=== block 1 ===
### Placement by cell class, block 1

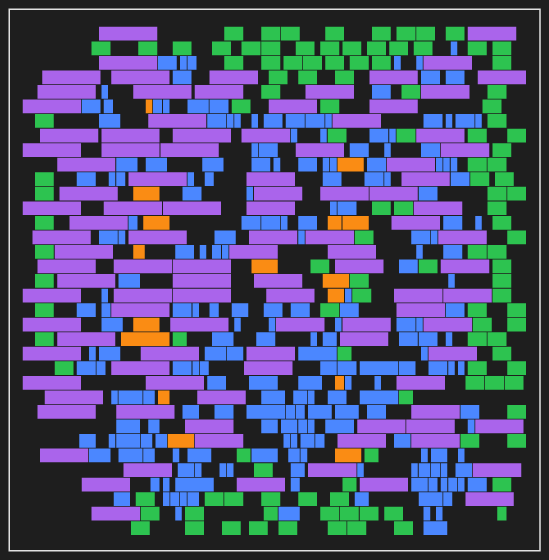
===== src/rtl/buff_inject_pkg.sv =====
// rtl/buff_inject_pkg.sv - shared router flit format and port indices
// Used by the eject stage and by buff_inject so both agree on the flit layout.
package buff_inject_pkg;

    localparam int FLIT_W = 11;

    // Flit field positions: [10:9] type, [8:6] destination, [5:0] payload.
    localparam int F_TYPE_HI = 10;
    localparam int F_TYPE_LO = 9;
    localparam int F_DEST_HI = 8;
    localparam int F_DEST_LO = 6;
    localparam int F_PAY_HI  = 5;
    localparam int F_PAY_LO  = 0;

    typedef logic [FLIT_W-1:0] flit_t;

    typedef enum logic [1:0] {
        PORT_N = 2'd0,
        PORT_S = 2'd1,
        PORT_E = 2'd2,
        PORT_W = 2'd3
    } port_t;

    // Rotating-priority successor; wraps W back to N.
    function automatic logic [1:0] next_port(input logic [1:0] p);
        return p + 2'd1;
    endfunction

endpackage


===== src/rtl/buff_inject_if.sv =====
// rtl/buff_inject_if.sv - side-buffer push handshake between eject stage and buff_inject
// Signals: sb_flit (flit), sb_valid (push request), sb_ready (buffer can accept).
// master: eject stage. slave: buff_inject.
interface buff_inject_if;
    import buff_inject_pkg::*;

    flit_t sb_flit;
    logic  sb_valid;
    logic  sb_ready;

    modport master (output sb_flit, output sb_valid, input sb_ready);
    modport slave  (input sb_flit, input sb_valid, output sb_ready);

endinterface


===== src/rtl/buff_inject_sb_fifo.sv =====
// rtl/buff_inject_sb_fifo.sv - circular side-buffer FIFO used by buff_inject
// Ports: clk, rst_n (async active-low), push/push_data, pop, head (oldest entry),
//        full, empty, count (occupancy, $clog2(DEPTH)+1 bits).
module sb_fifo
    import buff_inject_pkg::*;
#(
    parameter int DEPTH = 4
) (
    input  logic                   clk,
    input  logic                   rst_n,
    input  logic                   push,
    input  flit_t                  push_data,
    input  logic                   pop,
    output flit_t                  head,
    output logic                   full,
    output logic                   empty,
    output logic [$clog2(DEPTH):0] count
);

    localparam int AW = $clog2(DEPTH);
    localparam int CW = AW + 1;

    flit_t          mem [DEPTH];
    logic [AW-1:0]  wr_ptr;
    logic [AW-1:0]  rd_ptr;
    logic           do_push;
    logic           do_pop;

    assign full    = (count == CW'(DEPTH));
    assign empty   = (count == '0);
    // A push while full is dropped even if a pop frees a slot on the same edge.
    assign do_push = push && !full;
    assign do_pop  = pop && !empty;
    // Head comes only from storage, so a freshly pushed flit is never bypassed.
    assign head    = mem[rd_ptr];

    // DEPTH is a power of two, so pointers wrap by natural overflow.
    always_ff @(posedge clk or negedge rst_n) begin
        if (!rst_n) begin
            wr_ptr <= '0;
            rd_ptr <= '0;
            count  <= '0;
        end else begin
            if (do_push) wr_ptr <= wr_ptr + 1'b1;
            if (do_pop)  rd_ptr <= rd_ptr + 1'b1;
            case ({do_push, do_pop})
                2'b10:   count <= count + 1'b1;
                2'b01:   count <= count - 1'b1;
                default: count <= count;
            endcase
        end
    end

    // Storage needs no reset: clearing count discards all entries.
    always_ff @(posedge clk) begin
        if (do_push) mem[wr_ptr] <= push_data;
    end

endmodule


===== src/rtl/buff_inject.sv =====
// rtl/buff_inject.sv - side buffer reinjection into free pipeline slots
// Ports: clk, rst_n (async active-low); sb (slave side of the push handshake);
//        northad/southad/eastad/westad + n/s/e/w_vin: slots after ejection;
//        nad/sad/ead/wad + n/s/e/w_vout: registered slots after reinjection;
//        sb_count: buffer occupancy; starve: head flit waited STARVE_LIMIT cycles.
module buff_inject
    import buff_inject_pkg::*;
#(
    parameter int DEPTH        = 4,
    parameter int STARVE_LIMIT = 8
) (
    input  logic                   clk,
    input  logic                   rst_n,
    buff_inject_if.slave           sb,
    input  flit_t                  northad,
    input  flit_t                  southad,
    input  flit_t                  eastad,
    input  flit_t                  westad,
    input  logic                   n_vin,
    input  logic                   s_vin,
    input  logic                   e_vin,
    input  logic                   w_vin,
    output flit_t                  nad,
    output flit_t                  sad,
    output flit_t                  ead,
    output flit_t                  wad,
    output logic                   n_vout,
    output logic                   s_vout,
    output logic                   e_vout,
    output logic                   w_vout,
    output logic [$clog2(DEPTH):0] sb_count,
    output logic                   starve
);

    localparam int WW = $clog2(STARVE_LIMIT + 1);

    flit_t          head;
    logic           full;
    logic           empty;
    logic           inj;
    logic           found;
    logic [1:0]     sel;
    logic [1:0]     rr_ptr;
    logic [3:0]     vin;
    flit_t          din    [4];
    flit_t          slot_d [4];
    logic [3:0]     slot_v;
    logic [WW-1:0]  wait_cnt;
    logic [WW-1:0]  wait_nxt;

    sb_fifo #(.DEPTH(DEPTH)) u_fifo (
        .clk       (clk),
        .rst_n     (rst_n),
        .push      (sb.sb_valid),
        .push_data (sb.sb_flit),
        .pop       (inj),
        .head      (head),
        .full      (full),
        .empty     (empty),
        .count     (sb_count)
    );

    assign sb.sb_ready = !full;

    assign vin          = {w_vin, e_vin, s_vin, n_vin};
    assign din[PORT_N]  = northad;
    assign din[PORT_S]  = southad;
    assign din[PORT_E]  = eastad;
    assign din[PORT_W]  = westad;

    // Rotating search starting at rr_ptr: first slot with no valid flit wins.
    always_comb begin
        logic [1:0] idx;
        sel   = rr_ptr;
        found = 1'b0;
        idx   = rr_ptr;
        for (int i = 0; i < 4; i++) begin
            if (!found && !vin[idx]) begin
                sel   = idx;
                found = 1'b1;
            end
            idx = next_port(idx);
        end
    end

    assign inj = found && !empty;

    // Head wait counter: cleared on pop or while empty, saturating at the limit.
    always_comb begin
        wait_nxt = wait_cnt;
        if (empty || inj) begin
            wait_nxt = '0;
        end else if (wait_cnt != WW'(STARVE_LIMIT)) begin
            wait_nxt = wait_cnt + 1'b1;
        end
    end

    always_ff @(posedge clk or negedge rst_n) begin
        if (!rst_n) begin
            rr_ptr   <= '0;
            wait_cnt <= '0;
            starve   <= 1'b0;
            slot_v   <= '0;
            for (int i = 0; i < 4; i++) slot_d[i] <= '0;
        end else begin
            wait_cnt <= wait_nxt;
            starve   <= (wait_nxt == WW'(STARVE_LIMIT));
            if (inj) rr_ptr <= next_port(sel);
            for (int i = 0; i < 4; i++) begin
                if (inj && sel == 2'(i)) begin
                    slot_d[i] <= head;
                    slot_v[i] <= 1'b1;
                end else begin
                    // Empty slots carry a zero flit rather than stale data.
                    slot_d[i] <= vin[i] ? din[i] : '0;
                    slot_v[i] <= vin[i];
                end
            end
        end
    end

    assign nad    = slot_d[PORT_N];
    assign sad    = slot_d[PORT_S];
    assign ead    = slot_d[PORT_E];
    assign wad    = slot_d[PORT_W];
    assign n_vout = slot_v[PORT_N];
    assign s_vout = slot_v[PORT_S];
    assign e_vout = slot_v[PORT_E];
    assign w_vout = slot_v[PORT_W];

endmodule

===== src/flat_wrapper.sv =====
// flat-port wrapper written by rule: the top's interface ports become plain ports
module buff_inject_flat import buff_inject_pkg::*;
#(
    parameter int DEPTH        = 4,
    parameter int STARVE_LIMIT = 8
)
  (clk, rst_n, northad, southad, eastad, westad, n_vin, s_vin, e_vin, w_vin, nad, sad, ead, wad, n_vout, s_vout, e_vout, w_vout, sb_count, starve, sb_sb_flit, sb_sb_valid, sb_sb_ready);
  buff_inject_if sb_i ();
  input  logic clk;
  input  logic rst_n;
  input  flit_t northad;
  input  flit_t southad;
  input  flit_t eastad;
  input  flit_t westad;
  input  logic n_vin;
  input  logic s_vin;
  input  logic e_vin;
  input  logic w_vin;
  output flit_t nad;
  output flit_t sad;
  output flit_t ead;
  output flit_t wad;
  output logic n_vout;
  output logic s_vout;
  output logic e_vout;
  output logic w_vout;
  output logic [$clog2(DEPTH):0] sb_count;
  output logic starve;
  input wire logic [$bits(sb_i.sb_flit)-1:0] sb_sb_flit;
  input wire logic [$bits(sb_i.sb_valid)-1:0] sb_sb_valid;
  output wire logic [$bits(sb_i.sb_ready)-1:0] sb_sb_ready;
  assign sb_i.sb_flit = sb_sb_flit;
  assign sb_i.sb_valid = sb_sb_valid;
  assign sb_sb_ready = sb_i.sb_ready;
  buff_inject #(.DEPTH(DEPTH), .STARVE_LIMIT(STARVE_LIMIT)) u_core (.clk(clk), .rst_n(rst_n), .sb(sb_i), .northad(northad), .southad(southad), .eastad(eastad), .westad(westad), .n_vin(n_vin), .s_vin(s_vin), .e_vin(e_vin), .w_vin(w_vin), .nad(nad), .sad(sad), .ead(ead), .wad(wad), .n_vout(n_vout), .s_vout(s_vout), .e_vout(e_vout), .w_vout(w_vout), .sb_count(sb_count), .starve(starve));
endmodule

===== config.mk =====
export PLATFORM = sky130hd
export DESIGN_NAME = buff_inject_flat
export DESIGN_NICKNAME = d
export VERILOG_FILES = /design/src/rtl/buff_inject_pkg.sv /design/src/rtl/buff_inject_if.sv /design/src/rtl/buff_inject_sb_fifo.sv /design/src/rtl/buff_inject.sv /design/src/flat_wrapper.sv
export SDC_FILE = /design/constraint.sdc
export NUM_CORES = 1
export LEC_CHECK = 0
export CORE_AREA = 2 2 97 99
export DETAILED_ROUTE_END_ITERATION = 10
export DIE_AREA = 0 0 99 101
export PLACE_DENSITY_LB_ADDON = 0.1
export SYNTH_ARGS = -nofsm -noshare
export SYNTH_HDL_FRONTEND = slang
export SYNTH_SLANG_ARGS = --single-unit

===== constraint.sdc =====
create_clock -name clk -period 3.95 [get_ports clk]
set_clock_uncertainty 0.05 [all_clocks]
set_input_delay 1.185 -clock clk [delete_from_list [all_inputs] [get_ports clk]]
set_output_delay 1.185 -clock clk [all_outputs]
set_load 0.01 [all_outputs]

==> results.tsv <==
metric	value	unit
DP Wirelength	7.04	mm
PortBufs	114	
Combinational Area	1570	um2
post_cts resized	0	
worst slew pin tran	697	ps
outcome	completed	
Commonest Layout Cell	clkdlybuf4s50_1	
Post-CTS Hold Buffers	0	
vias in the first global route	3033	
R2R depth	4	
Logic inverters	9	
Largest cell class	registers	
global-route usage over all layers	0.198	
share of cells above drive strength 1	0.105	
drt pass-1 iters	7	
FA/HA/MAJ Cells, Area Fraction	0.0340	
routed via count	2913	
Area leader share	0.335	
htree depth	3	
post-route ant nets	0	
Worst Setup SP	n_vin	
reg2reg end	u_core.sad[0]$_DFF_PN0_	
Notes on 'Placement by cell class' of block 1 above:
Purple marks registers, cells 106, share of their area 49%. Blue marks remaining logic cells, cells 215, share of their area 27%. Orange marks clock drivers and dummy loads, cells 16, share of their area 3.2%. Green marks remaining buffers and delay cells, cells 121, share of their area 20%.
FP Rows: 35
Core ar.: 8980 um2
final core occ: 0.667
Seq area share: 0.480
final instance area: 5990 um2

==> per-layer routing <==
metal,share of wire,track usage,vias up
met5,0,0,-
met4,0.0077,0.0537,0
met3,0.053,0.0451,4
met2,0.51,0.341,78
met1,0.43,0.253,1441
li1,-,-,1390
==> registers in the layout, indices dropped and copies added, names as in the netlist <==
register	cells
u_core.wait_cnt	4
u_core.u_fifo.mem	44
u_core.u_fifo.count	3
u_core.nad	11
u_core.sad	11
u_core.u_fifo.rd_ptr	2
u_core.slot_v	4
u_core.u_fifo.wr_ptr	2
u_core.ead	11
u_core.wad	11
u_core.rr_ptr	2
u_core.starve	1

=== block 2 ===
### Local utilization, block 2

Bar = 50 um. The die is cut into 17 by 14 equal tiles; dark blue is low, red is high, 0 to 100% covered.
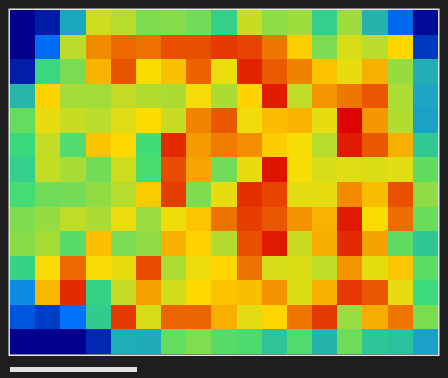
### Placement by cell class, block 2

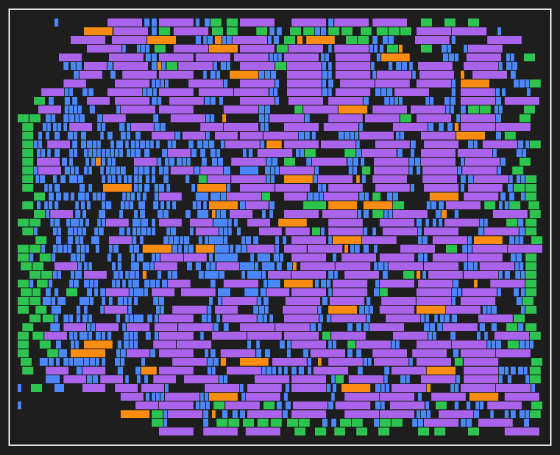
==> src/rtl/ifetch_queue.sv <==
// Instruction fetch: fetch PC, 1-cycle synchronous ROM port, DEPTH-entry prefetch queue, redirect flush.
// Optional IFETCH_MISALIGN_EN: a misaligned redirect target yields one fault entry and halts fetch.
module ifetch_queue #(
    parameter int              XLEN     = 32,
    parameter int              ROM_AW   = 14,
    parameter int              DEPTH    = 4,
    parameter logic [XLEN-1:0] RESET_PC = '0
) (
    input  logic              clk,
    input  logic              rst,
    input  logic              redirect_valid,
    input  logic [XLEN-1:0]   redirect_pc,
    output logic              out_valid,
    input  logic              out_ready,
    output logic [31:0]       out_inst,
    output logic [XLEN-1:0]   out_pc,
    output logic              out_fault,
    output logic              rom_en,
    output logic [ROM_AW-1:0] rom_addr,
    input  logic [31:0]       rom_data
);
    localparam int PW = $clog2(DEPTH);
    localparam int CW = PW + 1;

    logic [XLEN-1:0]             fpc_q, fpc_d;
    logic [XLEN-1:0]             inflight_pc_q, inflight_pc_d;
    logic                        inflight_q, inflight_d;
    logic [PW-1:0]               head_q, head_d, tail_q, tail_d;
    logic [CW-1:0]               count_q, count_d;
    logic [DEPTH-1:0][XLEN-1:0]  mem_pc_q, mem_pc_d;
    logic [DEPTH-1:0][31:0]      mem_inst_q, mem_inst_d;
    logic [CW:0]                 occ;
    logic                        issue, push, pop, halted;

`ifdef IFETCH_MISALIGN_EN
    logic                        halt_q, halt_d;
    logic [DEPTH-1:0]            mem_fault_q, mem_fault_d;
    assign halted    = halt_q;
    assign out_fault = out_valid ? mem_fault_q[head_q] : 1'b0;
`else
    assign halted    = 1'b0;
    assign out_fault = 1'b0;
`endif

    assign rom_en   = issue;
    assign rom_addr = fpc_q[ROM_AW+1:2];
    assign out_pc   = out_valid ? mem_pc_q[head_q] : '0;
    assign out_inst = out_valid ? mem_inst_q[head_q] : '0;

    always_comb begin
        fpc_d         = fpc_q;
        inflight_d    = inflight_q;
        inflight_pc_d = inflight_pc_q;
        head_d        = head_q;
        tail_d        = tail_q;
        count_d       = count_q;
        mem_pc_d      = mem_pc_q;
        mem_inst_d    = mem_inst_q;
`ifdef IFETCH_MISALIGN_EN
        halt_d        = halt_q;
        mem_fault_d   = mem_fault_q;
`endif
        out_valid = (count_q != '0);
        // The in-flight read reserves a slot so its return can never overflow the queue.
        occ   = {1'b0, count_q} + {{CW{1'b0}}, inflight_q};
        issue = !rst && !redirect_valid && !halted && (occ < (CW+1)'(DEPTH));
        push  = inflight_q;
        pop   = out_valid && out_ready;

        if (redirect_valid) begin
            head_d     = '0;
            tail_d     = '0;
            count_d    = '0;
            inflight_d = 1'b0;
            fpc_d      = redirect_pc & ~XLEN'(3);
`ifdef IFETCH_MISALIGN_EN
            halt_d = 1'b0;
            if (redirect_pc[1:0] != 2'b00) begin
                mem_pc_d[0]    = redirect_pc;
                mem_inst_d[0]  = 32'h0000_0013;
                mem_fault_d[0] = 1'b1;
                tail_d         = PW'(1);
                count_d        = CW'(1);
                halt_d         = 1'b1;
            end
`endif
        end else begin
            if (push) begin
                mem_pc_d[tail_q]   = inflight_pc_q;
                mem_inst_d[tail_q] = rom_data;
`ifdef IFETCH_MISALIGN_EN
                mem_fault_d[tail_q] = 1'b0;
`endif
                tail_d = tail_q + PW'(1);
            end
            if (pop) head_d = head_q + PW'(1);
            count_d    = count_q + CW'(push) - CW'(pop);
            inflight_d = issue;
            if (issue) begin
                inflight_pc_d = fpc_q;
                fpc_d         = fpc_q + XLEN'(4);
            end
        end
    end

    always_ff @(posedge clk) begin
        if (rst) begin
            fpc_q         <= RESET_PC;
            inflight_q    <= 1'b0;
            inflight_pc_q <= '0;
            head_q        <= '0;
            tail_q        <= '0;
            count_q       <= '0;
`ifdef IFETCH_MISALIGN_EN
            halt_q        <= 1'b0;
`endif
        end else begin
            fpc_q         <= fpc_d;
            inflight_q    <= inflight_d;
            inflight_pc_q <= inflight_pc_d;
            head_q        <= head_d;
            tail_q        <= tail_d;
            count_q       <= count_d;
`ifdef IFETCH_MISALIGN_EN
            halt_q        <= halt_d;
`endif
        end
    end

    // Storage needs no reset: entries are only visible while counted.
    always_ff @(posedge clk) begin
        mem_pc_q    <= mem_pc_d;
        mem_inst_q  <= mem_inst_d;
`ifdef IFETCH_MISALIGN_EN
        mem_fault_q <= mem_fault_d;
`endif
    end
endmodule

==> config.mk <==
export PLATFORM = sky130hd
export DESIGN_NAME = ifetch_queue
export DESIGN_NICKNAME = d
export VERILOG_FILES = /design/src/rtl/ifetch_queue.sv
export SDC_FILE = /design/constraint.sdc
export NUM_CORES = 1
export LEC_CHECK = 0
export ABC_AREA = 1
export CORE_ASPECT_RATIO = 0.8
export CORE_MARGIN = 2
export CORE_UTILIZATION = 61
export CTS_CLUSTER_DIAMETER = 60
export DETAILED_ROUTE_END_ITERATION = 10
export PLACE_DENSITY_LB_ADDON = 0.15
export SYNTH_ARGS = -nofsm -noshare
export SYNTH_HDL_FRONTEND = slang
export SYNTH_SLANG_ARGS = --single-unit
==> constraint.sdc <==
create_clock -name clk -period 7.5 [get_ports clk]
set_input_delay 1.5 -clock clk [delete_from_list [all_inputs] [get_ports clk]]
set_output_delay 1.5 -clock clk [all_outputs]
set_load 0.02 [all_outputs]
==> results.tsv <==
metric	value	unit
Worst Setup SP	redirect_valid	
Area leader share	0.562	
nonclk buf count	156	
worst slack at placement	2020	ps
Arrival @ worst endpoint	3980	ps
outcome	completed	
most common library cells after synthesis	nor2_1 (330), edfxtp_1 (248), o21ai_0 (161), nand2_1 (141), a21oi_1 (109)	
setup tns final	0	ps
WL final	28.8	mm
WL met3	2.28	mm
Max Clk Rate	0.182	GHz
initial antenna violation count	0	
RSZ-0062 raised after global routing	no	
Chip Height	136	um
final setup vio count	0	
max_cap viols	0	
Notes on 'Local utilization' of block 2 above:
39% of the tiles are over 75% full. The mean over all tiles is 67%. 2.1% of the tiles are nearly empty. The fullest tile reaches 100%.
final core occ: 0.731
Starting Density: 0.618
Core ar.: 21,400 um2

Notes on 'Placement by cell class' of block 2 above:
Orange marks clock drivers and dummy loads, cells 54, share of their area 5.9%. Purple marks registers, cells 316, share of their area 57%. Blue marks remaining logic cells, cells 911, share of their area 27%. Green marks remaining buffers and delay cells, cells 156, share of their area 10%.
Seq area share: 0.562
final instance area: 15,700 um2

[sequential cells by signal (all words and copies together), names as in the netlist]
name           flops
tail_q             2
mem_pc_q         120
head_q             2
mem_inst_q       128
inflight_pc_q     30
inflight_q         1
count_q            3
fpc_q             30
[power by group through the flow]
stage / Sequential (mW) / Combinational, mW / Clock (mW)
3_3_place_gp: 2.01 / 0.382 / 0
2_1_floorplan: 2.00 / 0.221 / 0
6_report: 1.98 / 0.390 / 1.40
5_1_grt: 1.98 / 0.423 / 1.49
3_5_place_dp: 2.01 / 0.388 / 0
4_1_cts: 1.97 / 0.391 / 1.41

=== block 3 ===
### Routing congestion, block 3

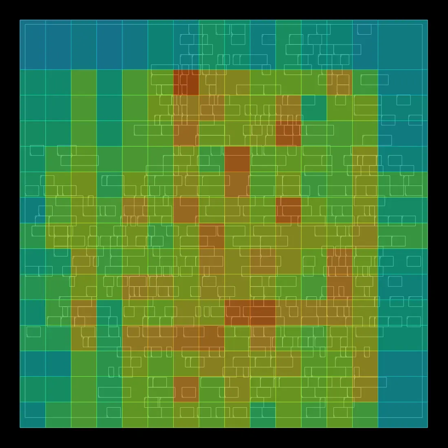
`src/rtl/enemy_shooter_sprite_fetch.sv`:
```
// rtl/enemy_shooter_sprite_fetch.sv - per-pixel enemy sprite fetch with walk animation and hit flash
module enemy_shooter_sprite_fetch #(
  parameter int SPRITE_W     = 32,
  parameter int SPRITE_H     = 32,
  parameter int ANIM_FRAMES  = 2,
  parameter int ANIM_PERIOD  = 16,
  parameter int FLASH_FRAMES = 8,
  parameter int ADDR_W       = $clog2(ANIM_FRAMES * SPRITE_W * SPRITE_H)
) (
  input  logic              Clk,
  input  logic              Reset,
  input  logic              frame_start,
  input  logic [9:0]        enemy_x,
  input  logic [9:0]        enemy_y,
  input  logic              enemy_alive,
  input  logic              hit,
  input  logic [9:0]        DrawX,
  input  logic [9:0]        DrawY,
  output logic [ADDR_W-1:0] rom_addr,
  input  logic [3:0]        rom_data,
  output logic [3:0]        palette_idx,
  output logic              sprite_on
);

  localparam int XW  = $clog2(SPRITE_W);
  localparam int YW  = $clog2(SPRITE_H);
  localparam int AFW = (ANIM_FRAMES > 1) ? $clog2(ANIM_FRAMES) : 1;
  localparam int ATW = (ANIM_PERIOD > 1) ? $clog2(ANIM_PERIOD) : 1;
  localparam int FW  = $clog2(FLASH_FRAMES + 1);

  typedef enum logic [1:0] {HIDDEN, ALIVE, FLASH} state_t;

  state_t           state_q, state_d;
  logic [FW-1:0]    flash_cnt_q, flash_cnt_d;
  logic [ATW-1:0]   anim_tick_q, anim_tick_d;
  logic [AFW-1:0]   anim_frame_q, anim_frame_d;
  logic [9:0]       x_lat_q, x_lat_d, y_lat_q, y_lat_d;
  logic [ADDR_W-1:0] rom_addr_q, rom_addr_d;
  logic             vis1_q, vis1_d, red1_q, red1_d;
  logic             vis2_q, red2_q;
  logic [3:0]       palette_idx_q, palette_idx_d;
  logic             sprite_on_q, sprite_on_d;
  logic             in_box;
  logic [XW-1:0]    dx;
  logic [YW-1:0]    dy;

  // Frame-rate control: hit overrides frame_start, but a departing enemy always hides.
  always_comb begin
    state_d      = state_q;
    flash_cnt_d  = flash_cnt_q;
    anim_tick_d  = anim_tick_q;
    anim_frame_d = anim_frame_q;
    x_lat_d      = x_lat_q;
    y_lat_d      = y_lat_q;
    if (frame_start) begin
      x_lat_d = enemy_x;
      y_lat_d = enemy_y;
      if (state_q != HIDDEN) begin
        if (anim_tick_q == ATW'(ANIM_PERIOD - 1)) begin
          anim_tick_d  = '0;
          anim_frame_d = (anim_frame_q == AFW'(ANIM_FRAMES - 1)) ? '0 : anim_frame_q + 1'b1;
        end else begin
          anim_tick_d = anim_tick_q + 1'b1;
        end
      end
      if (state_q == FLASH) begin
        flash_cnt_d = flash_cnt_q - 1'b1;
        if (flash_cnt_q == FW'(1)) state_d = ALIVE;
      end
      if (state_q == HIDDEN && enemy_alive) state_d = ALIVE;
    end
    if (hit && state_q != HIDDEN) begin
      state_d     = FLASH;
      flash_cnt_d = FW'(FLASH_FRAMES);
    end
    if (frame_start && !enemy_alive) begin
      state_d      = HIDDEN;
      flash_cnt_d  = '0;
      anim_tick_d  = '0;
      anim_frame_d = '0;
    end
  end

  // Pixel pipeline; latched positions at or beyond the visible area never draw.
  always_comb begin
    in_box = (x_lat_q < 10'd640) && (y_lat_q < 10'd480) &&
             (DrawX >= x_lat_q) && ({1'b0, DrawX} < ({1'b0, x_lat_q} + 11'(SPRITE_W))) &&
             (DrawY >= y_lat_q) && ({1'b0, DrawY} < ({1'b0, y_lat_q} + 11'(SPRITE_H)));
    dx = XW'(DrawX - x_lat_q);
    dy = YW'(DrawY - y_lat_q);
    rom_addr_d = in_box ? (ADDR_W'(anim_frame_q) * ADDR_W'(SPRITE_W * SPRITE_H) +
                           ADDR_W'(dy) * ADDR_W'(SPRITE_W) + ADDR_W'(dx)) : '0;
    vis1_d = in_box && (state_q != HIDDEN);
    red1_d = (state_q == FLASH) && flash_cnt_q[0];
    sprite_on_d   = vis2_q && (rom_data != 4'h0);
    palette_idx_d = !sprite_on_d ? 4'h0 : (red2_q ? 4'h3 : rom_data);
  end

  always_ff @(posedge Clk) begin
    if (Reset) begin
      state_q       <= HIDDEN;
      flash_cnt_q   <= '0;
      anim_tick_q   <= '0;
      anim_frame_q  <= '0;
      x_lat_q       <= '0;
      y_lat_q       <= '0;
      rom_addr_q    <= '0;
      vis1_q        <= 1'b0;
      red1_q        <= 1'b0;
      vis2_q        <= 1'b0;
      red2_q        <= 1'b0;
      palette_idx_q <= 4'h0;
      sprite_on_q   <= 1'b0;
    end else begin
      state_q       <= state_d;
      flash_cnt_q   <= flash_cnt_d;
      anim_tick_q   <= anim_tick_d;
      anim_frame_q  <= anim_frame_d;
      x_lat_q       <= x_lat_d;
      y_lat_q       <= y_lat_d;
      rom_addr_q    <= rom_addr_d;
      vis1_q        <= vis1_d;
      red1_q        <= red1_d;
      vis2_q        <= vis1_q;
      red2_q        <= red1_q;
      palette_idx_q <= palette_idx_d;
      sprite_on_q   <= sprite_on_d;
    end
  end

  assign rom_addr    = rom_addr_q;
  assign palette_idx = palette_idx_q;
  assign sprite_on   = sprite_on_q;

endmodule

```
`config.mk`:
```
export PLATFORM = sky130hd
export DESIGN_NAME = enemy_shooter_sprite_fetch
export DESIGN_NICKNAME = d
export VERILOG_FILES = /design/src/rtl/enemy_shooter_sprite_fetch.sv
export SDC_FILE = /design/constraint.sdc
export NUM_CORES = 1
export LEC_CHECK = 0
export CORE_UTILIZATION = 25
export DETAILED_ROUTE_END_ITERATION = 8
export GPL_ROUTABILITY_DRIVEN = 1
export MAX_ROUTING_LAYER = met4
export PLACE_DENSITY = 0.44
export SYNTH_ARGS = -nofsm -noshare
export SYNTH_HDL_FRONTEND = slang
export SYNTH_SLANG_ARGS = --single-unit
```
`constraint.sdc`:
```
create_clock -name Clk -period 1.9 [get_ports Clk]
set_input_delay 0.19 -clock Clk [delete_from_list [all_inputs] [get_ports Clk]]
set_output_delay 0.19 -clock Clk [all_outputs]
set_load 0.05 [all_outputs]
```
==> results.tsv <==
metric	value	unit
outcome	finished with violations	
pwr/cell area	624	nW/um2
P_leak	1.82	nW
routed via count	2441	
Top Ports	65	
worst slew pin tran	510	ps
required time at the worst-slack endpoint	2080	ps
Worst setup endpoint	rom_addr[1]$_SDFF_PP0_	
Yosys reg bits	51	
xor/xnor share	0.0481	
AO/OA Area Share	0.116	
final worst slack	-188	ps
FP Rows	39	
Max VDD drop	0.358	mV
DP Wirelength	5.53	mm
Unique cell types	48	
failing checks	negative setup slack	
register area	1050	um2
FFs w/ async S/R, synth	0	
clk cell area share	0.0331	
largest net degree at the start of global routing	26	
Hold Fails Final Rpt	0	
area fraction in mux cells	0.0687	
hold path depth	5	
final setup vio count	12	
About 'Routing congestion' of block 3:
M1 GR Usage: 0.161
global-route usage over all layers: 0.132

==> power breakdown <==
group | total, mW | leakage, nW | internal [mW] | switching, mW
sequential | 1.13 | 0.420 | 1.10 | 0.0316
clock | 0.943 | 0.0748 | 0.501 | 0.442
combinational | 0.785 | 1.33 | 0.421 | 0.364
total | 2.86 | 1.82 | 2.02 | 0.837
==> what timing repair did <==
item,in CTS,in global routing
endpoints found under the setup margin,12,12
endpoints found under the hold margin,0,0
gates resized,22,32
hold buffers,0,0
pin swaps,4,12
gates cloned,1,1
buffers inserted,2,2

=== block 4 ===
### Cells by drive strength, block 4

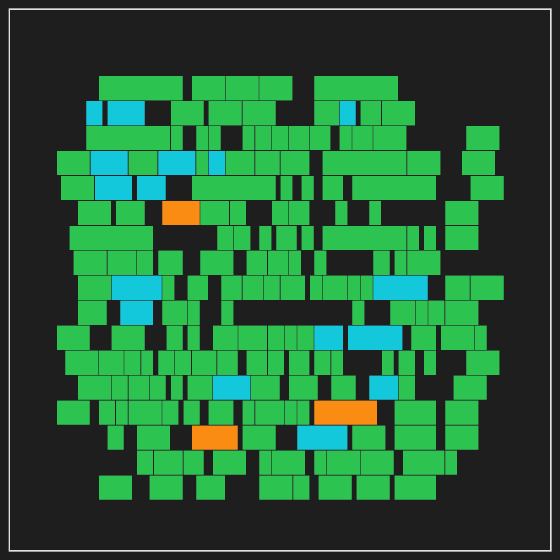
### Signal metal coverage by tile, block 4

Bar = 20 um. The die is cut into 12 by 12 equal tiles; dark blue is low, red is high, scaled to the fullest tile. Values are wire area over tile area, all layers added.
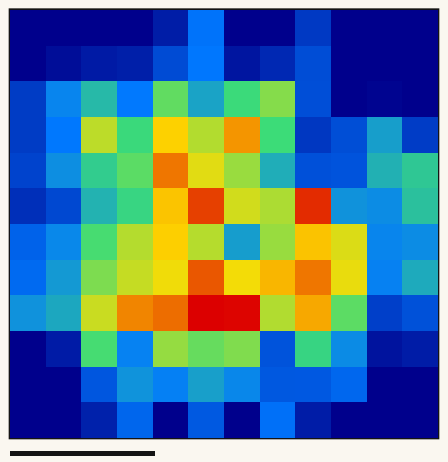
### Placement by cell class, block 4

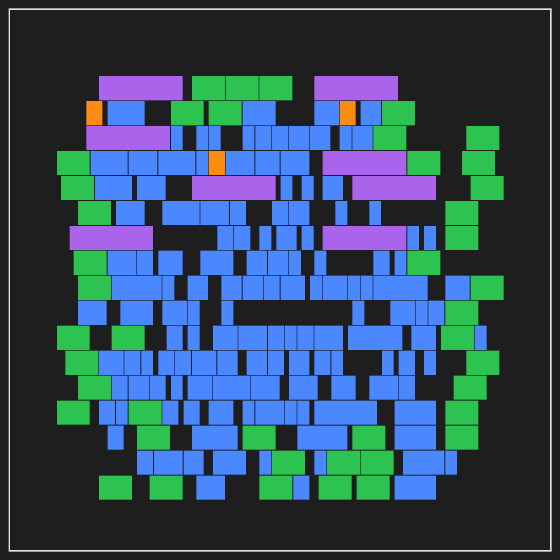
<file path="src/rtl/hw_ctrl_pkg.sv">
// Shared types and encodings for the hardwired control unit.
package hw_ctrl_pkg;

  typedef enum logic [1:0] {
    IDLE = 2'd0,
    W1   = 2'd1,
    W2   = 2'd2,
    W3   = 2'd3
  } beat_t;

  typedef logic [2:0] mode_t;

  localparam mode_t MODE_RUN  = 3'b000;
  localparam mode_t MODE_RSTO = 3'b001;
  localparam mode_t MODE_WSTO = 3'b010;
  localparam mode_t MODE_RREG = 3'b011;
  localparam mode_t MODE_WREG = 3'b100;

  localparam int unsigned OPC_INT_W = 4;

  localparam logic [OPC_INT_W-1:0] OP_ADD = 4'b0001;
  localparam logic [OPC_INT_W-1:0] OP_SUB = 4'b0010;
  localparam logic [OPC_INT_W-1:0] OP_AND = 4'b0011;
  localparam logic [OPC_INT_W-1:0] OP_INC = 4'b0100;
  localparam logic [OPC_INT_W-1:0] OP_LD  = 4'b0101;
  localparam logic [OPC_INT_W-1:0] OP_ST  = 4'b0110;
  localparam logic [OPC_INT_W-1:0] OP_JC  = 4'b0111;
  localparam logic [OPC_INT_W-1:0] OP_JZ  = 4'b1000;
  localparam logic [OPC_INT_W-1:0] OP_JMP = 4'b1001;
  localparam logic [OPC_INT_W-1:0] OP_XOR = 4'b1010;
  localparam logic [OPC_INT_W-1:0] OP_DEC = 4'b1011;
  localparam logic [OPC_INT_W-1:0] OP_STP = 4'b1110;
  localparam logic [OPC_INT_W-1:0] OP_NOP = 4'b1111;

  typedef struct packed {
    logic       drw;
    logic       pcinc;
    logic       lpc;
    logic       lar;
    logic       pcadd;
    logic       arinc;
    logic       selctl;
    logic       memw;
    logic       stop;
    logic       lir;
    logic       ldz;
    logic       ldc;
    logic       cin;
    logic       m;
    logic       abus;
    logic       sbus;
    logic       mbus;
    logic       short;
    logic       long;
    logic [3:0] s;
  } ctrl_t;

endpackage

</file>
<file path="src/rtl/hw_ctrl_seq_decode.sv">
// Combinational strobe decode from beat, console mode, phase, register index and opcode.
module hw_ctrl_decode
  import hw_ctrl_pkg::*;
#(
  parameter int unsigned REG_SEL_W = 2,
  parameter int unsigned OPC_W     = 4
) (
  input  beat_t                beat,
  input  mode_t                mode,
  input  logic                 st0,
  input  logic [REG_SEL_W-1:0] idx,
  input  logic [OPC_W-1:0]     ir,
  input  logic                 c,
  input  logic                 z,
  output ctrl_t                ctrl,
  output logic [REG_SEL_W-1:0] rd_sel,
  output logic [REG_SEL_W-1:0] rs_sel
);

  logic [OPC_INT_W-1:0] opc;

  // Codes beyond STP (possible with a wider field) fall through to NOP.
  always_comb begin
    opc = OPC_INT_W'(ir);
    if (32'(ir) > 32'd14) opc = OP_NOP;
  end

  always_comb begin
    ctrl   = '0;
    rd_sel = '0;
    rs_sel = '0;
    if (beat != IDLE) begin
      case (mode)
        MODE_WREG: if (beat == W1) begin
          ctrl.short  = 1'b1;
          ctrl.selctl = 1'b1;
          ctrl.sbus   = 1'b1;
          ctrl.drw    = 1'b1;
          ctrl.stop   = 1'b1;
          rd_sel      = idx;
        end
        MODE_RREG: if (beat == W1) begin
          ctrl.short  = 1'b1;
          ctrl.selctl = 1'b1;
          ctrl.stop   = 1'b1;
          rs_sel      = idx;
          rd_sel      = idx + REG_SEL_W'(1);
        end
        MODE_WSTO: if (beat == W1) begin
          ctrl.short  = 1'b1;
          ctrl.selctl = 1'b1;
          ctrl.stop   = 1'b1;
          ctrl.sbus   = 1'b1;
          ctrl.lar    = ~st0;
          ctrl.memw   = st0;
          ctrl.arinc  = st0;
        end
        MODE_RSTO: if (beat == W1) begin
          ctrl.short  = 1'b1;
          ctrl.selctl = 1'b1;
          ctrl.stop   = 1'b1;
          ctrl.lar    = ~st0;
          ctrl.sbus   = ~st0;
          ctrl.mbus   = st0;
          ctrl.arinc  = st0;
        end
        MODE_RUN: begin
          if (!st0) begin
            if (beat == W1) begin
              ctrl.lpc   = 1'b1;
              ctrl.sbus  = 1'b1;
              ctrl.short = 1'b1;
              ctrl.stop  = 1'b1;
            end
          end else if (beat == W1) begin
            ctrl.lir   = 1'b1;
            ctrl.pcinc = 1'b1;
          end else if (beat == W2) begin
            case (opc)
              OP_ADD: begin ctrl.s = 4'b1001; ctrl.cin = 1'b1;
                ctrl.abus = 1'b1; ctrl.drw = 1'b1; ctrl.ldz = 1'b1; ctrl.ldc = 1'b1; end
              OP_SUB: begin ctrl.s = 4'b0110;
                ctrl.abus = 1'b1; ctrl.drw = 1'b1; ctrl.ldz = 1'b1; ctrl.ldc = 1'b1; end
              OP_AND: begin ctrl.s = 4'b1011; ctrl.m = 1'b1;
                ctrl.abus = 1'b1; ctrl.drw = 1'b1; ctrl.ldz = 1'b1; end
              OP_INC: begin ctrl.s = 4'b0000;
                ctrl.abus = 1'b1; ctrl.drw = 1'b1; ctrl.ldz = 1'b1; ctrl.ldc = 1'b1; end
              OP_LD:  begin ctrl.s = 4'b1010; ctrl.m = 1'b1;
                ctrl.abus = 1'b1; ctrl.lar = 1'b1; ctrl.long = 1'b1; end
              OP_ST:  begin ctrl.s = 4'b1111; ctrl.m = 1'b1;
                ctrl.abus = 1'b1; ctrl.lar = 1'b1; ctrl.long = 1'b1; end
              OP_JC:  ctrl.pcadd = c;
              OP_JZ:  ctrl.pcadd = z;
              OP_JMP: begin ctrl.s = 4'b1111; ctrl.m = 1'b1;
                ctrl.abus = 1'b1; ctrl.lpc = 1'b1; end
              OP_XOR: begin ctrl.s = 4'b0110; ctrl.m = 1'b1;
                ctrl.abus = 1'b1; ctrl.drw = 1'b1; ctrl.ldz = 1'b1; end
              OP_DEC: begin ctrl.s = 4'b1111; ctrl.cin = 1'b1;
                ctrl.abus = 1'b1; ctrl.drw = 1'b1; ctrl.ldz = 1'b1; ctrl.ldc = 1'b1; end
              OP_STP: ctrl.stop = 1'b1;
              default: ;
            endcase
          end else begin
            // Second execute beat, reached only by the long-cycle memory ops.
            case (opc)
              OP_LD: begin ctrl.mbus = 1'b1; ctrl.drw = 1'b1; end
              OP_ST: begin ctrl.s = 4'b1010; ctrl.m = 1'b1;
                ctrl.abus = 1'b1; ctrl.memw = 1'b1; end
              default: ;
            endcase
          end
        end
        default: ;
      endcase
    end
  end

endmodule

</file>
<file path="src/rtl/hw_ctrl_seq.sv">
// Hardwired control unit: beat generator, console phase/mode/index state and strobe outputs.
module hw_ctrl_seq #(
  parameter int unsigned REG_SEL_W = 2,
  parameter int unsigned OPC_W     = 4
) (
  input  logic                 clk,
  input  logic                 clr,
  input  logic                 start,
  input  logic [2:0]           sw,
  input  logic                 step_mode,
  input  logic [OPC_W-1:0]     ir,
  input  logic                 c,
  input  logic                 z,
  output logic                 w1,
  output logic                 w2,
  output logic                 w3,
  output logic                 st0,
  output logic                 drw,
  output logic                 pcinc,
  output logic                 lpc,
  output logic                 lar,
  output logic                 pcadd,
  output logic                 arinc,
  output logic                 selctl,
  output logic                 memw,
  output logic                 stop,
  output logic                 lir,
  output logic                 ldz,
  output logic                 ldc,
  output logic                 cin,
  output logic                 m,
  output logic                 abus,
  output logic                 sbus,
  output logic                 mbus,
  output logic                 short,
  output logic                 long,
  output logic [3:0]           s,
  output logic [REG_SEL_W-1:0] rd_sel,
  output logic [REG_SEL_W-1:0] rs_sel
);
  import hw_ctrl_pkg::*;

  beat_t                beat, beat_nxt;
  mode_t                mode, mode_nxt;
  logic                 st0_q, st0_nxt;
  logic [REG_SEL_W-1:0] idx, idx_nxt;
  ctrl_t                ctrl_dec, ctrl_fin;
  logic [REG_SEL_W-1:0] rd_dec, rs_dec;

  hw_ctrl_decode #(
    .REG_SEL_W (REG_SEL_W),
    .OPC_W     (OPC_W)
  ) u_decode (
    .beat   (beat),
    .mode   (mode),
    .st0    (st0_q),
    .idx    (idx),
    .ir     (ir),
    .c      (c),
    .z      (z),
    .ctrl   (ctrl_dec),
    .rd_sel (rd_dec),
    .rs_sel (rs_dec)
  );

  always_ff @(posedge clk or negedge clr) begin
    if (!clr) begin
      beat  <= IDLE;
      mode  <= MODE_RUN;
      st0_q <= 1'b0;
      idx   <= '0;
    end else begin
      beat  <= beat_nxt;
      mode  <= mode_nxt;
      st0_q <= st0_nxt;
      idx   <= idx_nxt;
    end
  end

  always_comb begin
    beat_nxt = beat;
    mode_nxt = mode;
    st0_nxt  = st0_q;
    idx_nxt  = idx;
    unique case (beat)
      IDLE: if (start) begin
        beat_nxt = W1;
        if (sw != mode) begin
          mode_nxt = sw;
          st0_nxt  = 1'b0;
          idx_nxt  = '0;
        end
      end
      W1: beat_nxt = ctrl_fin.short ? W1 : W2;
      W2: beat_nxt = ctrl_fin.long ? W3 : W1;
      W3: beat_nxt = W1;
    endcase
    if (beat != IDLE && ctrl_fin.stop) beat_nxt = IDLE;
    // Console index walks and the one-shot phase flag advance at the end of W1.
    if (beat == W1) begin
      case (mode)
        MODE_WREG: idx_nxt = idx + REG_SEL_W'(1);
        MODE_RREG: idx_nxt = idx + REG_SEL_W'(2);
        MODE_WSTO, MODE_RSTO, MODE_RUN: if (!st0_q) st0_nxt = 1'b1;
        default: ;
      endcase
    end
  end

  always_comb begin
    ctrl_fin = ctrl_dec;
    // Single-step halts in whichever beat ends the current instruction.
    if (step_mode && mode == MODE_RUN && st0_q &&
        ((beat == W2 && !ctrl_dec.long) || beat == W3))
      ctrl_fin.stop = 1'b1;
    w1     = (beat == W1);
    w2     = (beat == W2);
    w3     = (beat == W3);
    st0    = st0_q;
    drw    = ctrl_fin.drw;
    pcinc  = ctrl_fin.pcinc;
    lpc    = ctrl_fin.lpc;
    lar    = ctrl_fin.lar;
    pcadd  = ctrl_fin.pcadd;
    arinc  = ctrl_fin.arinc;
    selctl = ctrl_fin.selctl;
    memw   = ctrl_fin.memw;
    stop   = ctrl_fin.stop;
    lir    = ctrl_fin.lir;
    ldz    = ctrl_fin.ldz;
    ldc    = ctrl_fin.ldc;
    cin    = ctrl_fin.cin;
    m      = ctrl_fin.m;
    abus   = ctrl_fin.abus;
    sbus   = ctrl_fin.sbus;
    mbus   = ctrl_fin.mbus;
    short  = ctrl_fin.short;
    long   = ctrl_fin.long;
    s      = ctrl_fin.s;
    rd_sel = rd_dec;
    rs_sel = rs_dec;
  end

endmodule

</file>
<file path="config.mk">
export PLATFORM = sky130hd
export DESIGN_NAME = hw_ctrl_seq
export DESIGN_NICKNAME = d
export VERILOG_FILES = /design/src/rtl/hw_ctrl_pkg.sv /design/src/rtl/hw_ctrl_seq_decode.sv /design/src/rtl/hw_ctrl_seq.sv
export SDC_FILE = /design/constraint.sdc
export NUM_CORES = 1
export LEC_CHECK = 0
export CAP_MARGIN = 10
export CORE_MARGIN = 5
export CORE_UTILIZATION = 49
export CTS_BUF_LIST = sky130_fd_sc_hd__clkbuf_2
export CTS_CLUSTER_SIZE = 8
export DETAILED_ROUTE_END_ITERATION = 7
export PLACE_DENSITY_LB_ADDON = 0.3
export SLEW_MARGIN = 20
export SYNTH_ARGS = -nofsm -noshare
export SYNTH_HDL_FRONTEND = slang
export SYNTH_SLANG_ARGS = --single-unit
</file>
<file path="constraint.sdc">
create_clock -name clk -period 5.15 [get_ports clk]
set_input_delay 0.515 -clock clk [delete_from_list [all_inputs] [get_ports clk]]
set_output_delay 0.515 -clock clk [all_outputs]
set_load 0.05 [all_outputs]
</file>
==> results.tsv <==
metric	value	unit
outcome	completed	
Slew HR	0.574	
P_int	0.315	mW
initial antenna violation count	0	
combinational share of cell area	0.556	
max_cap viols	0	
# fillers	202	
Max Slew Vio Count	0	
Clock Skew	1.27	ps
Worst-Skew Late Latency	240	ps
Worst Setup End Kind	primary output	
Hold Startpoint	idx[1]$_DFF_PN0_	
Num CTS Buffers	3	
Yosys Chip Area	1170	um2
share of cells above drive strength 1	0.100	
Notes on 'Cells by drive strength' of block 4 above:
Green marks x1 and smaller, cells 171, share 90%. Orange marks x3 and x4, cells 3, share 1.6%. Cyan marks x2, cells 16, share 8.4%.
nonclk buf count: 43
final worst slack: 1330 ps
area delta synth->final: 35.4%
final instance area: 1580 um2

Notes on 'Signal metal coverage by tile' of block 4 above:
The emptiest ninth of the die: north-east. The mean over all tiles is 0.15. 19% of the tiles are nearly empty. The fullest tile reaches 0.46. The densest ninth of the die: centre.
global-route usage over all layers: 0.190
DR WL/cell: 14.9 um
routed via count: 1,286

Notes on 'Placement by cell class' of block 4 above:
Orange marks clock-net drivers, cells 3, share of their area 0.97%. Green marks remaining buffers and delay cells, cells 43, share of their area 28%. Blue marks remaining logic cells, cells 136, share of their area 58%. Purple marks registers, cells 8, share of their area 13%.
Core ar.: 2250 um2
FP Rows: 17
final core occ: 0.702
Seq area share: 0.126

-- metal layers --
layer | vias up | wire length [um] | track usage
met5 | - | 0 | 0
met4 | 0 | 12 | 0.0227
met3 | 2 | 295 | 0.0592
met2 | 62 | 1560 | 0.328
met1 | 596 | 1380 | 0.237
li1 | 626 | - | -
-- critical path, stage by stage --
cell	delay, ps
clkdlybuf4s50_1	660
nor3b_1	350
nand2_1	120
or4_1	440
a2111oi_2	360
clkdlybuf4s50_1	860
-- state kept, by name, summed over array words and instances (netlist names) --
register	cells
beat	2
st0	1
idx	2
mode	3

=== block 5 ===
### Cells by drive strength, block 5

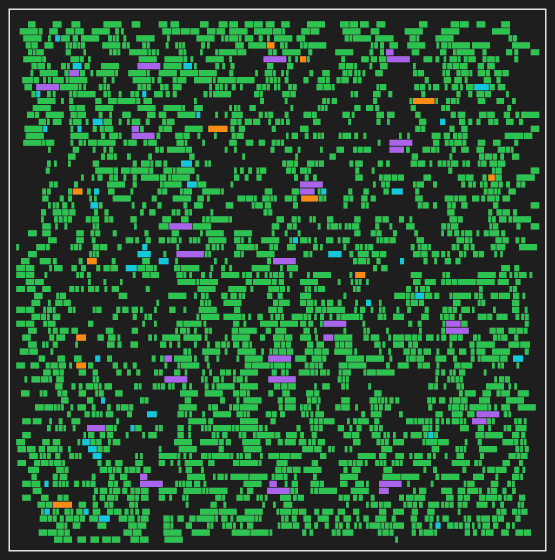
### Signal metal coverage by tile, block 5

Bar = 50 um. The die is cut into 21 by 21 equal tiles; dark blue is low, red is high, scaled to the fullest tile. Values are wire area over tile area, all layers added.
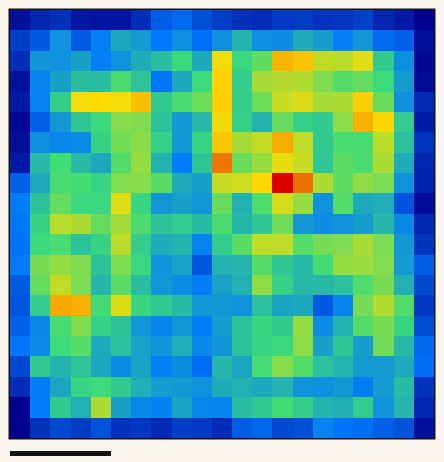
===== src/rtl/rv32m_muldiv_unit.sv =====
// rv32m_muldiv_unit
// Iterative RV32M/RV64M multiply/divide execute unit, generalised over XLEN.
// Multiplies use XLEN-step shift-add; divides use XLEN-step restoring division.
// Divide-by-zero and signed overflow are resolved without iterating.
//
// Optional build macro: RV32M_FAST_MUL_EN
//   defined   -> multiplies finish with a single-cycle 2*XLEN multiply
//   undefined -> multiplies use the XLEN-cycle shift-add path
//
// Ports:
//   clk, rst          clock, synchronous active-high reset
//   flush             abort in-flight op, drop any pending result
//   req_valid/ready   request handshake (req_ready high only in IDLE)
//   req_funct3        000 mul,001 mulh,010 mulhsu,011 mulhu,100 div,101 divu,110 rem,111 remu
//   req_a, req_b      rs1 / rs2 operands
//   req_tag           destination register tag
//   resp_valid/ready  response handshake
//   resp_data         result
//   resp_tag          tag of the completed request
//   busy              high in CALC or DONE
//
// Handshakes: a transfer happens on a rising edge where valid and ready are
// both high. Once resp_valid is high, resp_data/resp_tag stay constant until
// that transfer (or a flush/reset) takes place.
module rv32m_muldiv_unit #(
  parameter int XLEN  = 32,
  parameter int TAG_W = 5
) (
  input  logic             clk,
  input  logic             rst,
  input  logic             flush,
  input  logic             req_valid,
  output logic             req_ready,
  input  logic [2:0]       req_funct3,
  input  logic [XLEN-1:0]  req_a,
  input  logic [XLEN-1:0]  req_b,
  input  logic [TAG_W-1:0] req_tag,
  output logic             resp_valid,
  input  logic             resp_ready,
  output logic [XLEN-1:0]  resp_data,
  output logic [TAG_W-1:0] resp_tag,
  output logic             busy
);

  localparam int CNT_W = $clog2(XLEN) + 1;
  localparam logic [CNT_W-1:0] CNT_LAST = CNT_W'(XLEN);
  localparam logic [XLEN-1:0] MIN_VAL = {1'b1, {(XLEN-1){1'b0}}};

  typedef enum logic [1:0] {IDLE, CALC, DONE} state_t;

  state_t            state;
  logic [CNT_W-1:0]  cnt;
  logic [2:0]        funct3_q;
  logic [TAG_W-1:0]  tag_q;
  logic [XLEN-1:0]   a_mag;
  logic [XLEN-1:0]   b_mag;
  logic              sign_a;
  logic              sign_b;
  logic              special_q;
  // Shared work register: {upper product / partial remainder, multiplier / quotient}
  logic [2*XLEN-1:0] acc;

  // Request-side operand conditioning
  logic            a_signed, b_signed, neg_a, neg_b;
  logic [XLEN-1:0] a_abs, b_abs, special_res;
  logic            is_div, div_zero, div_ovf;

  always_comb begin
    a_signed = 1'b0;
    b_signed = 1'b0;
    case (req_funct3)
      3'b000, 3'b001, 3'b100, 3'b110: begin a_signed = 1'b1; b_signed = 1'b1; end
      3'b010:                         a_signed = 1'b1;
      default: ;
    endcase
    neg_a    = a_signed & req_a[XLEN-1];
    neg_b    = b_signed & req_b[XLEN-1];
    a_abs    = neg_a ? -req_a : req_a;
    b_abs    = neg_b ? -req_b : req_b;
    is_div   = req_funct3[2];
    div_zero = is_div && (req_b == '0);
    div_ovf  = is_div && !req_funct3[0] && (req_a == MIN_VAL) && (req_b == '1);
    // funct3[1] selects rem/remu within the divide group
    if (div_zero) special_res = req_funct3[1] ? req_a : '1;
    else          special_res = req_funct3[1] ? '0 : req_a;
  end

  // One shift-add multiply step: add multiplicand into the upper half when the
  // current multiplier LSB is set, then shift the whole register right.
  logic [XLEN:0]     mul_sum;
  logic [2*XLEN-1:0] mul_next;
  // One restoring-division step: shift in the next dividend bit and subtract
  // the divisor; a borrow (MSB set) means the trial subtraction is undone.
  logic [XLEN:0]     div_shift, div_diff;
  logic [2*XLEN-1:0] div_next;

  always_comb begin
    mul_sum   = {1'b0, acc[2*XLEN-1:XLEN]} + (acc[0] ? {1'b0, a_mag} : '0);
    mul_next  = {mul_sum, acc[XLEN-1:1]};
    div_shift = {acc[2*XLEN-1:XLEN], acc[XLEN-1]};
    div_diff  = div_shift - {1'b0, b_mag};
    if (div_diff[XLEN]) div_next = {div_shift[XLEN-1:0], acc[XLEN-2:0], 1'b0};
    else                div_next = {div_diff[XLEN-1:0],  acc[XLEN-2:0], 1'b1};
  end

  // Final sign correction and result selection
  logic [2*XLEN-1:0] prod_fix;
  logic [XLEN-1:0]   quo_fix, rem_fix, result;

  always_comb begin
    prod_fix = (sign_a ^ sign_b) ? -acc : acc;
    quo_fix  = (sign_a ^ sign_b) ? -acc[XLEN-1:0] : acc[XLEN-1:0];
    rem_fix  = sign_a ? -acc[2*XLEN-1:XLEN] : acc[2*XLEN-1:XLEN];
    case (funct3_q)
      3'b000:                 result = prod_fix[XLEN-1:0];
      3'b001, 3'b010, 3'b011: result = prod_fix[2*XLEN-1:XLEN];
      3'b100, 3'b101:         result = quo_fix;
      default:                result = rem_fix;
    endcase
  end

`ifdef RV32M_FAST_MUL_EN
  logic [2*XLEN-1:0] a_wide, b_wide, fast_prod;
  always_comb begin
    a_wide    = {{XLEN{1'b0}}, a_mag};
    b_wide    = {{XLEN{1'b0}}, b_mag};
    fast_prod = a_wide * b_wide;
  end
`endif

  always_ff @(posedge clk) begin
    if (rst) begin
      state      <= IDLE;
      cnt        <= '0;
      funct3_q   <= '0;
      tag_q      <= '0;
      a_mag      <= '0;
      b_mag      <= '0;
      sign_a     <= 1'b0;
      sign_b     <= 1'b0;
      special_q  <= 1'b0;
      acc        <= '0;
      resp_valid <= 1'b0;
      resp_data  <= '0;
      resp_tag   <= '0;
    end else if (flush) begin
      state      <= IDLE;
      resp_valid <= 1'b0;
    end else begin
      case (state)
        IDLE: begin
          if (req_valid) begin
            state     <= CALC;
            cnt       <= '0;
            funct3_q  <= req_funct3;
            tag_q     <= req_tag;
            a_mag     <= a_abs;
            b_mag     <= b_abs;
            sign_a    <= neg_a;
            sign_b    <= neg_b;
            special_q <= div_zero | div_ovf;
            // Special results park in the low half; divides start with the
            // dividend, multiplies with the multiplier, in the low half.
            if (div_zero | div_ovf) acc <= {{XLEN{1'b0}}, special_res};
            else if (is_div)        acc <= {{XLEN{1'b0}}, a_abs};
            else                    acc <= {{XLEN{1'b0}}, b_abs};
          end
        end
        CALC: begin
          // Special cases leave on the first CALC edge with the parked value.
          if (special_q || cnt == CNT_LAST) begin
            resp_data  <= special_q ? acc[XLEN-1:0] : result;
            resp_tag   <= tag_q;
            resp_valid <= 1'b1;
            state      <= DONE;
          end else begin
`ifdef RV32M_FAST_MUL_EN
            if (!funct3_q[2]) begin
              acc <= fast_prod;
              cnt <= CNT_LAST;
            end else begin
              acc <= div_next;
              cnt <= cnt + 1'b1;
            end
`else
            acc <= funct3_q[2] ? div_next : mul_next;
            cnt <= cnt + 1'b1;
`endif
          end
        end
        DONE: begin
          if (resp_ready) begin
            resp_valid <= 1'b0;
            state      <= IDLE;
          end
        end
        default: state <= IDLE;
      endcase
    end
  end

  assign req_ready = (state == IDLE);
  assign busy      = (state != IDLE);

endmodule


===== config.mk =====
export PLATFORM = sky130hd
export DESIGN_NAME = rv32m_muldiv_unit
export DESIGN_NICKNAME = d
export VERILOG_FILES = /design/src/rtl/rv32m_muldiv_unit.sv
export SDC_FILE = /design/constraint.sdc
export NUM_CORES = 1
export LEC_CHECK = 0
export CAP_MARGIN = 20
export CORE_AREA = 2 2 207 209
export CTS_CLUSTER_DIAMETER = 30
export DETAILED_ROUTE_END_ITERATION = 12
export DIE_AREA = 0 0 209 211
export GPL_TIMING_DRIVEN = 0
export PLACE_DENSITY_LB_ADDON = 0.15
export SETUP_SLACK_MARGIN = 0.4
export SLEW_MARGIN = 0
export SYNTH_ARGS = -nofsm -noshare
export SYNTH_HDL_FRONTEND = slang
export SYNTH_SLANG_ARGS = --single-unit

===== constraint.sdc =====
create_clock -name clk -period 10.7 [get_ports clk]
set_clock_uncertainty 0.15 [all_clocks]
set_input_delay 1.07 -clock clk [delete_from_list [all_inputs] [get_ports clk]]
set_output_delay 1.07 -clock clk [all_outputs]
set_load 0.01 [all_outputs]

==> results.tsv <==
metric	value	unit
outcome	completed	
cells in synth_stat.txt	2252	
number of enable flip-flop cells	0	
FFs w/ async S/R, synth	0	
WHS Endpoint	resp_data[3]$_SDFFE_PP0P_	
post_cts resized	0	
hold crit path type	reg -> reg	
Placer Congestion	0.999	
# fillers	4407	
Crit-path slowest cell	a211oi_1	
R2R depth	15	
path length in cells of the critical path	15	
fin crit period	5450	ps
Worst Setup End Kind	register	
WL met3	6.50	mm
drt pass-1 iters	6	
largest cells by area after synthesis	dfxtp_1 (23%), a21oi_1 (7.2%), ha_1 (5.5%)	
Log Warnings	28	
Hold Fails Final Rpt	0	
Logic inverters	80	
P_leak	6.73	nW
post-route ant nets	0	
area fraction in mux cells	0.0289	
DP Wirelength	65.7	mm
clk sink count	185	
M1 GR Usage	0.494	
Largest register FFs	64	
total power	2.04	mW
combinational share of cell area	0.617	
Max Clk Rate	0.184	GHz
Notes on 'Cells by drive strength' of block 5 above:
Green marks x1 and smaller, cells 2,315, share 96%. Cyan marks x2, cells 40, share 1.7%. Purple marks x6 and larger, cells 32, share 1.3%. Orange marks x3 and x4, cells 12, share 0.50%.
area delta synth->final: 15.3%
nonclk buf count: 287
final worst slack: 5250 ps

Notes on 'Signal metal coverage by tile' of block 5 above:
30% of the tiles are over half the peak. The fullest tile reaches 0.76. 1.1% of the tiles are nearly empty. The mean over all tiles is 0.31.
global-route usage over all layers: 0.363
routed via count: 18,300
DR WL/cell: 27.6 um
WL final: 81.1 mm

[power by group through the flow]
| stage | Clock (mW) | Combinational [mW] | Sequential [mW] |
|---|---|---|---|
| floorplan | 0 | 0.342 | 0.752 |
| global placement | 0 | 0.571 | 0.764 |
| detailed placement | 0 | 0.570 | 0.765 |
| CTS | 0.708 | 0.573 | 0.749 |
| global route | 0.731 | 0.625 | 0.753 |
| finish | 0.701 | 0.591 | 0.751 |

=== block 6 ===
### Cells by drive strength, block 6

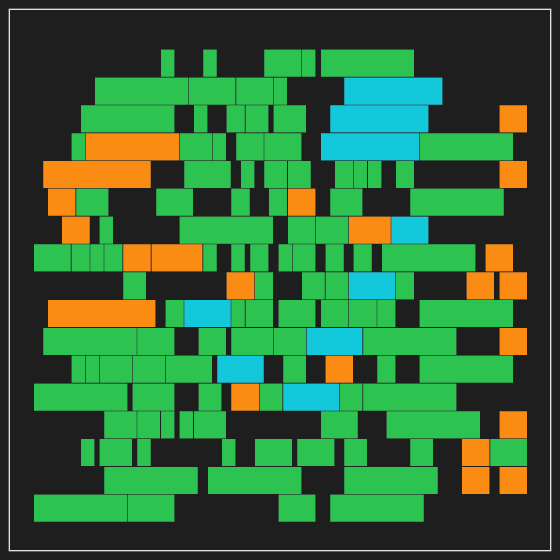
### Local utilization, block 6

Bar = 20 um. The die is cut into 11 by 11 equal tiles; dark blue is low, red is high, 0 to 100% covered.
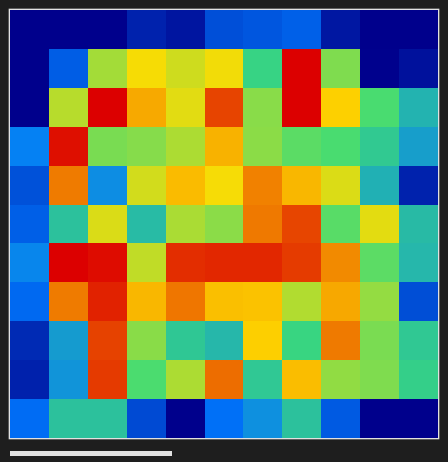
**src/rtl/logic_ctrl_pkg.sv**
```systemverilog
// logic_ctrl_pkg: shared state encoding, defaults and output decode
// for the matrix-multiply job sequencer.
package logic_ctrl_pkg;

    localparam int N_ROWS_DEF     = 4;
    localparam int N_MUL_DEF      = 8;
    localparam int WB_TIMEOUT_DEF = 16;
    localparam int ROW_W          = $clog2(N_ROWS_DEF);
    localparam int MUL_W          = $clog2(N_MUL_DEF);

    typedef enum logic [2:0] {
        S_IDLE    = 3'd0,
        S_LOAD    = 3'd1,
        S_KICK    = 3'd2,
        S_COMPUTE = 3'd3,
        S_WB_REQ  = 3'd4,
        S_WB_WAIT = 3'd5,
        S_AVGMAX  = 3'd6,
        S_FIN     = 3'd7
    } state_e;

    typedef struct packed {
        logic busy;
        logic in_ready;
        logic input_load_en;
        logic rom_start;
        logic au_en;
        logic web;
        logic avgmax_en;
        logic done;
    } ctrl_out_t;

    function automatic ctrl_out_t decode_outs(state_e s);
        ctrl_out_t o;
        o      = '0;
        o.busy = (s != S_IDLE);
        unique case (s)
            S_LOAD: begin
                o.input_load_en = 1'b1;
                o.in_ready      = 1'b1;
            end
            S_KICK:    o.rom_start = 1'b1;
            S_COMPUTE: o.au_en     = 1'b1;
            S_WB_REQ:  o.web       = 1'b1;
            S_AVGMAX:  o.avgmax_en = 1'b1;
            S_FIN:     o.done      = 1'b1;
            default:   ;
        endcase
        return o;
    endfunction

endpackage

```
**src/rtl/ctrl_counter.sv**
```systemverilog
// ctrl_counter: clearable, enable-gated saturating up-counter.
// tc_o is high while the count sits at LIMIT.
module ctrl_counter #(
    parameter int W     = 4,
    parameter int LIMIT = 15
) (
    input  logic         clk,
    input  logic         rst,
    input  logic         clr_i,
    input  logic         en_i,
    output logic [W-1:0] cnt_o,
    output logic         tc_o
);

    logic [W-1:0] cnt_q, cnt_d;

    assign tc_o  = (cnt_q == W'(LIMIT));
    assign cnt_o = cnt_q;

    always_comb begin
        cnt_d = cnt_q;
        if (clr_i) begin
            cnt_d = '0;
        end else if (en_i && !tc_o) begin
            cnt_d = cnt_q + 1'b1;
        end
    end

    always_ff @(posedge clk or negedge rst) begin
        if (!rst) begin
            cnt_q <= '0;
        end else begin
            cnt_q <= cnt_d;
        end
    end

endmodule

```
**src/rtl/logic_ctrl.sv**
```systemverilog
// logic_ctrl: per-job sequencer for the matmul datapath
// (X load, per-row ROM kick / MAC / writeback, then avg/max).
module logic_ctrl
    import logic_ctrl_pkg::*;
#(
    parameter int N_ROWS     = N_ROWS_DEF,
    parameter int N_MUL      = N_MUL_DEF,
    parameter int WB_TIMEOUT = WB_TIMEOUT_DEF
) (
    input  logic             clk,
    input  logic             rst,
    input  logic             start,
    input  logic             abort,
    input  logic             valid_input,
    output logic             in_ready,
    input  logic             xload_done,
    input  logic [MUL_W-1:0] count_mul,
    input  logic             ram_done,
    output logic             input_load_en,
    output logic             rom_start,
    output logic             AU_en,
    output logic             web,
    output logic [ROW_W-1:0] row_idx,
    output logic             avgmax_en,
    output logic             busy,
    output logic             done,
    output logic             err
);

    localparam int TMO_W = $clog2(WB_TIMEOUT + 1);
    localparam int AV_W  = $clog2(N_ROWS + 1);

    state_e           state_q, state_d;
    ctrl_out_t        out_q;
    logic             err_q, err_d;
    logic [MUL_W-1:0] cm_prev_q;

    logic             row_clr, row_en, row_tc;
    logic [ROW_W-1:0] row_cnt;
    logic             tmo_clr, tmo_en, tmo_tc;
    logic [TMO_W-1:0] tmo_cnt;
    logic             av_clr, av_en, av_tc;
    logic [AV_W-1:0]  av_cnt;

    logic             mul_hit, tmo_hit, av_last;

    // Byte qualification lives in the X buffer; only in_ready is ours.
    logic             unused_valid;
    assign unused_valid = valid_input;

    // Edge-detect so a count left at N_MUL-1 from before doesn't end the row.
    assign mul_hit = (count_mul == MUL_W'(N_MUL - 1))
                  && (cm_prev_q != MUL_W'(N_MUL - 1));
    assign tmo_hit = tmo_tc || (tmo_cnt == TMO_W'(WB_TIMEOUT - 1));
    assign av_last = av_tc || (av_cnt == AV_W'(N_ROWS - 1));

    ctrl_counter #(.W(ROW_W), .LIMIT(N_ROWS - 1)) u_row_cnt (
        .clk   (clk),
        .rst   (rst),
        .clr_i (row_clr),
        .en_i  (row_en),
        .cnt_o (row_cnt),
        .tc_o  (row_tc)
    );

    ctrl_counter #(.W(TMO_W), .LIMIT(WB_TIMEOUT)) u_tmo_cnt (
        .clk   (clk),
        .rst   (rst),
        .clr_i (tmo_clr),
        .en_i  (tmo_en),
        .cnt_o (tmo_cnt),
        .tc_o  (tmo_tc)
    );

    ctrl_counter #(.W(AV_W), .LIMIT(N_ROWS)) u_av_cnt (
        .clk   (clk),
        .rst   (rst),
        .clr_i (av_clr),
        .en_i  (av_en),
        .cnt_o (av_cnt),
        .tc_o  (av_tc)
    );

    always_comb begin
        state_d = state_q;
        err_d   = err_q;
        row_clr = 1'b0;
        row_en  = 1'b0;
        tmo_clr = 1'b0;
        tmo_en  = 1'b0;
        av_clr  = 1'b0;
        av_en   = 1'b0;
        if (abort && state_q != S_IDLE) begin
            state_d = S_IDLE;
            row_clr = 1'b1;
        end else begin
            unique case (state_q)
                S_IDLE: begin
                    if (start) begin
                        state_d = S_LOAD;
                        row_clr = 1'b1;
                        av_clr  = 1'b1;
                        err_d   = 1'b0;
                    end
                end
                S_LOAD: begin
                    if (xload_done) state_d = S_KICK;
                end
                S_KICK: state_d = S_COMPUTE;
                S_COMPUTE: begin
                    if (mul_hit) state_d = S_WB_REQ;
                end
                S_WB_REQ: begin
                    tmo_clr = 1'b1;
                    state_d = S_WB_WAIT;
                end
                S_WB_WAIT: begin
                    tmo_en = 1'b1;
                    if (ram_done) begin
                        if (row_tc) begin
                            state_d = S_AVGMAX;
                        end else begin
                            row_en  = 1'b1;
                            state_d = S_KICK;
                        end
                    end else if (tmo_hit) begin
                        err_d   = 1'b1;
                        state_d = S_FIN;
                    end
                end
                S_AVGMAX: begin
                    av_en = 1'b1;
                    if (av_last) state_d = S_FIN;
                end
                S_FIN:   state_d = S_IDLE;
                default: state_d = S_IDLE;
            endcase
        end
    end

    always_ff @(posedge clk or negedge rst) begin
        if (!rst) begin
            state_q   <= S_IDLE;
            out_q     <= '0;
            err_q     <= 1'b0;
            cm_prev_q <= '0;
        end else begin
            state_q   <= state_d;
            out_q     <= decode_outs(state_d);
            err_q     <= err_d;
            cm_prev_q <= count_mul;
        end
    end

    assign busy          = out_q.busy;
    assign in_ready      = out_q.in_ready;
    assign input_load_en = out_q.input_load_en;
    assign rom_start     = out_q.rom_start;
    assign AU_en         = out_q.au_en;
    assign web           = out_q.web;
    assign avgmax_en     = out_q.avgmax_en;
    assign done          = out_q.done;
    assign err           = err_q;
    assign row_idx       = row_cnt;

endmodule

```
**config.mk**
```make
export PLATFORM = sky130hd
export DESIGN_NAME = logic_ctrl
export DESIGN_NICKNAME = d
export VERILOG_FILES = /design/src/rtl/logic_ctrl_pkg.sv /design/src/rtl/ctrl_counter.sv /design/src/rtl/logic_ctrl.sv
export SDC_FILE = /design/constraint.sdc
export NUM_CORES = 1
export LEC_CHECK = 0
export ABC_CLOCK_PERIOD_IN_PS = 2100
export CAP_MARGIN = 20
export CORE_MARGIN = 2
export CORE_UTILIZATION = 51
export DETAILED_ROUTE_END_ITERATION = 10
export HOLD_SLACK_MARGIN = 0.06
export PLACE_DENSITY = 0.77
export SETUP_SLACK_MARGIN = 0.4
export SYNTH_ARGS = -nofsm -noshare
export SYNTH_HDL_FRONTEND = slang
export SYNTH_SLANG_ARGS = --single-unit
```
**constraint.sdc**
```tcl
create_clock -name clk -period 2.1 [get_ports clk]
set_input_delay 0.21 -clock clk [delete_from_list [all_inputs] [get_ports clk]]
set_output_delay 0.21 -clock clk [all_outputs]
set_load 0.1 [all_outputs]
```
==> results.tsv <==
metric	value	unit
Worst setup endpoint	in_ready$_DFF_PN0_	
P_int	0.709	mW
P_leak	0.651	nW
Yosys Chip Area	1210	um2
reg2reg start	u_row_cnt.cnt_o[1]$_DFFE_PN0P_	
post_cts resized	0	
clock transition at the registers of the reported paths	120	ps
FA/HA/MAJ Cells, Area Fraction	0.0515	
Synth Instances	115	
crit start category	register	
sequential power share	0.440	
outcome	completed	
WL final	2.33	mm
FP Rows	17	
Post-synth seq share	0.494	
About 'Cells by drive strength' of block 6:
Green marks x1 and smaller, cells 106, share 77%. Cyan marks x2, cells 9, share 6.6%. Orange marks x3 and x4, cells 22, share 16%.
area delta synth->final: 22.2%
final worst slack: 507 ps
nonclk buf count: 22
final instance area: 1490 um2

About 'Local utilization' of block 6:
The fullest tile reaches 100%. 28% of the tiles are over 75% full. 9.1% of the tiles are nearly empty. The densest ninth of the die: centre.
Starting Density: 0.544
final core occ: 0.665

-- placed cells by master (no fill, tap or decap), types with 2 or more instances in the layout --
cell type,Yosys,final
a21oi_1,3,3
and2_1,2,2
buf_4,1,14
clkbuf_4,0,3
clkdlybuf4s50_1,0,8
dfrtp_1,24,19
dfrtp_2,0,3
dfrtp_4,0,2
ha_1,5,4
inv_1,6,6
mux2i_1,3,3
nand2_1,4,4
nand2b_1,2,2
nand3_1,3,3
nand4_1,4,4
nor2_1,13,13
nor2b_1,3,2
nor3_1,6,6
nor3b_1,2,2
o21ai_0,3,2
or2_1,2,2
xnor2_1,2,2
xor2_1,5,5

=== block 7 ===
### Placement by cell class, block 7

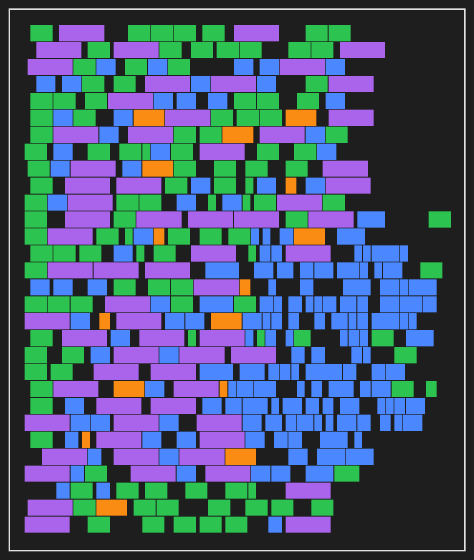
### Local utilization, block 7

Bar = 20 um. The die is cut into 7 by 9 equal tiles; dark blue is low, red is high, 0 to 100% covered.
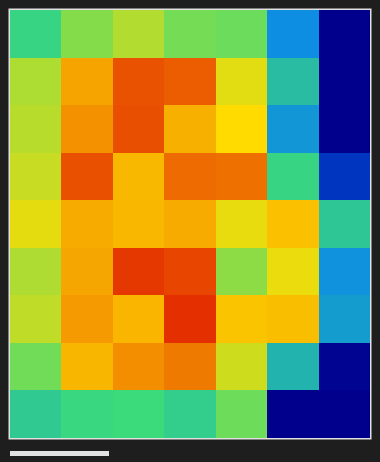
### Routing congestion, block 7

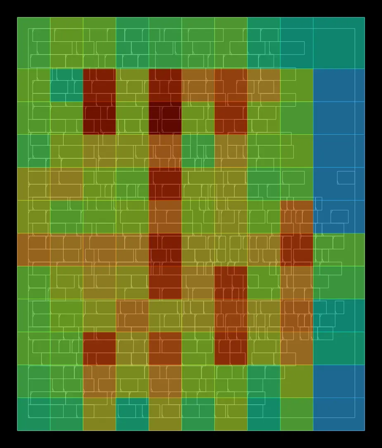
### config.mk
export PLATFORM = sky130hd
export DESIGN_NAME = rtc_rd_chan_ctrl
export DESIGN_NICKNAME = d
export VERILOG_FILES = /design/src/rtl/rtc_mc_pkg.sv /design/src/rtl/rtc_rd_addr_dec.sv /design/src/rtl/rtc_rd_chan_ctrl.sv
export SDC_FILE = /design/constraint.sdc
export NUM_CORES = 1
export LEC_CHECK = 0
export CAP_MARGIN = 20
export CORE_ASPECT_RATIO = 1.2
export CORE_MARGIN = 2
export CORE_UTILIZATION = 46
export DETAILED_ROUTE_END_ITERATION = 10
export GPL_TIMING_DRIVEN = 0
export PLACE_DENSITY = 0.85
export SYNTH_ARGS = -nofsm -noshare
export SYNTH_HDL_FRONTEND = slang
export SYNTH_SLANG_ARGS = --single-unit
### constraint.sdc
create_clock -name clk -period 3.9 [get_ports clk]
set_input_delay 0.78 -clock clk [delete_from_list [all_inputs] [get_ports clk]]
set_output_delay 0.78 -clock clk [all_outputs]
set_load 0.02 [all_outputs]
### src/rtl/rtc_mc_pkg.sv
// rtl/rtc_mc_pkg.sv - shared types and register-map constants for the MC interface read channel
package rtc_mc_pkg;

    typedef enum logic {
        IDLE = 1'b0,
        WAIT = 1'b1
    } rd_state_t;

    localparam int unsigned RD_LO_BASE = 32'h00;
    localparam int unsigned RD_LO_LAST = 32'h08;
    localparam int unsigned RD_HI_BASE = 32'h14;
    localparam int unsigned RD_HI_LAST = 32'h20;
    localparam int unsigned RD_HI_BIT  = 18;

    // Offset-from-base compares stay correct even when a base is zero.
    function automatic logic rd_addr_valid(input logic [31:0] addr);
        return ((addr - RD_LO_BASE) <= (RD_LO_LAST - RD_LO_BASE)) ||
               ((addr - RD_HI_BASE) <= (RD_HI_LAST - RD_HI_BASE));
    endfunction

endpackage

### src/rtl/rtc_rd_addr_dec.sv
// rtl/rtc_rd_addr_dec.sv - combinational read address to {valid, one-hot select} decoder
module rtc_rd_addr_dec
    import rtc_mc_pkg::*;
#(
    parameter int ADDR_W = 6,
    parameter int SEL_W  = 31
) (
    input  logic [ADDR_W-1:0] addr,
    output logic              valid,
    output logic [SEL_W-1:0]  sel
);

    logic [31:0] addr_w;
    logic [31:0] bit_idx;

    always_comb begin
        addr_w  = 32'(addr);
        valid   = rd_addr_valid(addr_w);
        sel     = '0;
        if (addr_w <= RD_LO_LAST) begin
            bit_idx = addr_w - RD_LO_BASE;
        end else begin
            bit_idx = addr_w - RD_HI_BASE + RD_HI_BIT;
        end
        if (valid && (bit_idx < 32'(SEL_W))) begin
            sel = SEL_W'(1) << bit_idx;
        end
    end

endmodule

### src/rtl/rtc_rd_chan_ctrl.sv
// rtl/rtc_rd_chan_ctrl.sv - registered read channel FSM; RTC_RD_TIMEOUT_EN adds the ack timeout abort
module rtc_rd_chan_ctrl
    import rtc_mc_pkg::*;
#(
    parameter int ADDR_W      = 6,
    parameter int DATA_W      = 32,
    parameter int SEL_W       = 31,
    parameter int ACK_TIMEOUT = 16
) (
    input  logic              clk,
    input  logic              i_reset,
    input  logic              i_rd_en,
    input  logic [ADDR_W-1:0] i_addr,
    input  logic [DATA_W-1:0] i_reg_r_data,
    input  logic              i_ack,
    output logic [SEL_W-1:0]  o_rd_sel,
    output logic [DATA_W-1:0] o_reg_data,
    output logic              o_rd_valid,
    output logic              o_rd_err,
    output logic              o_busy
);

    rd_state_t         state, state_n;
    logic              dec_valid;
    logic [SEL_W-1:0]  dec_sel;
    logic [SEL_W-1:0]  sel_n;
    logic [DATA_W-1:0] data_n;
    logic              valid_n;
    logic              err_n;

    rtc_rd_addr_dec #(
        .ADDR_W(ADDR_W),
        .SEL_W (SEL_W)
    ) u_dec (
        .addr (i_addr),
        .valid(dec_valid),
        .sel  (dec_sel)
    );

`ifdef RTC_RD_TIMEOUT_EN
    localparam logic [7:0] TMO_LAST = 8'(ACK_TIMEOUT - 1);
    logic [7:0] cnt, cnt_n;
`endif

    always_ff @(posedge clk) begin
        if (i_reset) begin
            state      <= IDLE;
            o_rd_sel   <= '0;
            o_reg_data <= '0;
            o_rd_valid <= 1'b0;
            o_rd_err   <= 1'b0;
`ifdef RTC_RD_TIMEOUT_EN
            cnt        <= '0;
`endif
        end else begin
            state      <= state_n;
            o_rd_sel   <= sel_n;
            o_reg_data <= data_n;
            o_rd_valid <= valid_n;
            o_rd_err   <= err_n;
`ifdef RTC_RD_TIMEOUT_EN
            cnt        <= cnt_n;
`endif
        end
    end

    always_comb begin
        state_n = state;
        sel_n   = o_rd_sel;
        data_n  = o_reg_data;
        valid_n = 1'b0;
        err_n   = 1'b0;
`ifdef RTC_RD_TIMEOUT_EN
        cnt_n   = cnt;
`endif
        case (state)
            IDLE: begin
                if (i_rd_en) begin
                    if (dec_valid) begin
                        sel_n   = dec_sel;
                        state_n = WAIT;
`ifdef RTC_RD_TIMEOUT_EN
                        cnt_n   = '0;
`endif
                    end else begin
                        err_n  = 1'b1;
                        data_n = '0;
                    end
                end
            end
            WAIT: begin
                // Ack is checked first so a same-cycle ack beats the timeout.
                if (i_ack) begin
                    data_n  = i_reg_r_data;
                    valid_n = 1'b1;
                    sel_n   = '0;
                    state_n = IDLE;
                end
`ifdef RTC_RD_TIMEOUT_EN
                else if (cnt == TMO_LAST) begin
                    err_n   = 1'b1;
                    data_n  = '0;
                    sel_n   = '0;
                    state_n = IDLE;
                end else if (cnt != 8'hFF) begin
                    cnt_n = cnt + 8'd1;
                end
`endif
            end
            default: state_n = IDLE;
        endcase
    end

    assign o_busy = (state == WAIT);

endmodule
==> results.tsv <==
metric	value	unit
fin crit share	0.943	
Pwr top	sequential cells	
Num CTS Buffers	9	
WHS Endpoint	o_rd_sel[11]$_SDFFE_PP0P_	
area delta synth->final	49.8	%
first-pass GRT wire length	11.4	mm
Area leader share	0.504	
combinational share of cell area	0.316	
largest net degree at the start of global routing	11	
final setup vio count	0	
R2R depth	5	
WP buf/inv	2	
registers	66	
fin crit period	3680	ps
outcome	completed	
final layout net count	415	
switching share of power	0.257	
# fillers	411	
Root Driver	clkbuf_8	
Yosys reg bits	66	
comb area leader	AND-OR/OR-AND gates	
die area	6320	um2
## Picture notes: 'Placement by cell class' of block 7
Green marks remaining buffers and delay cells, cells 119, share of their area 29%. Blue marks remaining logic cells, cells 166, share of their area 32%. Orange marks clock drivers and dummy loads, cells 15, share of their area 3.9%. Purple marks registers, cells 66, share of their area 34%.
Core ar.: 5590 um2
Seq area share: 0.337

## Picture notes: 'Local utilization' of block 7
9.5% of the tiles are nearly empty. The fullest tile reaches 95%. The emptiest ninth of the die: north-east. The mean over all tiles is 61%.
final core occ: 0.702
Starting Density: 0.468

## Picture notes: 'Routing congestion' of block 7
DR WL/cell: 16.5 um
met3 GRT Util: 0.0895
busiest grt layer: met2
GR met2 Demand/Resource: 0.369
global-route usage over all layers: 0.230

[layer usage]
| layer | routed length (um) | global-route usage |
|---|---|---|
| met1 | 3000 | 0.284 |
| met2 | 3480 | 0.369 |
| met3 | 515 | 0.0895 |
| met4 | 95 | 0.0724 |
| met5 | 0 | 0 |
[through the flow]
step / setup TNS, ps / instances
after floorplan: 0 / 244
final: 0 / 430
after global routing: 0 / 430
after global placement: 0 / 414
after CTS: 0 / 429
after detailed placement: -181 / 414
[flip-flops by register name, summed over array words and instances (netlist names)]
register	cells
o_reg_data	32
o_rd_sel	31
o_busy	1
o_rd_err	1
o_rd_valid	1

=== block 8 ===
### Signal metal coverage by tile, block 8

Bar = 20 um. The die is cut into 19 by 19 equal tiles; dark blue is low, red is high, scaled to the fullest tile. Values are wire area over tile area, all layers added.
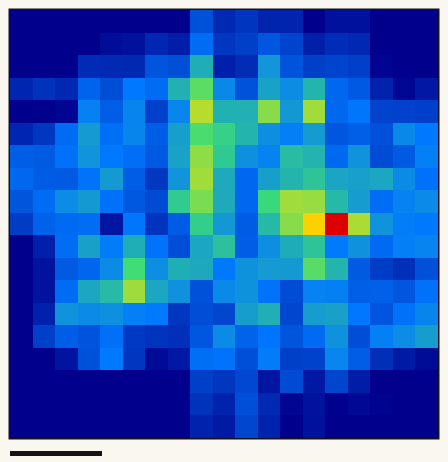
### Cells by drive strength, block 8

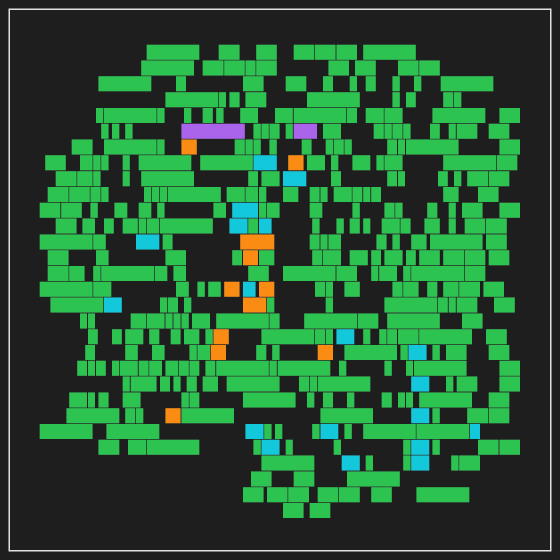
[config.mk]
export PLATFORM = sky130hd
export DESIGN_NAME = mem_data_reg_ctl
export DESIGN_NICKNAME = d
export VERILOG_FILES = /design/src/rtl/mem_data_reg_ctl.sv
export SDC_FILE = /design/constraint.sdc
export NUM_CORES = 1
export LEC_CHECK = 0
export ABC_CLOCK_PERIOD_IN_PS = 4850
export CORE_MARGIN = 5
export CORE_UTILIZATION = 40
export CTS_BUF_LIST = sky130_fd_sc_hd__clkbuf_4
export CTS_CLUSTER_DIAMETER = 150
export DETAILED_ROUTE_END_ITERATION = 12
export PLACE_DENSITY = 0.66
export SETUP_SLACK_MARGIN = 0.1
export SLEW_MARGIN = 10
export SYNTH_ARGS = -nofsm -noshare
export SYNTH_HDL_FRONTEND = slang
export SYNTH_SLANG_ARGS = --single-unit
[constraint.sdc]
create_clock -name clk -period 4.85 [get_ports clk]
set_clock_uncertainty 0.2 [all_clocks]
set_input_delay 1.455 -clock clk [delete_from_list [all_inputs] [get_ports clk]]
set_output_delay 1.455 -clock clk [all_outputs]
set_load 0.01 [all_outputs]
[src/rtl/mem_data_reg_ctl.sv]
// mem_data_reg_ctl: memory data register for the multi-cycle CPU datapath.
// Waits for mem_ready after a load request (with timeout), extracts the
// addressed byte/half/word lane, sign- or zero-extends it, and holds the
// result for write-back. Optional macro MDR_BYPASS_EN forwards the
// extracted value combinationally in the cycle mem_ready is seen.
module mem_data_reg_ctl #(
   parameter int DATA_W  = 32,
   parameter int OFF_W   = $clog2(DATA_W/8),
   parameter int TIMEOUT = 15
) (
   input  logic              clk,
   input  logic              rst_n,
   input  logic              ld_req,
   input  logic [2:0]        ld_type,
   input  logic [OFF_W-1:0]  addr_lo,
   input  logic              mem_ready,
   input  logic [DATA_W-1:0] mem_data,
   output logic [DATA_W-1:0] mdr_out,
   output logic              mdr_valid,
   output logic              busy,
   output logic              err
);

   typedef enum logic [1:0] {
      S_IDLE = 2'd0,
      S_WAIT = 2'd1,
      S_HOLD = 2'd2
   } state_t;

   localparam logic [7:0] TIMEOUT_L = 8'(TIMEOUT);

   // A load is legal for a known type whose natural alignment is met.
   function automatic logic is_legal(input logic [2:0] t, input logic [OFF_W-1:0] off);
      logic ok;
      case (t)
         3'b000:         ok = (off == '0);
         3'b001, 3'b101: ok = ~off[0];
         3'b010, 3'b110: ok = 1'b1;
         default:        ok = 1'b0;
      endcase
      return ok;
   endfunction

   // Select the addressed lane and extend it to the full data width.
   function automatic logic [DATA_W-1:0] extract(input logic [2:0]        t,
                                                 input logic [OFF_W-1:0]  off,
                                                 input logic [DATA_W-1:0] d);
      logic signed [7:0]  lane_b;
      logic signed [15:0] lane_h;
      logic [DATA_W-1:0]  r;
      lane_b = 8'(d >> {off, 3'b000});
      lane_h = 16'(d >> {off[OFF_W-1:1], 4'b0000});
      case (t)
         3'b001:  r = {{(DATA_W-16){lane_h[15]}}, lane_h};
         3'b101:  r = {{(DATA_W-16){1'b0}}, lane_h};
         3'b010:  r = {{(DATA_W-8){lane_b[7]}}, lane_b};
         3'b110:  r = {{(DATA_W-8){1'b0}}, lane_b};
         default: r = d;
      endcase
      return r;
   endfunction

   state_t             state_q, state_d;
   logic [7:0]         cnt_q, cnt_d;
   logic [2:0]         type_q, type_d;
   logic [OFF_W-1:0]   off_q, off_d;
   logic [DATA_W-1:0]  mdr_q, mdr_d;
   logic               valid_q, valid_d;
   logic               err_q, err_d;
   logic               busy_q, busy_d;

   logic [7:0]         cnt_inc;
   logic [DATA_W-1:0]  extracted;
   logic               capture_now;

   // Wait counter saturates at its maximum instead of wrapping.
   assign cnt_inc     = (cnt_q == 8'hFF) ? cnt_q : cnt_q + 8'd1;
   // Extraction always uses the type/offset latched with the request.
   assign extracted   = extract(type_q, off_q, mem_data);
   assign capture_now = (state_q == S_WAIT) && mem_ready;

   // Next-state and next-output computation for the load handshake.
   always_comb begin
      state_d = state_q;
      cnt_d   = cnt_q;
      type_d  = type_q;
      off_d   = off_q;
      mdr_d   = mdr_q;
      valid_d = valid_q;
      err_d   = err_q;
      case (state_q)
         S_IDLE, S_HOLD: begin
            if (ld_req) begin
               type_d  = ld_type;
               off_d   = addr_lo;
               valid_d = 1'b0;
               if (is_legal(ld_type, addr_lo)) begin
                  state_d = S_WAIT;
                  cnt_d   = 8'd0;
               end else begin
                  err_d   = 1'b1;
                  state_d = S_IDLE;
               end
            end
         end
         S_WAIT: begin
            // ld_req is deliberately ignored here: no request queueing.
            if (mem_ready) begin
               mdr_d   = extracted;
               valid_d = 1'b1;
               state_d = S_HOLD;
            end else begin
               cnt_d = cnt_inc;
               if (cnt_inc >= TIMEOUT_L) begin
                  err_d   = 1'b1;
                  valid_d = 1'b0;
                  state_d = S_IDLE;
               end
            end
         end
         default: state_d = S_IDLE;
      endcase
      busy_d = (state_d == S_WAIT);
   end

   // State and output registers; async reset returns everything to idle.
   always_ff @(posedge clk or negedge rst_n) begin
      if (!rst_n) begin
         state_q <= S_IDLE;
         cnt_q   <= 8'd0;
         type_q  <= 3'b000;
         off_q   <= '0;
         mdr_q   <= '0;
         valid_q <= 1'b0;
         err_q   <= 1'b0;
         busy_q  <= 1'b0;
      end else begin
         state_q <= state_d;
         cnt_q   <= cnt_d;
         type_q  <= type_d;
         off_q   <= off_d;
         mdr_q   <= mdr_d;
         valid_q <= valid_d;
         err_q   <= err_d;
         busy_q  <= busy_d;
      end
   end

`ifdef MDR_BYPASS_EN
   // Zero-latency forwarding while the capture edge is pending.
   assign mdr_out   = capture_now ? extracted : mdr_q;
   assign mdr_valid = valid_q | capture_now;
`else
   // Purely registered result; capture_now only matters for forwarding.
   assign mdr_out   = mdr_q;
   assign mdr_valid = valid_q | (capture_now & 1'b0);
`endif

   assign busy = busy_q;
   assign err  = err_q;

endmodule

==> results.tsv <==
metric	value	unit
clk cell area share	0.0239	
area delta synth->final	31.2	%
Pwr top	combinational logic	
comb area leader	AND-OR/OR-AND gates	
ys flop type	dfrtp_1	
outcome	completed	
NetSw	0.580	mW
final setup vio count	0	
CTS tree	done	
FFs w/ async S/R, synth	1.00	
Commonest Layout Cell	clkdlybuf4s50_1	
Starting Density	0.407	
most frequent cells in the layout	clkdlybuf4s50_1 (74), nand2_1 (69), dfrtp_1 (50)	
M1 WL	3.35	mm
Post-Syn Area	2750	um2
setup tns final	0	ps
drt pass-1 iters	5	
met3 GRT Util	0.0431	
Largest register FFs	32	
yosys simple share	0.216	
worst slew pin tran	973	ps
GR met2 Demand/Resource	0.283	
Post-CTS Hold Buffers	0	
first-pass GRT wire length	12.1	mm
## Picture notes: 'Signal metal coverage by tile' of block 8
The mean over all tiles is 0.14. 21% of the tiles are nearly empty. The emptiest ninth of the die: south-west. 4.7% of the tiles are over half the peak. The fullest tile reaches 0.74.
WL final: 7.65 mm
global-route usage over all layers: 0.174
DR WL/cell: 16.2 um
routed via count: 2,611

## Picture notes: 'Cells by drive strength' of block 8
Cyan marks x2, cells 19, share 4.8%. Purple marks x6 and larger, cells 2, share 0.51%. Green marks x1 and smaller, cells 360, share 92%. Orange marks x3 and x4, cells 11, share 2.8%.
nonclk buf count: 78
final worst slack: 1720 ps
final instance area: 3610 um2

-- worst register-to-register path: cells and delay by family, from the launching register on --
family / cells / cell delay, ps
flops: 1 / 820
simple gates: 1 / 640
mux: 1 / 430
compound gates: 3 / 350
-- per-stage QoR --
step | instances | area [um2] | setup slack, ps | utilization
after floorplan | 327 | 2750 | 2120 | -
after global placement | 464 | 3530 | 1330 | 0.522
after detailed placement | 464 | 3530 | 1300 | 0.522
after CTS | 472 | 3610 | 1730 | 0.535
after global routing | 472 | 3610 | 1560 | 0.535
final | 472 | 3610 | 1720 | 0.535

=== block 9 ===
### Cells by drive strength, block 9

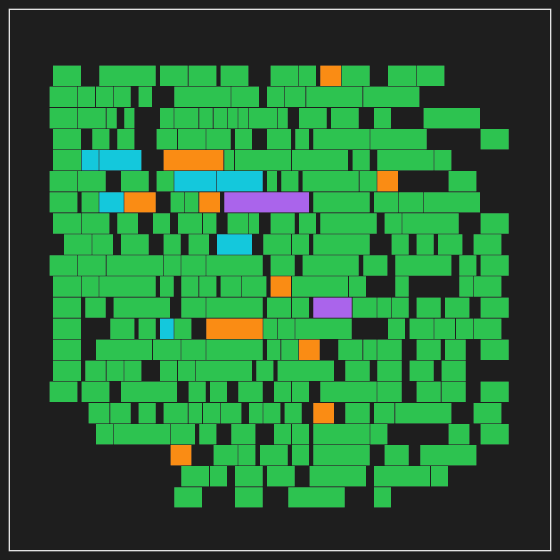
### Placement by cell class, block 9

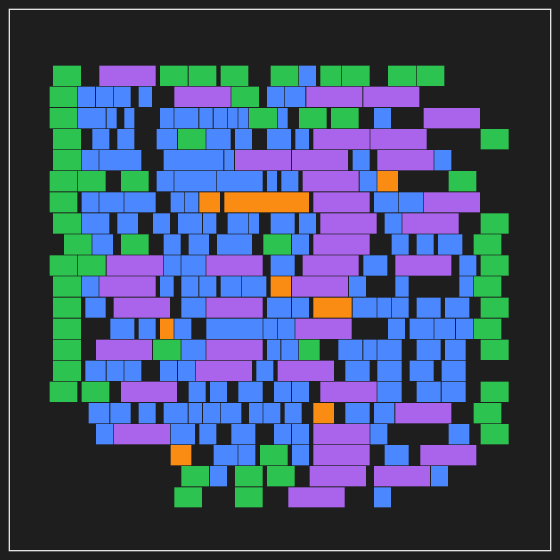
### src/rtl/ctrl_pipe_unit.sv
`default_nettype none
// ============================================================================
// Module      : ctrl_pipe_unit
// Description : Pipelined control unit for a 5-stage MIPS core. Decodes the
//               ID-stage instruction into a control bundle, carries it through
//               the ID/EX, EX/MEM and MEM/WB registers, and generates the
//               load-use stall, branch/jump flush and EX operand forwarding
//               selects. FWD_EN=0 replaces forwarding with RAW stalls.
// Revision    : 1.0 - initial release
// ============================================================================
module ctrl_pipe_unit #(
  parameter int ALU_CTRL_W = 3,
  parameter int RA_W       = 5,
  parameter int FWD_EN     = 1
) (
  input  logic                  clk,
  input  logic                  rst,
  input  logic                  id_valid,
  input  logic [5:0]            opcode,
  input  logic [5:0]            funct,
  input  logic [RA_W-1:0]       id_rs,
  input  logic [RA_W-1:0]       id_rt,
  input  logic [RA_W-1:0]       id_rd,
  input  logic                  branch_taken,
  output logic                  stall,
  output logic                  if_flush,
  output logic                  illegal,
  output logic [ALU_CTRL_W-1:0] ex_alu_control,
  output logic                  ex_alu_src,
  output logic                  ex_reg_dst,
  output logic                  ex_branch,
  output logic                  mem_mem_read,
  output logic                  mem_mem_write,
  output logic                  wb_reg_write,
  output logic                  wb_mem_to_reg,
  output logic [RA_W-1:0]       wb_dest,
  output logic [1:0]            fwd_a,
  output logic [1:0]            fwd_b,
  output logic                  id_jump
);

  // Opcode encodings (instruction [31:26])
  localparam logic [5:0] c_OP_RTYPE = 6'b000000;
  localparam logic [5:0] c_OP_LW    = 6'b100011;
  localparam logic [5:0] c_OP_SW    = 6'b101011;
  localparam logic [5:0] c_OP_ADDI  = 6'b001000;
  localparam logic [5:0] c_OP_BEQ   = 6'b000100;
  localparam logic [5:0] c_OP_J     = 6'b000010;

  // R-type function encodings (instruction [5:0])
  localparam logic [5:0] c_FN_ADD = 6'b100000;
  localparam logic [5:0] c_FN_SUB = 6'b100010;
  localparam logic [5:0] c_FN_AND = 6'b100100;
  localparam logic [5:0] c_FN_OR  = 6'b100101;
  localparam logic [5:0] c_FN_SLT = 6'b101010;

  // ALU control codes before zero-extension to ALU_CTRL_W
  localparam logic [2:0] c_ALU_AND = 3'b000;
  localparam logic [2:0] c_ALU_OR  = 3'b001;
  localparam logic [2:0] c_ALU_ADD = 3'b010;
  localparam logic [2:0] c_ALU_SUB = 3'b110;
  localparam logic [2:0] c_ALU_SLT = 3'b111;

  localparam logic [1:0] c_FWD_RF  = 2'b00;
  localparam logic [1:0] c_FWD_MEM = 2'b10;
  localparam logic [1:0] c_FWD_WB  = 2'b01;

  // Raw decode (before valid/legal gating)
  logic       w_dec_legal;
  logic       w_dec_reg_write;
  logic       w_dec_mem_read;
  logic       w_dec_mem_write;
  logic       w_dec_branch;
  logic       w_dec_jump;
  logic       w_dec_alu_src;
  logic       w_dec_reg_dst;
  logic       w_dec_mem_to_reg;
  logic       w_dec_uses_rs;
  logic       w_dec_uses_rt;
  logic [2:0] w_dec_alu;

  // Gated ID bundle
  logic                  w_id_ok;
  logic                  w_id_uses_rs;
  logic                  w_id_uses_rt;
  logic [RA_W-1:0]       w_id_dest;
  logic [ALU_CTRL_W-1:0] w_id_alu;

  // Hazard terms
  logic w_load_use;
  logic w_ex_raw;
  logic w_mem_raw;
  logic w_raw_pending;
  logic w_stall_raw;
  logic w_insert_bubble;

  // ID/EX register
  logic                  r_ex_reg_write;
  logic                  r_ex_mem_read;
  logic                  r_ex_mem_write;
  logic                  r_ex_mem_to_reg;
  logic                  r_ex_alu_src;
  logic                  r_ex_reg_dst;
  logic                  r_ex_branch;
  logic [ALU_CTRL_W-1:0] r_ex_alu;
  logic [RA_W-1:0]       r_ex_rs;
  logic [RA_W-1:0]       r_ex_rt;
  logic [RA_W-1:0]       r_ex_dest;

  // EX/MEM register
  logic                  r_mem_mem_read;
  logic                  r_mem_mem_write;
  logic                  r_mem_reg_write;
  logic                  r_mem_mem_to_reg;
  logic [RA_W-1:0]       r_mem_dest;

  // MEM/WB register
  logic                  r_wb_reg_write;
  logic                  r_wb_mem_to_reg;
  logic [RA_W-1:0]       r_wb_dest;

  // Main decoder: opcode/funct to control bits and source usage
  always_comb begin
    w_dec_legal      = 1'b0;
    w_dec_reg_write  = 1'b0;
    w_dec_mem_read   = 1'b0;
    w_dec_mem_write  = 1'b0;
    w_dec_branch     = 1'b0;
    w_dec_jump       = 1'b0;
    w_dec_alu_src    = 1'b0;
    w_dec_reg_dst    = 1'b0;
    w_dec_mem_to_reg = 1'b0;
    w_dec_uses_rs    = 1'b0;
    w_dec_uses_rt    = 1'b0;
    w_dec_alu        = c_ALU_AND;
    case (opcode)
      c_OP_RTYPE: begin
        w_dec_reg_write = 1'b1;
        w_dec_reg_dst   = 1'b1;
        w_dec_uses_rs   = 1'b1;
        w_dec_uses_rt   = 1'b1;
        w_dec_legal     = 1'b1;
        case (funct)
          c_FN_ADD: w_dec_alu = c_ALU_ADD;
          c_FN_SUB: w_dec_alu = c_ALU_SUB;
          c_FN_AND: w_dec_alu = c_ALU_AND;
          c_FN_OR:  w_dec_alu = c_ALU_OR;
          c_FN_SLT: w_dec_alu = c_ALU_SLT;
          default:  w_dec_legal = 1'b0;
        endcase
      end
      c_OP_LW: begin
        w_dec_legal      = 1'b1;
        w_dec_reg_write  = 1'b1;
        w_dec_mem_read   = 1'b1;
        w_dec_alu_src    = 1'b1;
        w_dec_mem_to_reg = 1'b1;
        w_dec_uses_rs    = 1'b1;
        w_dec_alu        = c_ALU_ADD;
      end
      c_OP_SW: begin
        w_dec_legal     = 1'b1;
        w_dec_mem_write = 1'b1;
        w_dec_alu_src   = 1'b1;
        w_dec_uses_rs   = 1'b1;
        w_dec_uses_rt   = 1'b1;
        w_dec_alu       = c_ALU_ADD;
      end
      c_OP_ADDI: begin
        w_dec_legal     = 1'b1;
        w_dec_reg_write = 1'b1;
        w_dec_alu_src   = 1'b1;
        w_dec_uses_rs   = 1'b1;
        w_dec_alu       = c_ALU_ADD;
      end
      c_OP_BEQ: begin
        w_dec_legal   = 1'b1;
        w_dec_branch  = 1'b1;
        w_dec_uses_rs = 1'b1;
        w_dec_uses_rt = 1'b1;
        w_dec_alu     = c_ALU_SUB;
      end
      c_OP_J: begin
        w_dec_legal = 1'b1;
        w_dec_jump  = 1'b1;
      end
      default: w_dec_legal = 1'b0;
    endcase
  end

  // An invalid slot or an undecodable instruction behaves as a bubble.
  // A writer with reg_write=0 carries dest 0 so it can never match a source.
  assign w_id_ok      = id_valid & w_dec_legal;
  assign illegal      = id_valid & ~w_dec_legal;
  assign id_jump      = w_id_ok & w_dec_jump;
  assign w_id_uses_rs = w_id_ok & w_dec_uses_rs;
  assign w_id_uses_rt = w_id_ok & w_dec_uses_rt;
  assign w_id_dest    = (w_id_ok && w_dec_reg_write) ? (w_dec_reg_dst ? id_rd : id_rt) : '0;
  assign w_id_alu     = ALU_CTRL_W'(w_dec_alu);

  // Load in EX whose result an ID source needs: one stall covers both sources
  assign w_load_use = r_ex_mem_read && (r_ex_dest != '0) &&
                      ((w_id_uses_rs && (r_ex_dest == id_rs)) ||
                       (w_id_uses_rt && (r_ex_dest == id_rt)));

  // Pending writers in EX and MEM that an ID source depends on
  assign w_ex_raw  = r_ex_reg_write && (r_ex_dest != '0) &&
                     ((w_id_uses_rs && (r_ex_dest == id_rs)) ||
                      (w_id_uses_rt && (r_ex_dest == id_rt)));
  assign w_mem_raw = r_mem_reg_write && (r_mem_dest != '0) &&
                     ((w_id_uses_rs && (r_mem_dest == id_rs)) ||
                      (w_id_uses_rt && (r_mem_dest == id_rt)));

  // Without forwarding every RAW on an in-flight writer must wait it out
  assign w_raw_pending = (FWD_EN == 0) && (w_ex_raw || w_mem_raw);
  assign w_stall_raw   = w_load_use | w_raw_pending;

  // A taken branch squashes the stalled instruction, so it wins over stall
  assign stall           = w_stall_raw & ~branch_taken;
  assign if_flush        = branch_taken | (id_jump & ~w_stall_raw);
  assign w_insert_bubble = ~w_id_ok | w_stall_raw | branch_taken;

  // ID/EX register: load the decoded bundle or a bubble
  always_ff @(posedge clk) begin
    if (rst || w_insert_bubble) begin
      r_ex_reg_write  <= 1'b0;
      r_ex_mem_read   <= 1'b0;
      r_ex_mem_write  <= 1'b0;
      r_ex_mem_to_reg <= 1'b0;
      r_ex_alu_src    <= 1'b0;
      r_ex_reg_dst    <= 1'b0;
      r_ex_branch     <= 1'b0;
      r_ex_alu        <= '0;
      r_ex_rs         <= '0;
      r_ex_rt         <= '0;
      r_ex_dest       <= '0;
    end else begin
      r_ex_reg_write  <= w_dec_reg_write;
      r_ex_mem_read   <= w_dec_mem_read;
      r_ex_mem_write  <= w_dec_mem_write;
      r_ex_mem_to_reg <= w_dec_mem_to_reg;
      r_ex_alu_src    <= w_dec_alu_src;
      r_ex_reg_dst    <= w_dec_reg_dst;
      r_ex_branch     <= w_dec_branch;
      r_ex_alu        <= w_id_alu;
      r_ex_rs         <= w_dec_uses_rs ? id_rs : '0;
      r_ex_rt         <= w_dec_uses_rt ? id_rt : '0;
      r_ex_dest       <= w_id_dest;
    end
  end

  // EX/MEM register: always advances, stalls only hold the front end
  always_ff @(posedge clk) begin
    if (rst) begin
      r_mem_mem_read   <= 1'b0;
      r_mem_mem_write  <= 1'b0;
      r_mem_reg_write  <= 1'b0;
      r_mem_mem_to_reg <= 1'b0;
      r_mem_dest       <= '0;
    end else begin
      r_mem_mem_read   <= r_ex_mem_read;
      r_mem_mem_write  <= r_ex_mem_write;
      r_mem_reg_write  <= r_ex_reg_write;
      r_mem_mem_to_reg <= r_ex_mem_to_reg;
      r_mem_dest       <= r_ex_dest;
    end
  end

  // MEM/WB register
  always_ff @(posedge clk) begin
    if (rst) begin
      r_wb_reg_write  <= 1'b0;
      r_wb_mem_to_reg <= 1'b0;
      r_wb_dest       <= '0;
    end else begin
      r_wb_reg_write  <= r_mem_reg_write;
      r_wb_mem_to_reg <= r_mem_mem_to_reg;
      r_wb_dest       <= r_mem_dest;
    end
  end

  // EX operand selects; the younger EX/MEM result shadows MEM/WB
  generate
    if (FWD_EN != 0) begin : g_fwd
      always_comb begin
        fwd_a = c_FWD_RF;
        fwd_b = c_FWD_RF;
        if (r_mem_reg_write && (r_mem_dest != '0) && (r_mem_dest == r_ex_rs)) begin
          fwd_a = c_FWD_MEM;
        end else if (r_wb_reg_write && (r_wb_dest != '0) && (r_wb_dest == r_ex_rs)) begin
          fwd_a = c_FWD_WB;
        end
        if (r_mem_reg_write && (r_mem_dest != '0) && (r_mem_dest == r_ex_rt)) begin
          fwd_b = c_FWD_MEM;
        end else if (r_wb_reg_write && (r_wb_dest != '0) && (r_wb_dest == r_ex_rt)) begin
          fwd_b = c_FWD_WB;
        end
      end
    end else begin : g_no_fwd
      assign fwd_a = c_FWD_RF;
      assign fwd_b = c_FWD_RF;
    end
  endgenerate

  assign ex_alu_control = r_ex_alu;
  assign ex_alu_src     = r_ex_alu_src;
  assign ex_reg_dst     = r_ex_reg_dst;
  assign ex_branch      = r_ex_branch;
  assign mem_mem_read   = r_mem_mem_read;
  assign mem_mem_write  = r_mem_mem_write;
  assign wb_reg_write   = r_wb_reg_write;
  assign wb_mem_to_reg  = r_wb_mem_to_reg;
  assign wb_dest        = r_wb_dest;

endmodule
`default_nettype wire

### config.mk
export PLATFORM = sky130hd
export DESIGN_NAME = ctrl_pipe_unit
export DESIGN_NICKNAME = d
export VERILOG_FILES = /design/src/rtl/ctrl_pipe_unit.sv
export SDC_FILE = /design/constraint.sdc
export NUM_CORES = 1
export LEC_CHECK = 0
export CORE_MARGIN = 5
export CORE_UTILIZATION = 53
export CTS_BUF_LIST = sky130_fd_sc_hd__clkbuf_4 sky130_fd_sc_hd__clkbuf_8
export DETAILED_ROUTE_END_ITERATION = 8
export GPL_TIMING_DRIVEN = 0
export PLACE_DENSITY = 0.91
export REMOVE_ABC_BUFFERS = 1
export SYNTH_ARGS = -nofsm -noshare
export SYNTH_HDL_FRONTEND = slang
export SYNTH_SLANG_ARGS = --single-unit
### constraint.sdc
create_clock -name clk -period 4 [get_ports clk]
set_input_delay 0.4 -clock clk [delete_from_list [all_inputs] [get_ports clk]]
set_output_delay 0.4 -clock clk [all_outputs]
set_load 0.02 [all_outputs]
==> results.tsv <==
metric	value	unit
clk sink count	39	
largest cells by area after synthesis	dfxtp_1 (41%), xor2_1 (9.3%), nor4_1 (8.6%)	
# fillers	233	
required time at the worst-slack endpoint	3600	ps
Log Warnings	25	
outcome	completed	
combinational share of power	0.110	
worst-path fanout max	25	
Commonest Layout Cell	clkdlybuf4s50_1	
htree depth	2	
Seq. pwr	0.389	mW
PortBufs	53	
routed via count	1713	
Root Driver	clkbuf_4	
Synth top cell by count	dfxtp_1	
Post-CTS Hold Buffers	0	
Max VDD drop	0.217	mV
pwr/cell area	294	nW/um2
Chip Height	69.7	um
Notes on 'Cells by drive strength' of block 9 above:
Orange marks x3 and x4, cells 10, share 4.0%. Purple marks x6 and larger, cells 2, share 0.80%. Cyan marks x2, cells 7, share 2.8%. Green marks x1 and smaller, cells 231, share 92%.
area delta synth->final: 34.7%
nonclk buf count: 55
final instance area: 2540 um2

Notes on 'Placement by cell class' of block 9 above:
Orange marks clock drivers and dummy loads, cells 8, share of their area 3.5%. Purple marks registers, cells 39, share of their area 31%. Green marks remaining buffers and delay cells, cells 55, share of their area 22%. Blue marks remaining logic cells, cells 148, share of their area 43%.
FP Rows: 21
Seq area share: 0.307
final core occ: 0.751

-- metrics by stage --
stage	worst slack [ps]	instance area, um2	hold WS, ps
global route	-7.78	2540	480
global placement	-20.9	2420	415
finish	215	2540	452
floorplan	1350	1840	414
detailed placement	-79.1	2420	433
CTS	42.1	2520	458
-- final cells by class --
cell class	count	area, um2	share of cell area
Tap cell	46	57.6	0.0226
Clock buffer	6	51.3	0.0202
Multi-Input combinational cell	147	1070	0.421
Inverter	1	3.75	0.00147
Timing Repair Buffer	55	546	0.214
Sequential cell	39	781	0.307
Clock inverter	2	35.0	0.0138

=== block 10 ===
`src/rtl/forward_pass_sequencer_if.sv`:
```
// Bundle of every non-clock signal around the forward-pass sequencer.
//   master : the sequencer's view (drives memory reads, datapath strobes, results)
//   slave  : the environment's view (image memory, datapath, result consumer)
// Signals:
//   start/busy                      - inference request and activity flag
//   mem_rd_en/mem_addr/mem_rd_data  - synchronous image memory read port
//   fp_*                            - pixel stream to the datapath, fp_valid/fp_out back
//   res_*/timeout_err               - result handshake towards the consumer
interface forward_pass_sequencer_if #(
    parameter int unsigned ADDR_W    = 10,
    parameter int unsigned NUM_CLASS = 10,
    parameter int unsigned SCORE_W   = 16
);
    logic                           start;
    logic                           busy;
    logic                           mem_rd_en;
    logic [ADDR_W-1:0]              mem_addr;
    logic [7:0]                     mem_rd_data;
    logic [7:0]                     fp_ima;
    logic                           fp_ena;
    logic                           fp_frame_start;
    logic                           fp_line_start;
    logic                           fp_frame_end;
    logic                           fp_frame_start_dim;
    logic                           fp_frame_end_dim;
    logic                           fp_valid;
    logic [NUM_CLASS*SCORE_W-1:0]   fp_out;
    logic                           res_valid;
    logic                           res_ready;
    logic [3:0]                     res_class;
    logic [SCORE_W-1:0]             res_score;
    logic [NUM_CLASS*SCORE_W-1:0]   res_scores;
    logic                           timeout_err;

    modport master (
        input  start, mem_rd_data, fp_valid, fp_out, res_ready,
        output busy, mem_rd_en, mem_addr, fp_ima, fp_ena, fp_frame_start, fp_line_start,
               fp_frame_end, fp_frame_start_dim, fp_frame_end_dim, res_valid, res_class,
               res_score, res_scores, timeout_err
    );

    modport slave (
        output start, mem_rd_data, fp_valid, fp_out, res_ready,
        input  busy, mem_rd_en, mem_addr, fp_ima, fp_ena, fp_frame_start, fp_line_start,
               fp_frame_end, fp_frame_start_dim, fp_frame_end_dim, res_valid, res_class,
               res_score, res_scores, timeout_err
    );
endinterface

```
`src/rtl/forward_pass_sequencer.sv`:
```
// Frame-level controller for the CNN forward pass. Reads one IMG_W x IMG_H 8-bit image
// from a synchronous memory, streams it to the datapath with frame/line strobes, waits
// for the class-score vector (with a watchdog), reduces it to an argmax class one
// comparison per cycle and presents the result on a valid/ready handshake.
// Ports:
//   clk    - clock
//   rst    - synchronous active-high reset
//   fp_bus - master side of forward_pass_sequencer_if (memory, datapath, result)
module forward_pass_sequencer #(
    parameter int unsigned IMG_W     = 28,
    parameter int unsigned IMG_H     = 28,
    parameter int unsigned ADDR_W    = 10,
    parameter int unsigned NUM_CLASS = 10,
    parameter int unsigned SCORE_W   = 16,
    parameter int unsigned TIMEOUT   = 4096
) (
    input  logic                     clk,
    input  logic                     rst,
    forward_pass_sequencer_if.master fp_bus
);
    localparam int unsigned ColW = (IMG_W > 1) ? $clog2(IMG_W) : 1;
    localparam int unsigned RowW = (IMG_H > 1) ? $clog2(IMG_H) : 1;
    localparam int unsigned TmoW = $clog2(TIMEOUT + 1);
    localparam int unsigned VecW = NUM_CLASS * SCORE_W;

    localparam logic [ColW-1:0] LastCol   = ColW'(IMG_W - 1);
    localparam logic [RowW-1:0] LastRow   = RowW'(IMG_H - 1);
    localparam logic [TmoW-1:0] LastCount = TmoW'(TIMEOUT - 1);
    localparam logic [3:0]      LastClass = 4'(NUM_CLASS - 1);

    typedef enum logic [2:0] {
        StIdle,
        StPre,
        StStream,
        StPost,
        StWait,
        StArgmax,
        StHold
    } state_e;

    state_e              state_q, state_d;

    // Read side: address plus column/row position of the read in flight.
    logic                rd_en_q, rd_en_d;
    logic [ADDR_W-1:0]   addr_q, addr_d;
    logic [ColW-1:0]     col_q, col_d;
    logic [RowW-1:0]     row_q, row_d;
    logic                last_rd;

    // Stage 1 tags travel alongside the memory latency; stage 2 drives the datapath.
    logic                s1_valid_q, s1_first_q, s1_line_q, s1_last_q;
    logic                ena_q, fs_q, ls_q, fe_q;
    logic [7:0]          ima_q;
    logic                fed_q, fed_d;

    // Result side.
    logic [TmoW-1:0]     tmo_cnt_q, tmo_cnt_d;
    logic [VecW-1:0]     scores_q, scores_d;
    logic [3:0]          best_idx_q, best_idx_d;
    logic [SCORE_W-1:0]  best_score_q, best_score_d;
    logic [3:0]          arg_k_q, arg_k_d;
    logic                tmo_err_q, tmo_err_d;
    logic [SCORE_W-1:0]  cur_score;

    assign last_rd = (col_q == LastCol) && (row_q == LastRow);

    // Score currently under comparison in ARGMAX.
    always_comb begin
        cur_score = '0;
        for (int unsigned k = 0; k < NUM_CLASS; k++) begin
            if (arg_k_q == 4'(k)) begin
                cur_score = scores_q[k*SCORE_W +: SCORE_W];
            end
        end
    end

    always_comb begin
        state_d      = state_q;
        rd_en_d      = 1'b0;
        addr_d       = addr_q;
        col_d        = col_q;
        row_d        = row_q;
        fed_d        = 1'b0;
        tmo_cnt_d    = tmo_cnt_q;
        scores_d     = scores_q;
        best_idx_d   = best_idx_q;
        best_score_d = best_score_q;
        arg_k_d      = arg_k_q;
        tmo_err_d    = tmo_err_q;

        // Keep issuing sequential reads until the last pixel address has gone out.
        if (rd_en_q && !last_rd) begin
            rd_en_d = 1'b1;
            addr_d  = addr_q + 1'b1;
            if (col_q == LastCol) begin
                col_d = '0;
                row_d = (row_q == LastRow) ? '0 : row_q + 1'b1;
            end else begin
                col_d = col_q + 1'b1;
            end
        end

        unique case (state_q)
            StIdle: begin
                if (fp_bus.start) begin
                    state_d   = StPre;
                    rd_en_d   = 1'b1;
                    addr_d    = '0;
                    col_d     = '0;
                    row_d     = '0;
                    tmo_err_d = 1'b0;
                end
            end
            StPre: begin
                state_d = StStream;
            end
            StStream: begin
                // Leave once the last pixel is on the datapath outputs.
                if (fe_q) begin
                    state_d = StPost;
                    fed_d   = 1'b1;
                end
            end
            StPost: begin
                state_d   = StWait;
                tmo_cnt_d = '0;
            end
            StWait: begin
                // A result on the final count still wins over the timeout.
                if (fp_bus.fp_valid) begin
                    state_d      = StArgmax;
                    scores_d     = fp_bus.fp_out;
                    best_idx_d   = '0;
                    best_score_d = fp_bus.fp_out[SCORE_W-1:0];
                    arg_k_d      = '0;
                end else if (tmo_cnt_q == LastCount) begin
                    state_d      = StHold;
                    tmo_err_d    = 1'b1;
                    best_idx_d   = 4'hF;
                    best_score_d = '0;
                end else begin
                    tmo_cnt_d = tmo_cnt_q + 1'b1;
                end
            end
            StArgmax: begin
                // Strictly greater only, so ties keep the lower index.
                if ($signed(cur_score) > $signed(best_score_q)) begin
                    best_idx_d   = arg_k_q;
                    best_score_d = cur_score;
                end
                if (arg_k_q == LastClass) begin
                    state_d = StHold;
                end else begin
                    arg_k_d = arg_k_q + 1'b1;
                end
            end
            StHold: begin
                if (fp_bus.res_ready) begin
                    state_d = StIdle;
                end
            end
            default: begin
                state_d = StIdle;
            end
        endcase
    end

    always_ff @(posedge clk) begin
        if (rst) begin
            state_q      <= StIdle;
            rd_en_q      <= 1'b0;
            addr_q       <= '0;
            col_q        <= '0;
            row_q        <= '0;
            s1_valid_q   <= 1'b0;
            s1_first_q   <= 1'b0;
            s1_line_q    <= 1'b0;
            s1_last_q    <= 1'b0;
            ena_q        <= 1'b0;
            fs_q         <= 1'b0;
            ls_q         <= 1'b0;
            fe_q         <= 1'b0;
            ima_q        <= '0;
            fed_q        <= 1'b0;
            tmo_cnt_q    <= '0;
            scores_q     <= '0;
            best_idx_q   <= '0;
            best_score_q <= '0;
            arg_k_q      <= '0;
            tmo_err_q    <= 1'b0;
        end else begin
            state_q      <= state_d;
            rd_en_q      <= rd_en_d;
            addr_q       <= addr_d;
            col_q        <= col_d;
            row_q        <= row_d;
            s1_valid_q   <= rd_en_q;
            s1_first_q   <= rd_en_q && (addr_q == '0);
            s1_line_q    <= rd_en_q && (col_q == '0);
            s1_last_q    <= rd_en_q && last_rd;
            ena_q        <= s1_valid_q;
            fs_q         <= s1_first_q;
            ls_q         <= s1_line_q;
            fe_q         <= s1_last_q;
            if (s1_valid_q) begin
                ima_q <= fp_bus.mem_rd_data;
            end
            fed_q        <= fed_d;
            tmo_cnt_q    <= tmo_cnt_d;
            scores_q     <= scores_d;
            best_idx_q   <= best_idx_d;
            best_score_q <= best_score_d;
            arg_k_q      <= arg_k_d;
            tmo_err_q    <= tmo_err_d;
        end
    end

    assign fp_bus.busy               = (state_q != StIdle);
    assign fp_bus.mem_rd_en          = rd_en_q;
    assign fp_bus.mem_addr           = addr_q;
    assign fp_bus.fp_ima             = ima_q;
    assign fp_bus.fp_ena             = ena_q;
    assign fp_bus.fp_frame_start     = fs_q;
    assign fp_bus.fp_line_start      = ls_q;
    assign fp_bus.fp_frame_end       = fe_q;
    // Stage-1 tag of pixel 0 lands exactly one cycle before pixel 0 is driven.
    assign fp_bus.fp_frame_start_dim = s1_first_q;
    assign fp_bus.fp_frame_end_dim   = fed_q;
    assign fp_bus.res_valid          = (state_q == StHold);
    assign fp_bus.res_class          = best_idx_q;
    assign fp_bus.res_score          = best_score_q;
    assign fp_bus.res_scores         = scores_q;
    assign fp_bus.timeout_err        = tmo_err_q;

endmodule

```
`src/flat_wrapper.sv`:
```
// flat-port wrapper written by rule: the top's interface ports become plain ports
module forward_pass_sequencer_flat 
#(
    parameter int unsigned IMG_W     = 28,
    parameter int unsigned IMG_H     = 28,
    parameter int unsigned ADDR_W    = 10,
    parameter int unsigned NUM_CLASS = 10,
    parameter int unsigned SCORE_W   = 16,
    parameter int unsigned TIMEOUT   = 4096
)
  (clk, rst, fp_bus_start, fp_bus_mem_rd_data, fp_bus_fp_valid, fp_bus_fp_out, fp_bus_res_ready, fp_bus_busy, fp_bus_mem_rd_en, fp_bus_mem_addr, fp_bus_fp_ima, fp_bus_fp_ena, fp_bus_fp_frame_start, fp_bus_fp_line_start, fp_bus_fp_frame_end, fp_bus_fp_frame_start_dim, fp_bus_fp_frame_end_dim, fp_bus_res_valid, fp_bus_res_class, fp_bus_res_score, fp_bus_res_scores, fp_bus_timeout_err);
  forward_pass_sequencer_if #(.ADDR_W(ADDR_W), .NUM_CLASS(NUM_CLASS), .SCORE_W(SCORE_W)) fp_bus_i ();
  input  logic clk;
  input  logic rst;
  input wire logic [$bits(fp_bus_i.start)-1:0] fp_bus_start;
  input wire logic [$bits(fp_bus_i.mem_rd_data)-1:0] fp_bus_mem_rd_data;
  input wire logic [$bits(fp_bus_i.fp_valid)-1:0] fp_bus_fp_valid;
  input wire logic [$bits(fp_bus_i.fp_out)-1:0] fp_bus_fp_out;
  input wire logic [$bits(fp_bus_i.res_ready)-1:0] fp_bus_res_ready;
  output wire logic [$bits(fp_bus_i.busy)-1:0] fp_bus_busy;
  output wire logic [$bits(fp_bus_i.mem_rd_en)-1:0] fp_bus_mem_rd_en;
  output wire logic [$bits(fp_bus_i.mem_addr)-1:0] fp_bus_mem_addr;
  output wire logic [$bits(fp_bus_i.fp_ima)-1:0] fp_bus_fp_ima;
  output wire logic [$bits(fp_bus_i.fp_ena)-1:0] fp_bus_fp_ena;
  output wire logic [$bits(fp_bus_i.fp_frame_start)-1:0] fp_bus_fp_frame_start;
  output wire logic [$bits(fp_bus_i.fp_line_start)-1:0] fp_bus_fp_line_start;
  output wire logic [$bits(fp_bus_i.fp_frame_end)-1:0] fp_bus_fp_frame_end;
  output wire logic [$bits(fp_bus_i.fp_frame_start_dim)-1:0] fp_bus_fp_frame_start_dim;
  output wire logic [$bits(fp_bus_i.fp_frame_end_dim)-1:0] fp_bus_fp_frame_end_dim;
  output wire logic [$bits(fp_bus_i.res_valid)-1:0] fp_bus_res_valid;
  output wire logic [$bits(fp_bus_i.res_class)-1:0] fp_bus_res_class;
  output wire logic [$bits(fp_bus_i.res_score)-1:0] fp_bus_res_score;
  output wire logic [$bits(fp_bus_i.res_scores)-1:0] fp_bus_res_scores;
  output wire logic [$bits(fp_bus_i.timeout_err)-1:0] fp_bus_timeout_err;
  assign fp_bus_i.start = fp_bus_start;
  assign fp_bus_i.mem_rd_data = fp_bus_mem_rd_data;
  assign fp_bus_i.fp_valid = fp_bus_fp_valid;
  assign fp_bus_i.fp_out = fp_bus_fp_out;
  assign fp_bus_i.res_ready = fp_bus_res_ready;
  assign fp_bus_busy = fp_bus_i.busy;
  assign fp_bus_mem_rd_en = fp_bus_i.mem_rd_en;
  assign fp_bus_mem_addr = fp_bus_i.mem_addr;
  assign fp_bus_fp_ima = fp_bus_i.fp_ima;
  assign fp_bus_fp_ena = fp_bus_i.fp_ena;
  assign fp_bus_fp_frame_start = fp_bus_i.fp_frame_start;
  assign fp_bus_fp_line_start = fp_bus_i.fp_line_start;
  assign fp_bus_fp_frame_end = fp_bus_i.fp_frame_end;
  assign fp_bus_fp_frame_start_dim = fp_bus_i.fp_frame_start_dim;
  assign fp_bus_fp_frame_end_dim = fp_bus_i.fp_frame_end_dim;
  assign fp_bus_res_valid = fp_bus_i.res_valid;
  assign fp_bus_res_class = fp_bus_i.res_class;
  assign fp_bus_res_score = fp_bus_i.res_score;
  assign fp_bus_res_scores = fp_bus_i.res_scores;
  assign fp_bus_timeout_err = fp_bus_i.timeout_err;
  forward_pass_sequencer #(.IMG_W(IMG_W), .IMG_H(IMG_H), .ADDR_W(ADDR_W), .NUM_CLASS(NUM_CLASS), .SCORE_W(SCORE_W), .TIMEOUT(TIMEOUT)) u_core (.clk(clk), .rst(rst), .fp_bus(fp_bus_i));
endmodule
```
`config.mk`:
```
export PLATFORM = sky130hd
export DESIGN_NAME = forward_pass_sequencer_flat
export DESIGN_NICKNAME = d
export VERILOG_FILES = /design/src/rtl/forward_pass_sequencer_if.sv /design/src/rtl/forward_pass_sequencer.sv /design/src/flat_wrapper.sv
export SDC_FILE = /design/constraint.sdc
export NUM_CORES = 1
export LEC_CHECK = 0
export CAP_MARGIN = 20
export CORE_AREA = 3 3 197 199
export CTS_CLUSTER_DIAMETER = 200
export DETAILED_ROUTE_END_ITERATION = 12
export DIE_AREA = 0 0 200 202
export PLACE_DENSITY_LB_ADDON = 0.2
export SYNTH_ARGS = -nofsm -noshare
export SYNTH_HDL_FRONTEND = slang
export SYNTH_SLANG_ARGS = --single-unit
```
`constraint.sdc`:
```
create_clock -name clk -period 4 [get_ports clk]
set_input_delay 0.4 -clock clk [delete_from_list [all_inputs] [get_ports clk]]
set_output_delay 0.4 -clock clk [all_outputs]
set_load 0.005 [all_outputs]
```
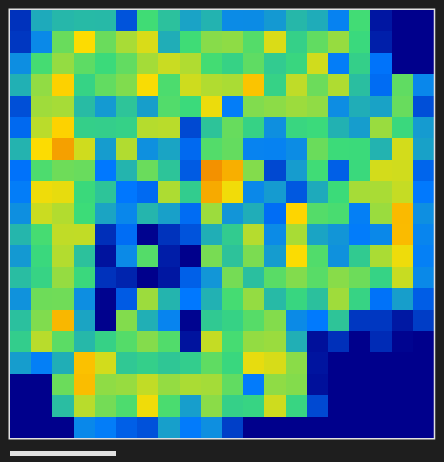
*Local utilization, block 10*
Bar = 50 um. The die is cut into 20 by 20 equal tiles; dark blue is low, red is high, 0 to 100% covered.
12% of the tiles are nearly empty. The mean over all tiles is 40%. The fullest tile reaches 84%. The emptiest ninth of the die: south-east.
Starting Density: 0.298
Core ar.: 37,400 um2
final core occ: 0.452

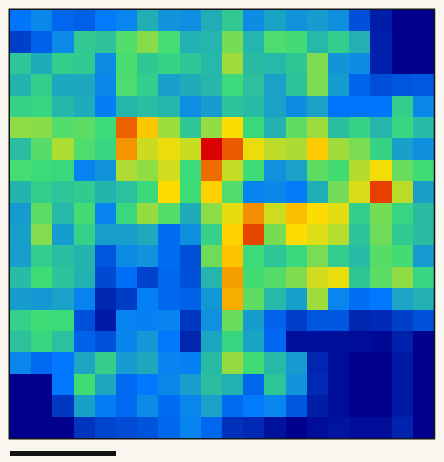
*Signal metal coverage by tile, block 10*
Bar = 50 um. The die is cut into 20 by 20 equal tiles; dark blue is low, red is high, scaled to the fullest tile. Values are wire area over tile area, all layers added.
The mean over all tiles is 0.19. The fullest tile reaches 0.52. The emptiest ninth of the die: south-east. 25% of the tiles are over half the peak. 6.5% of the tiles are nearly empty.
global-route usage over all layers: 0.223
DR WL/cell: 20.8 um

==> results.tsv <==
metric	value	unit
Slew HR	0.419	
most common library cells after synthesis	nand2_1 (350), dfxtp_1 (239), a21oi_1 (234), clkbuf_1 (81), nor2_1 (76)	
first-pass GRT wire length	69.8	mm
CTS tree	done	
Post-CTS Hold Buffers	0	
Met2 Wirelength	22.1	mm
Synth top cell by count	nand2_1	
Max Clk Rate	0.260	GHz
fin crit period	3850	ps
outcome	completed	
clock transition at the registers of the reported paths	60	ps
Worst Setup SP	u_core.arg_k_q[1]$_SDFFE_PP0P_	
register area	4790	um2
Chip Height	202	um
clock network fraction of total power	0.477	
final setup vio count	0	
Placer Congestion	0.880	
sequential power share	0.434	
[final cells by class]
type	count	share of cell area
clock buffers	41	0.0504
repair buffers	426	0.256
multi-input cells	1018	0.351
flip-flops and latches	239	0.284
well taps	511	0.0378
clock inverters	9	0.00785
inverters	57	0.0127
[critical path, cell delays in order, from the launching register on]
cell,delay (ps)
dfxtp_4,380
inv_2,70
ha_4,180
buf_12,150
nand3b_1,160
a221o_1,410
a221oi_2,460
a221oi_4,110
a21oi_1,190
ha_1,240
and3_1,250
nand4_1,130
o2111a_1,320
a21oi_2,150
or4_1,480
o21ai_1,80


==> screenshots <==
Local utilization.
shot_01.png
Bar = 20 um. The die is cut into 11 by 11 equal tiles; dark blue is low, red is high, 0 to 100% covered.
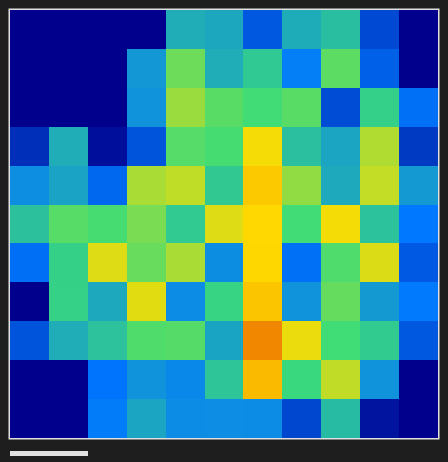
shot_02.png
Bar = 20 um. The die is cut into 7 by 7 equal tiles; dark blue is low, red is high, 0 to 100% covered.
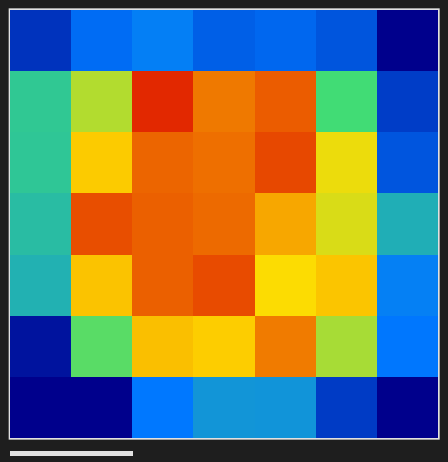
shot_03.png
Bar = 20 um. The die is cut into 10 by 10 equal tiles; dark blue is low, red is high, 0 to 100% covered.
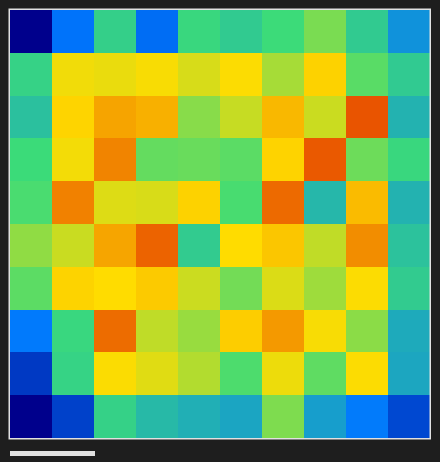
shot_04.png
Bar = 50 um. The die is cut into 21 by 21 equal tiles; dark blue is low, red is high, 0 to 100% covered.
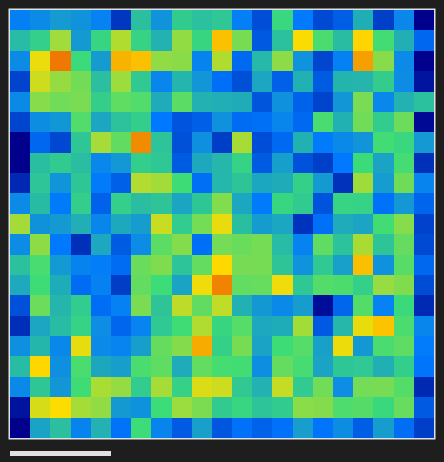
shot_05.png
Bar = 20 um. The die is cut into 12 by 12 equal tiles; dark blue is low, red is high, 0 to 100% covered.
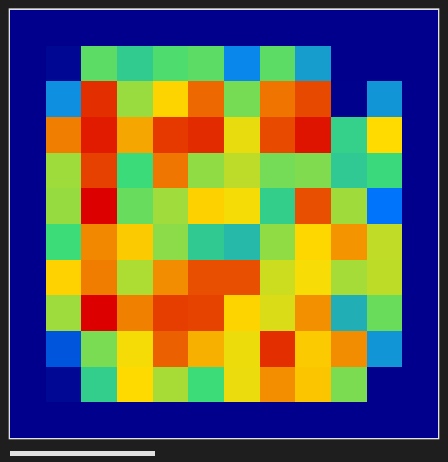
shot_06.png
Bar = 20 um. The die is cut into 9 by 9 equal tiles; dark blue is low, red is high, 0 to 100% covered.
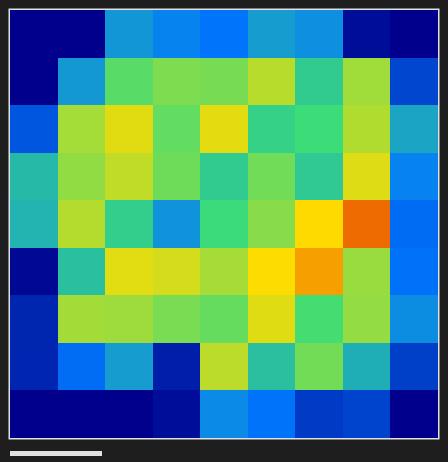
Of these, smallest die: shot_05.png
Of these, largest die: shot_04.png
Block 1 is shot_03.png.
Block 9 is shot_02.png.
Block 4 is shot_05.png.
Block 8 is shot_06.png.
Block 5 is shot_04.png.
Block 3 is shot_01.png.

Key to shot_04.png:
The mean over all tiles is 41%. The fullest tile reaches 86%. 2.9% of the tiles are over 75% full. 1.4% of the tiles are nearly empty.


==> notes/layouts.md <==
Pictures saved along the way, in no particular order.

Signal metal coverage by tile.
Plate I
Bar = 20 um. The die is cut into 15 by 17 equal tiles; dark blue is low, red is high, scaled to the fullest tile. Values are wire area over tile area, all layers added.
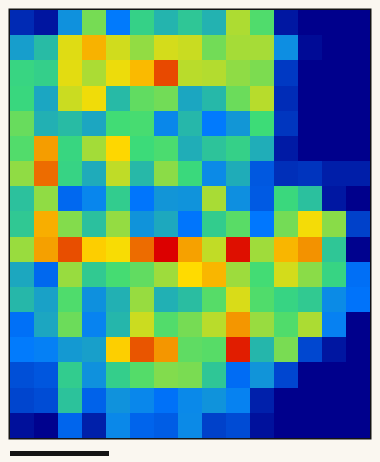
Plate II
Bar = 50 um. The die is cut into 34 by 27 equal tiles; dark blue is low, red is high, scaled to the fullest tile. Values are wire area over tile area, all layers added.
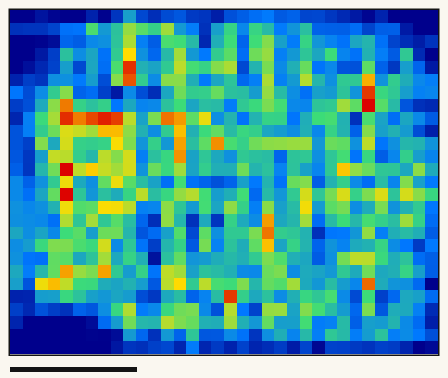
Plate III
Bar = 20 um. The die is cut into 14 by 14 equal tiles; dark blue is low, red is high, scaled to the fullest tile. Values are wire area over tile area, all layers added.
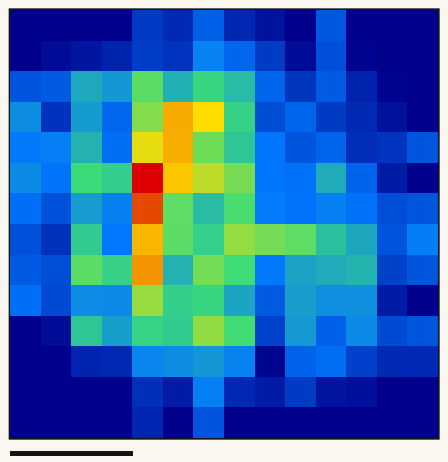
Plate IV
Bar = 20 um. The die is cut into 20 by 20 equal tiles; dark blue is low, red is high, scaled to the fullest tile. Values are wire area over tile area, all layers added.
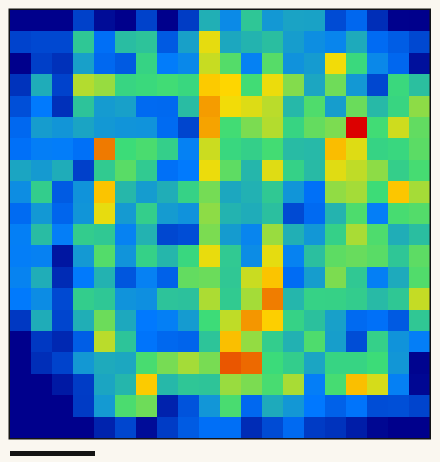
Plate V
Bar = 20 um. The die is cut into 22 by 22 equal tiles; dark blue is low, red is high, scaled to the fullest tile. Values are wire area over tile area, all layers added.
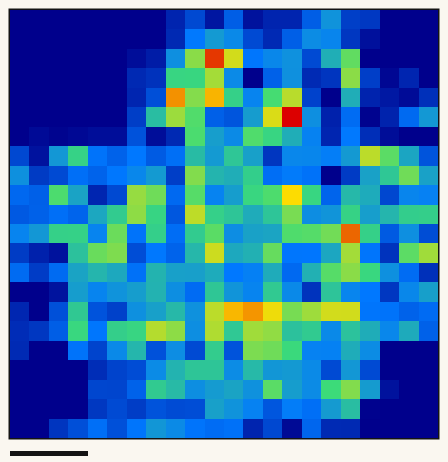
Plate VI
Bar = 20 um. The die is cut into 11 by 11 equal tiles; dark blue is low, red is high, scaled to the fullest tile. Values are wire area over tile area, all layers added.
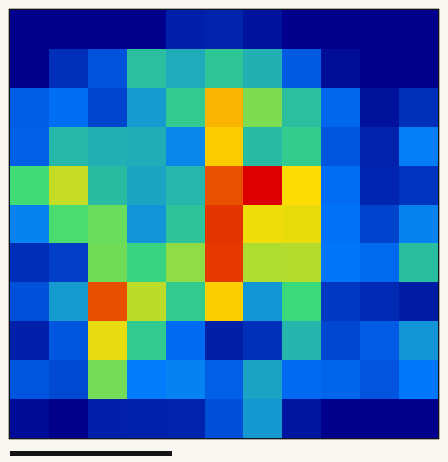
Block 7 is Plate I.
Block 6 is Plate VI.
Block 3 is Plate V.
Block 1 is Plate IV.
Block 9 is Plate III.
Block 2 is Plate II.

No activity file was given, so power comes from the tool's default toggle rates.
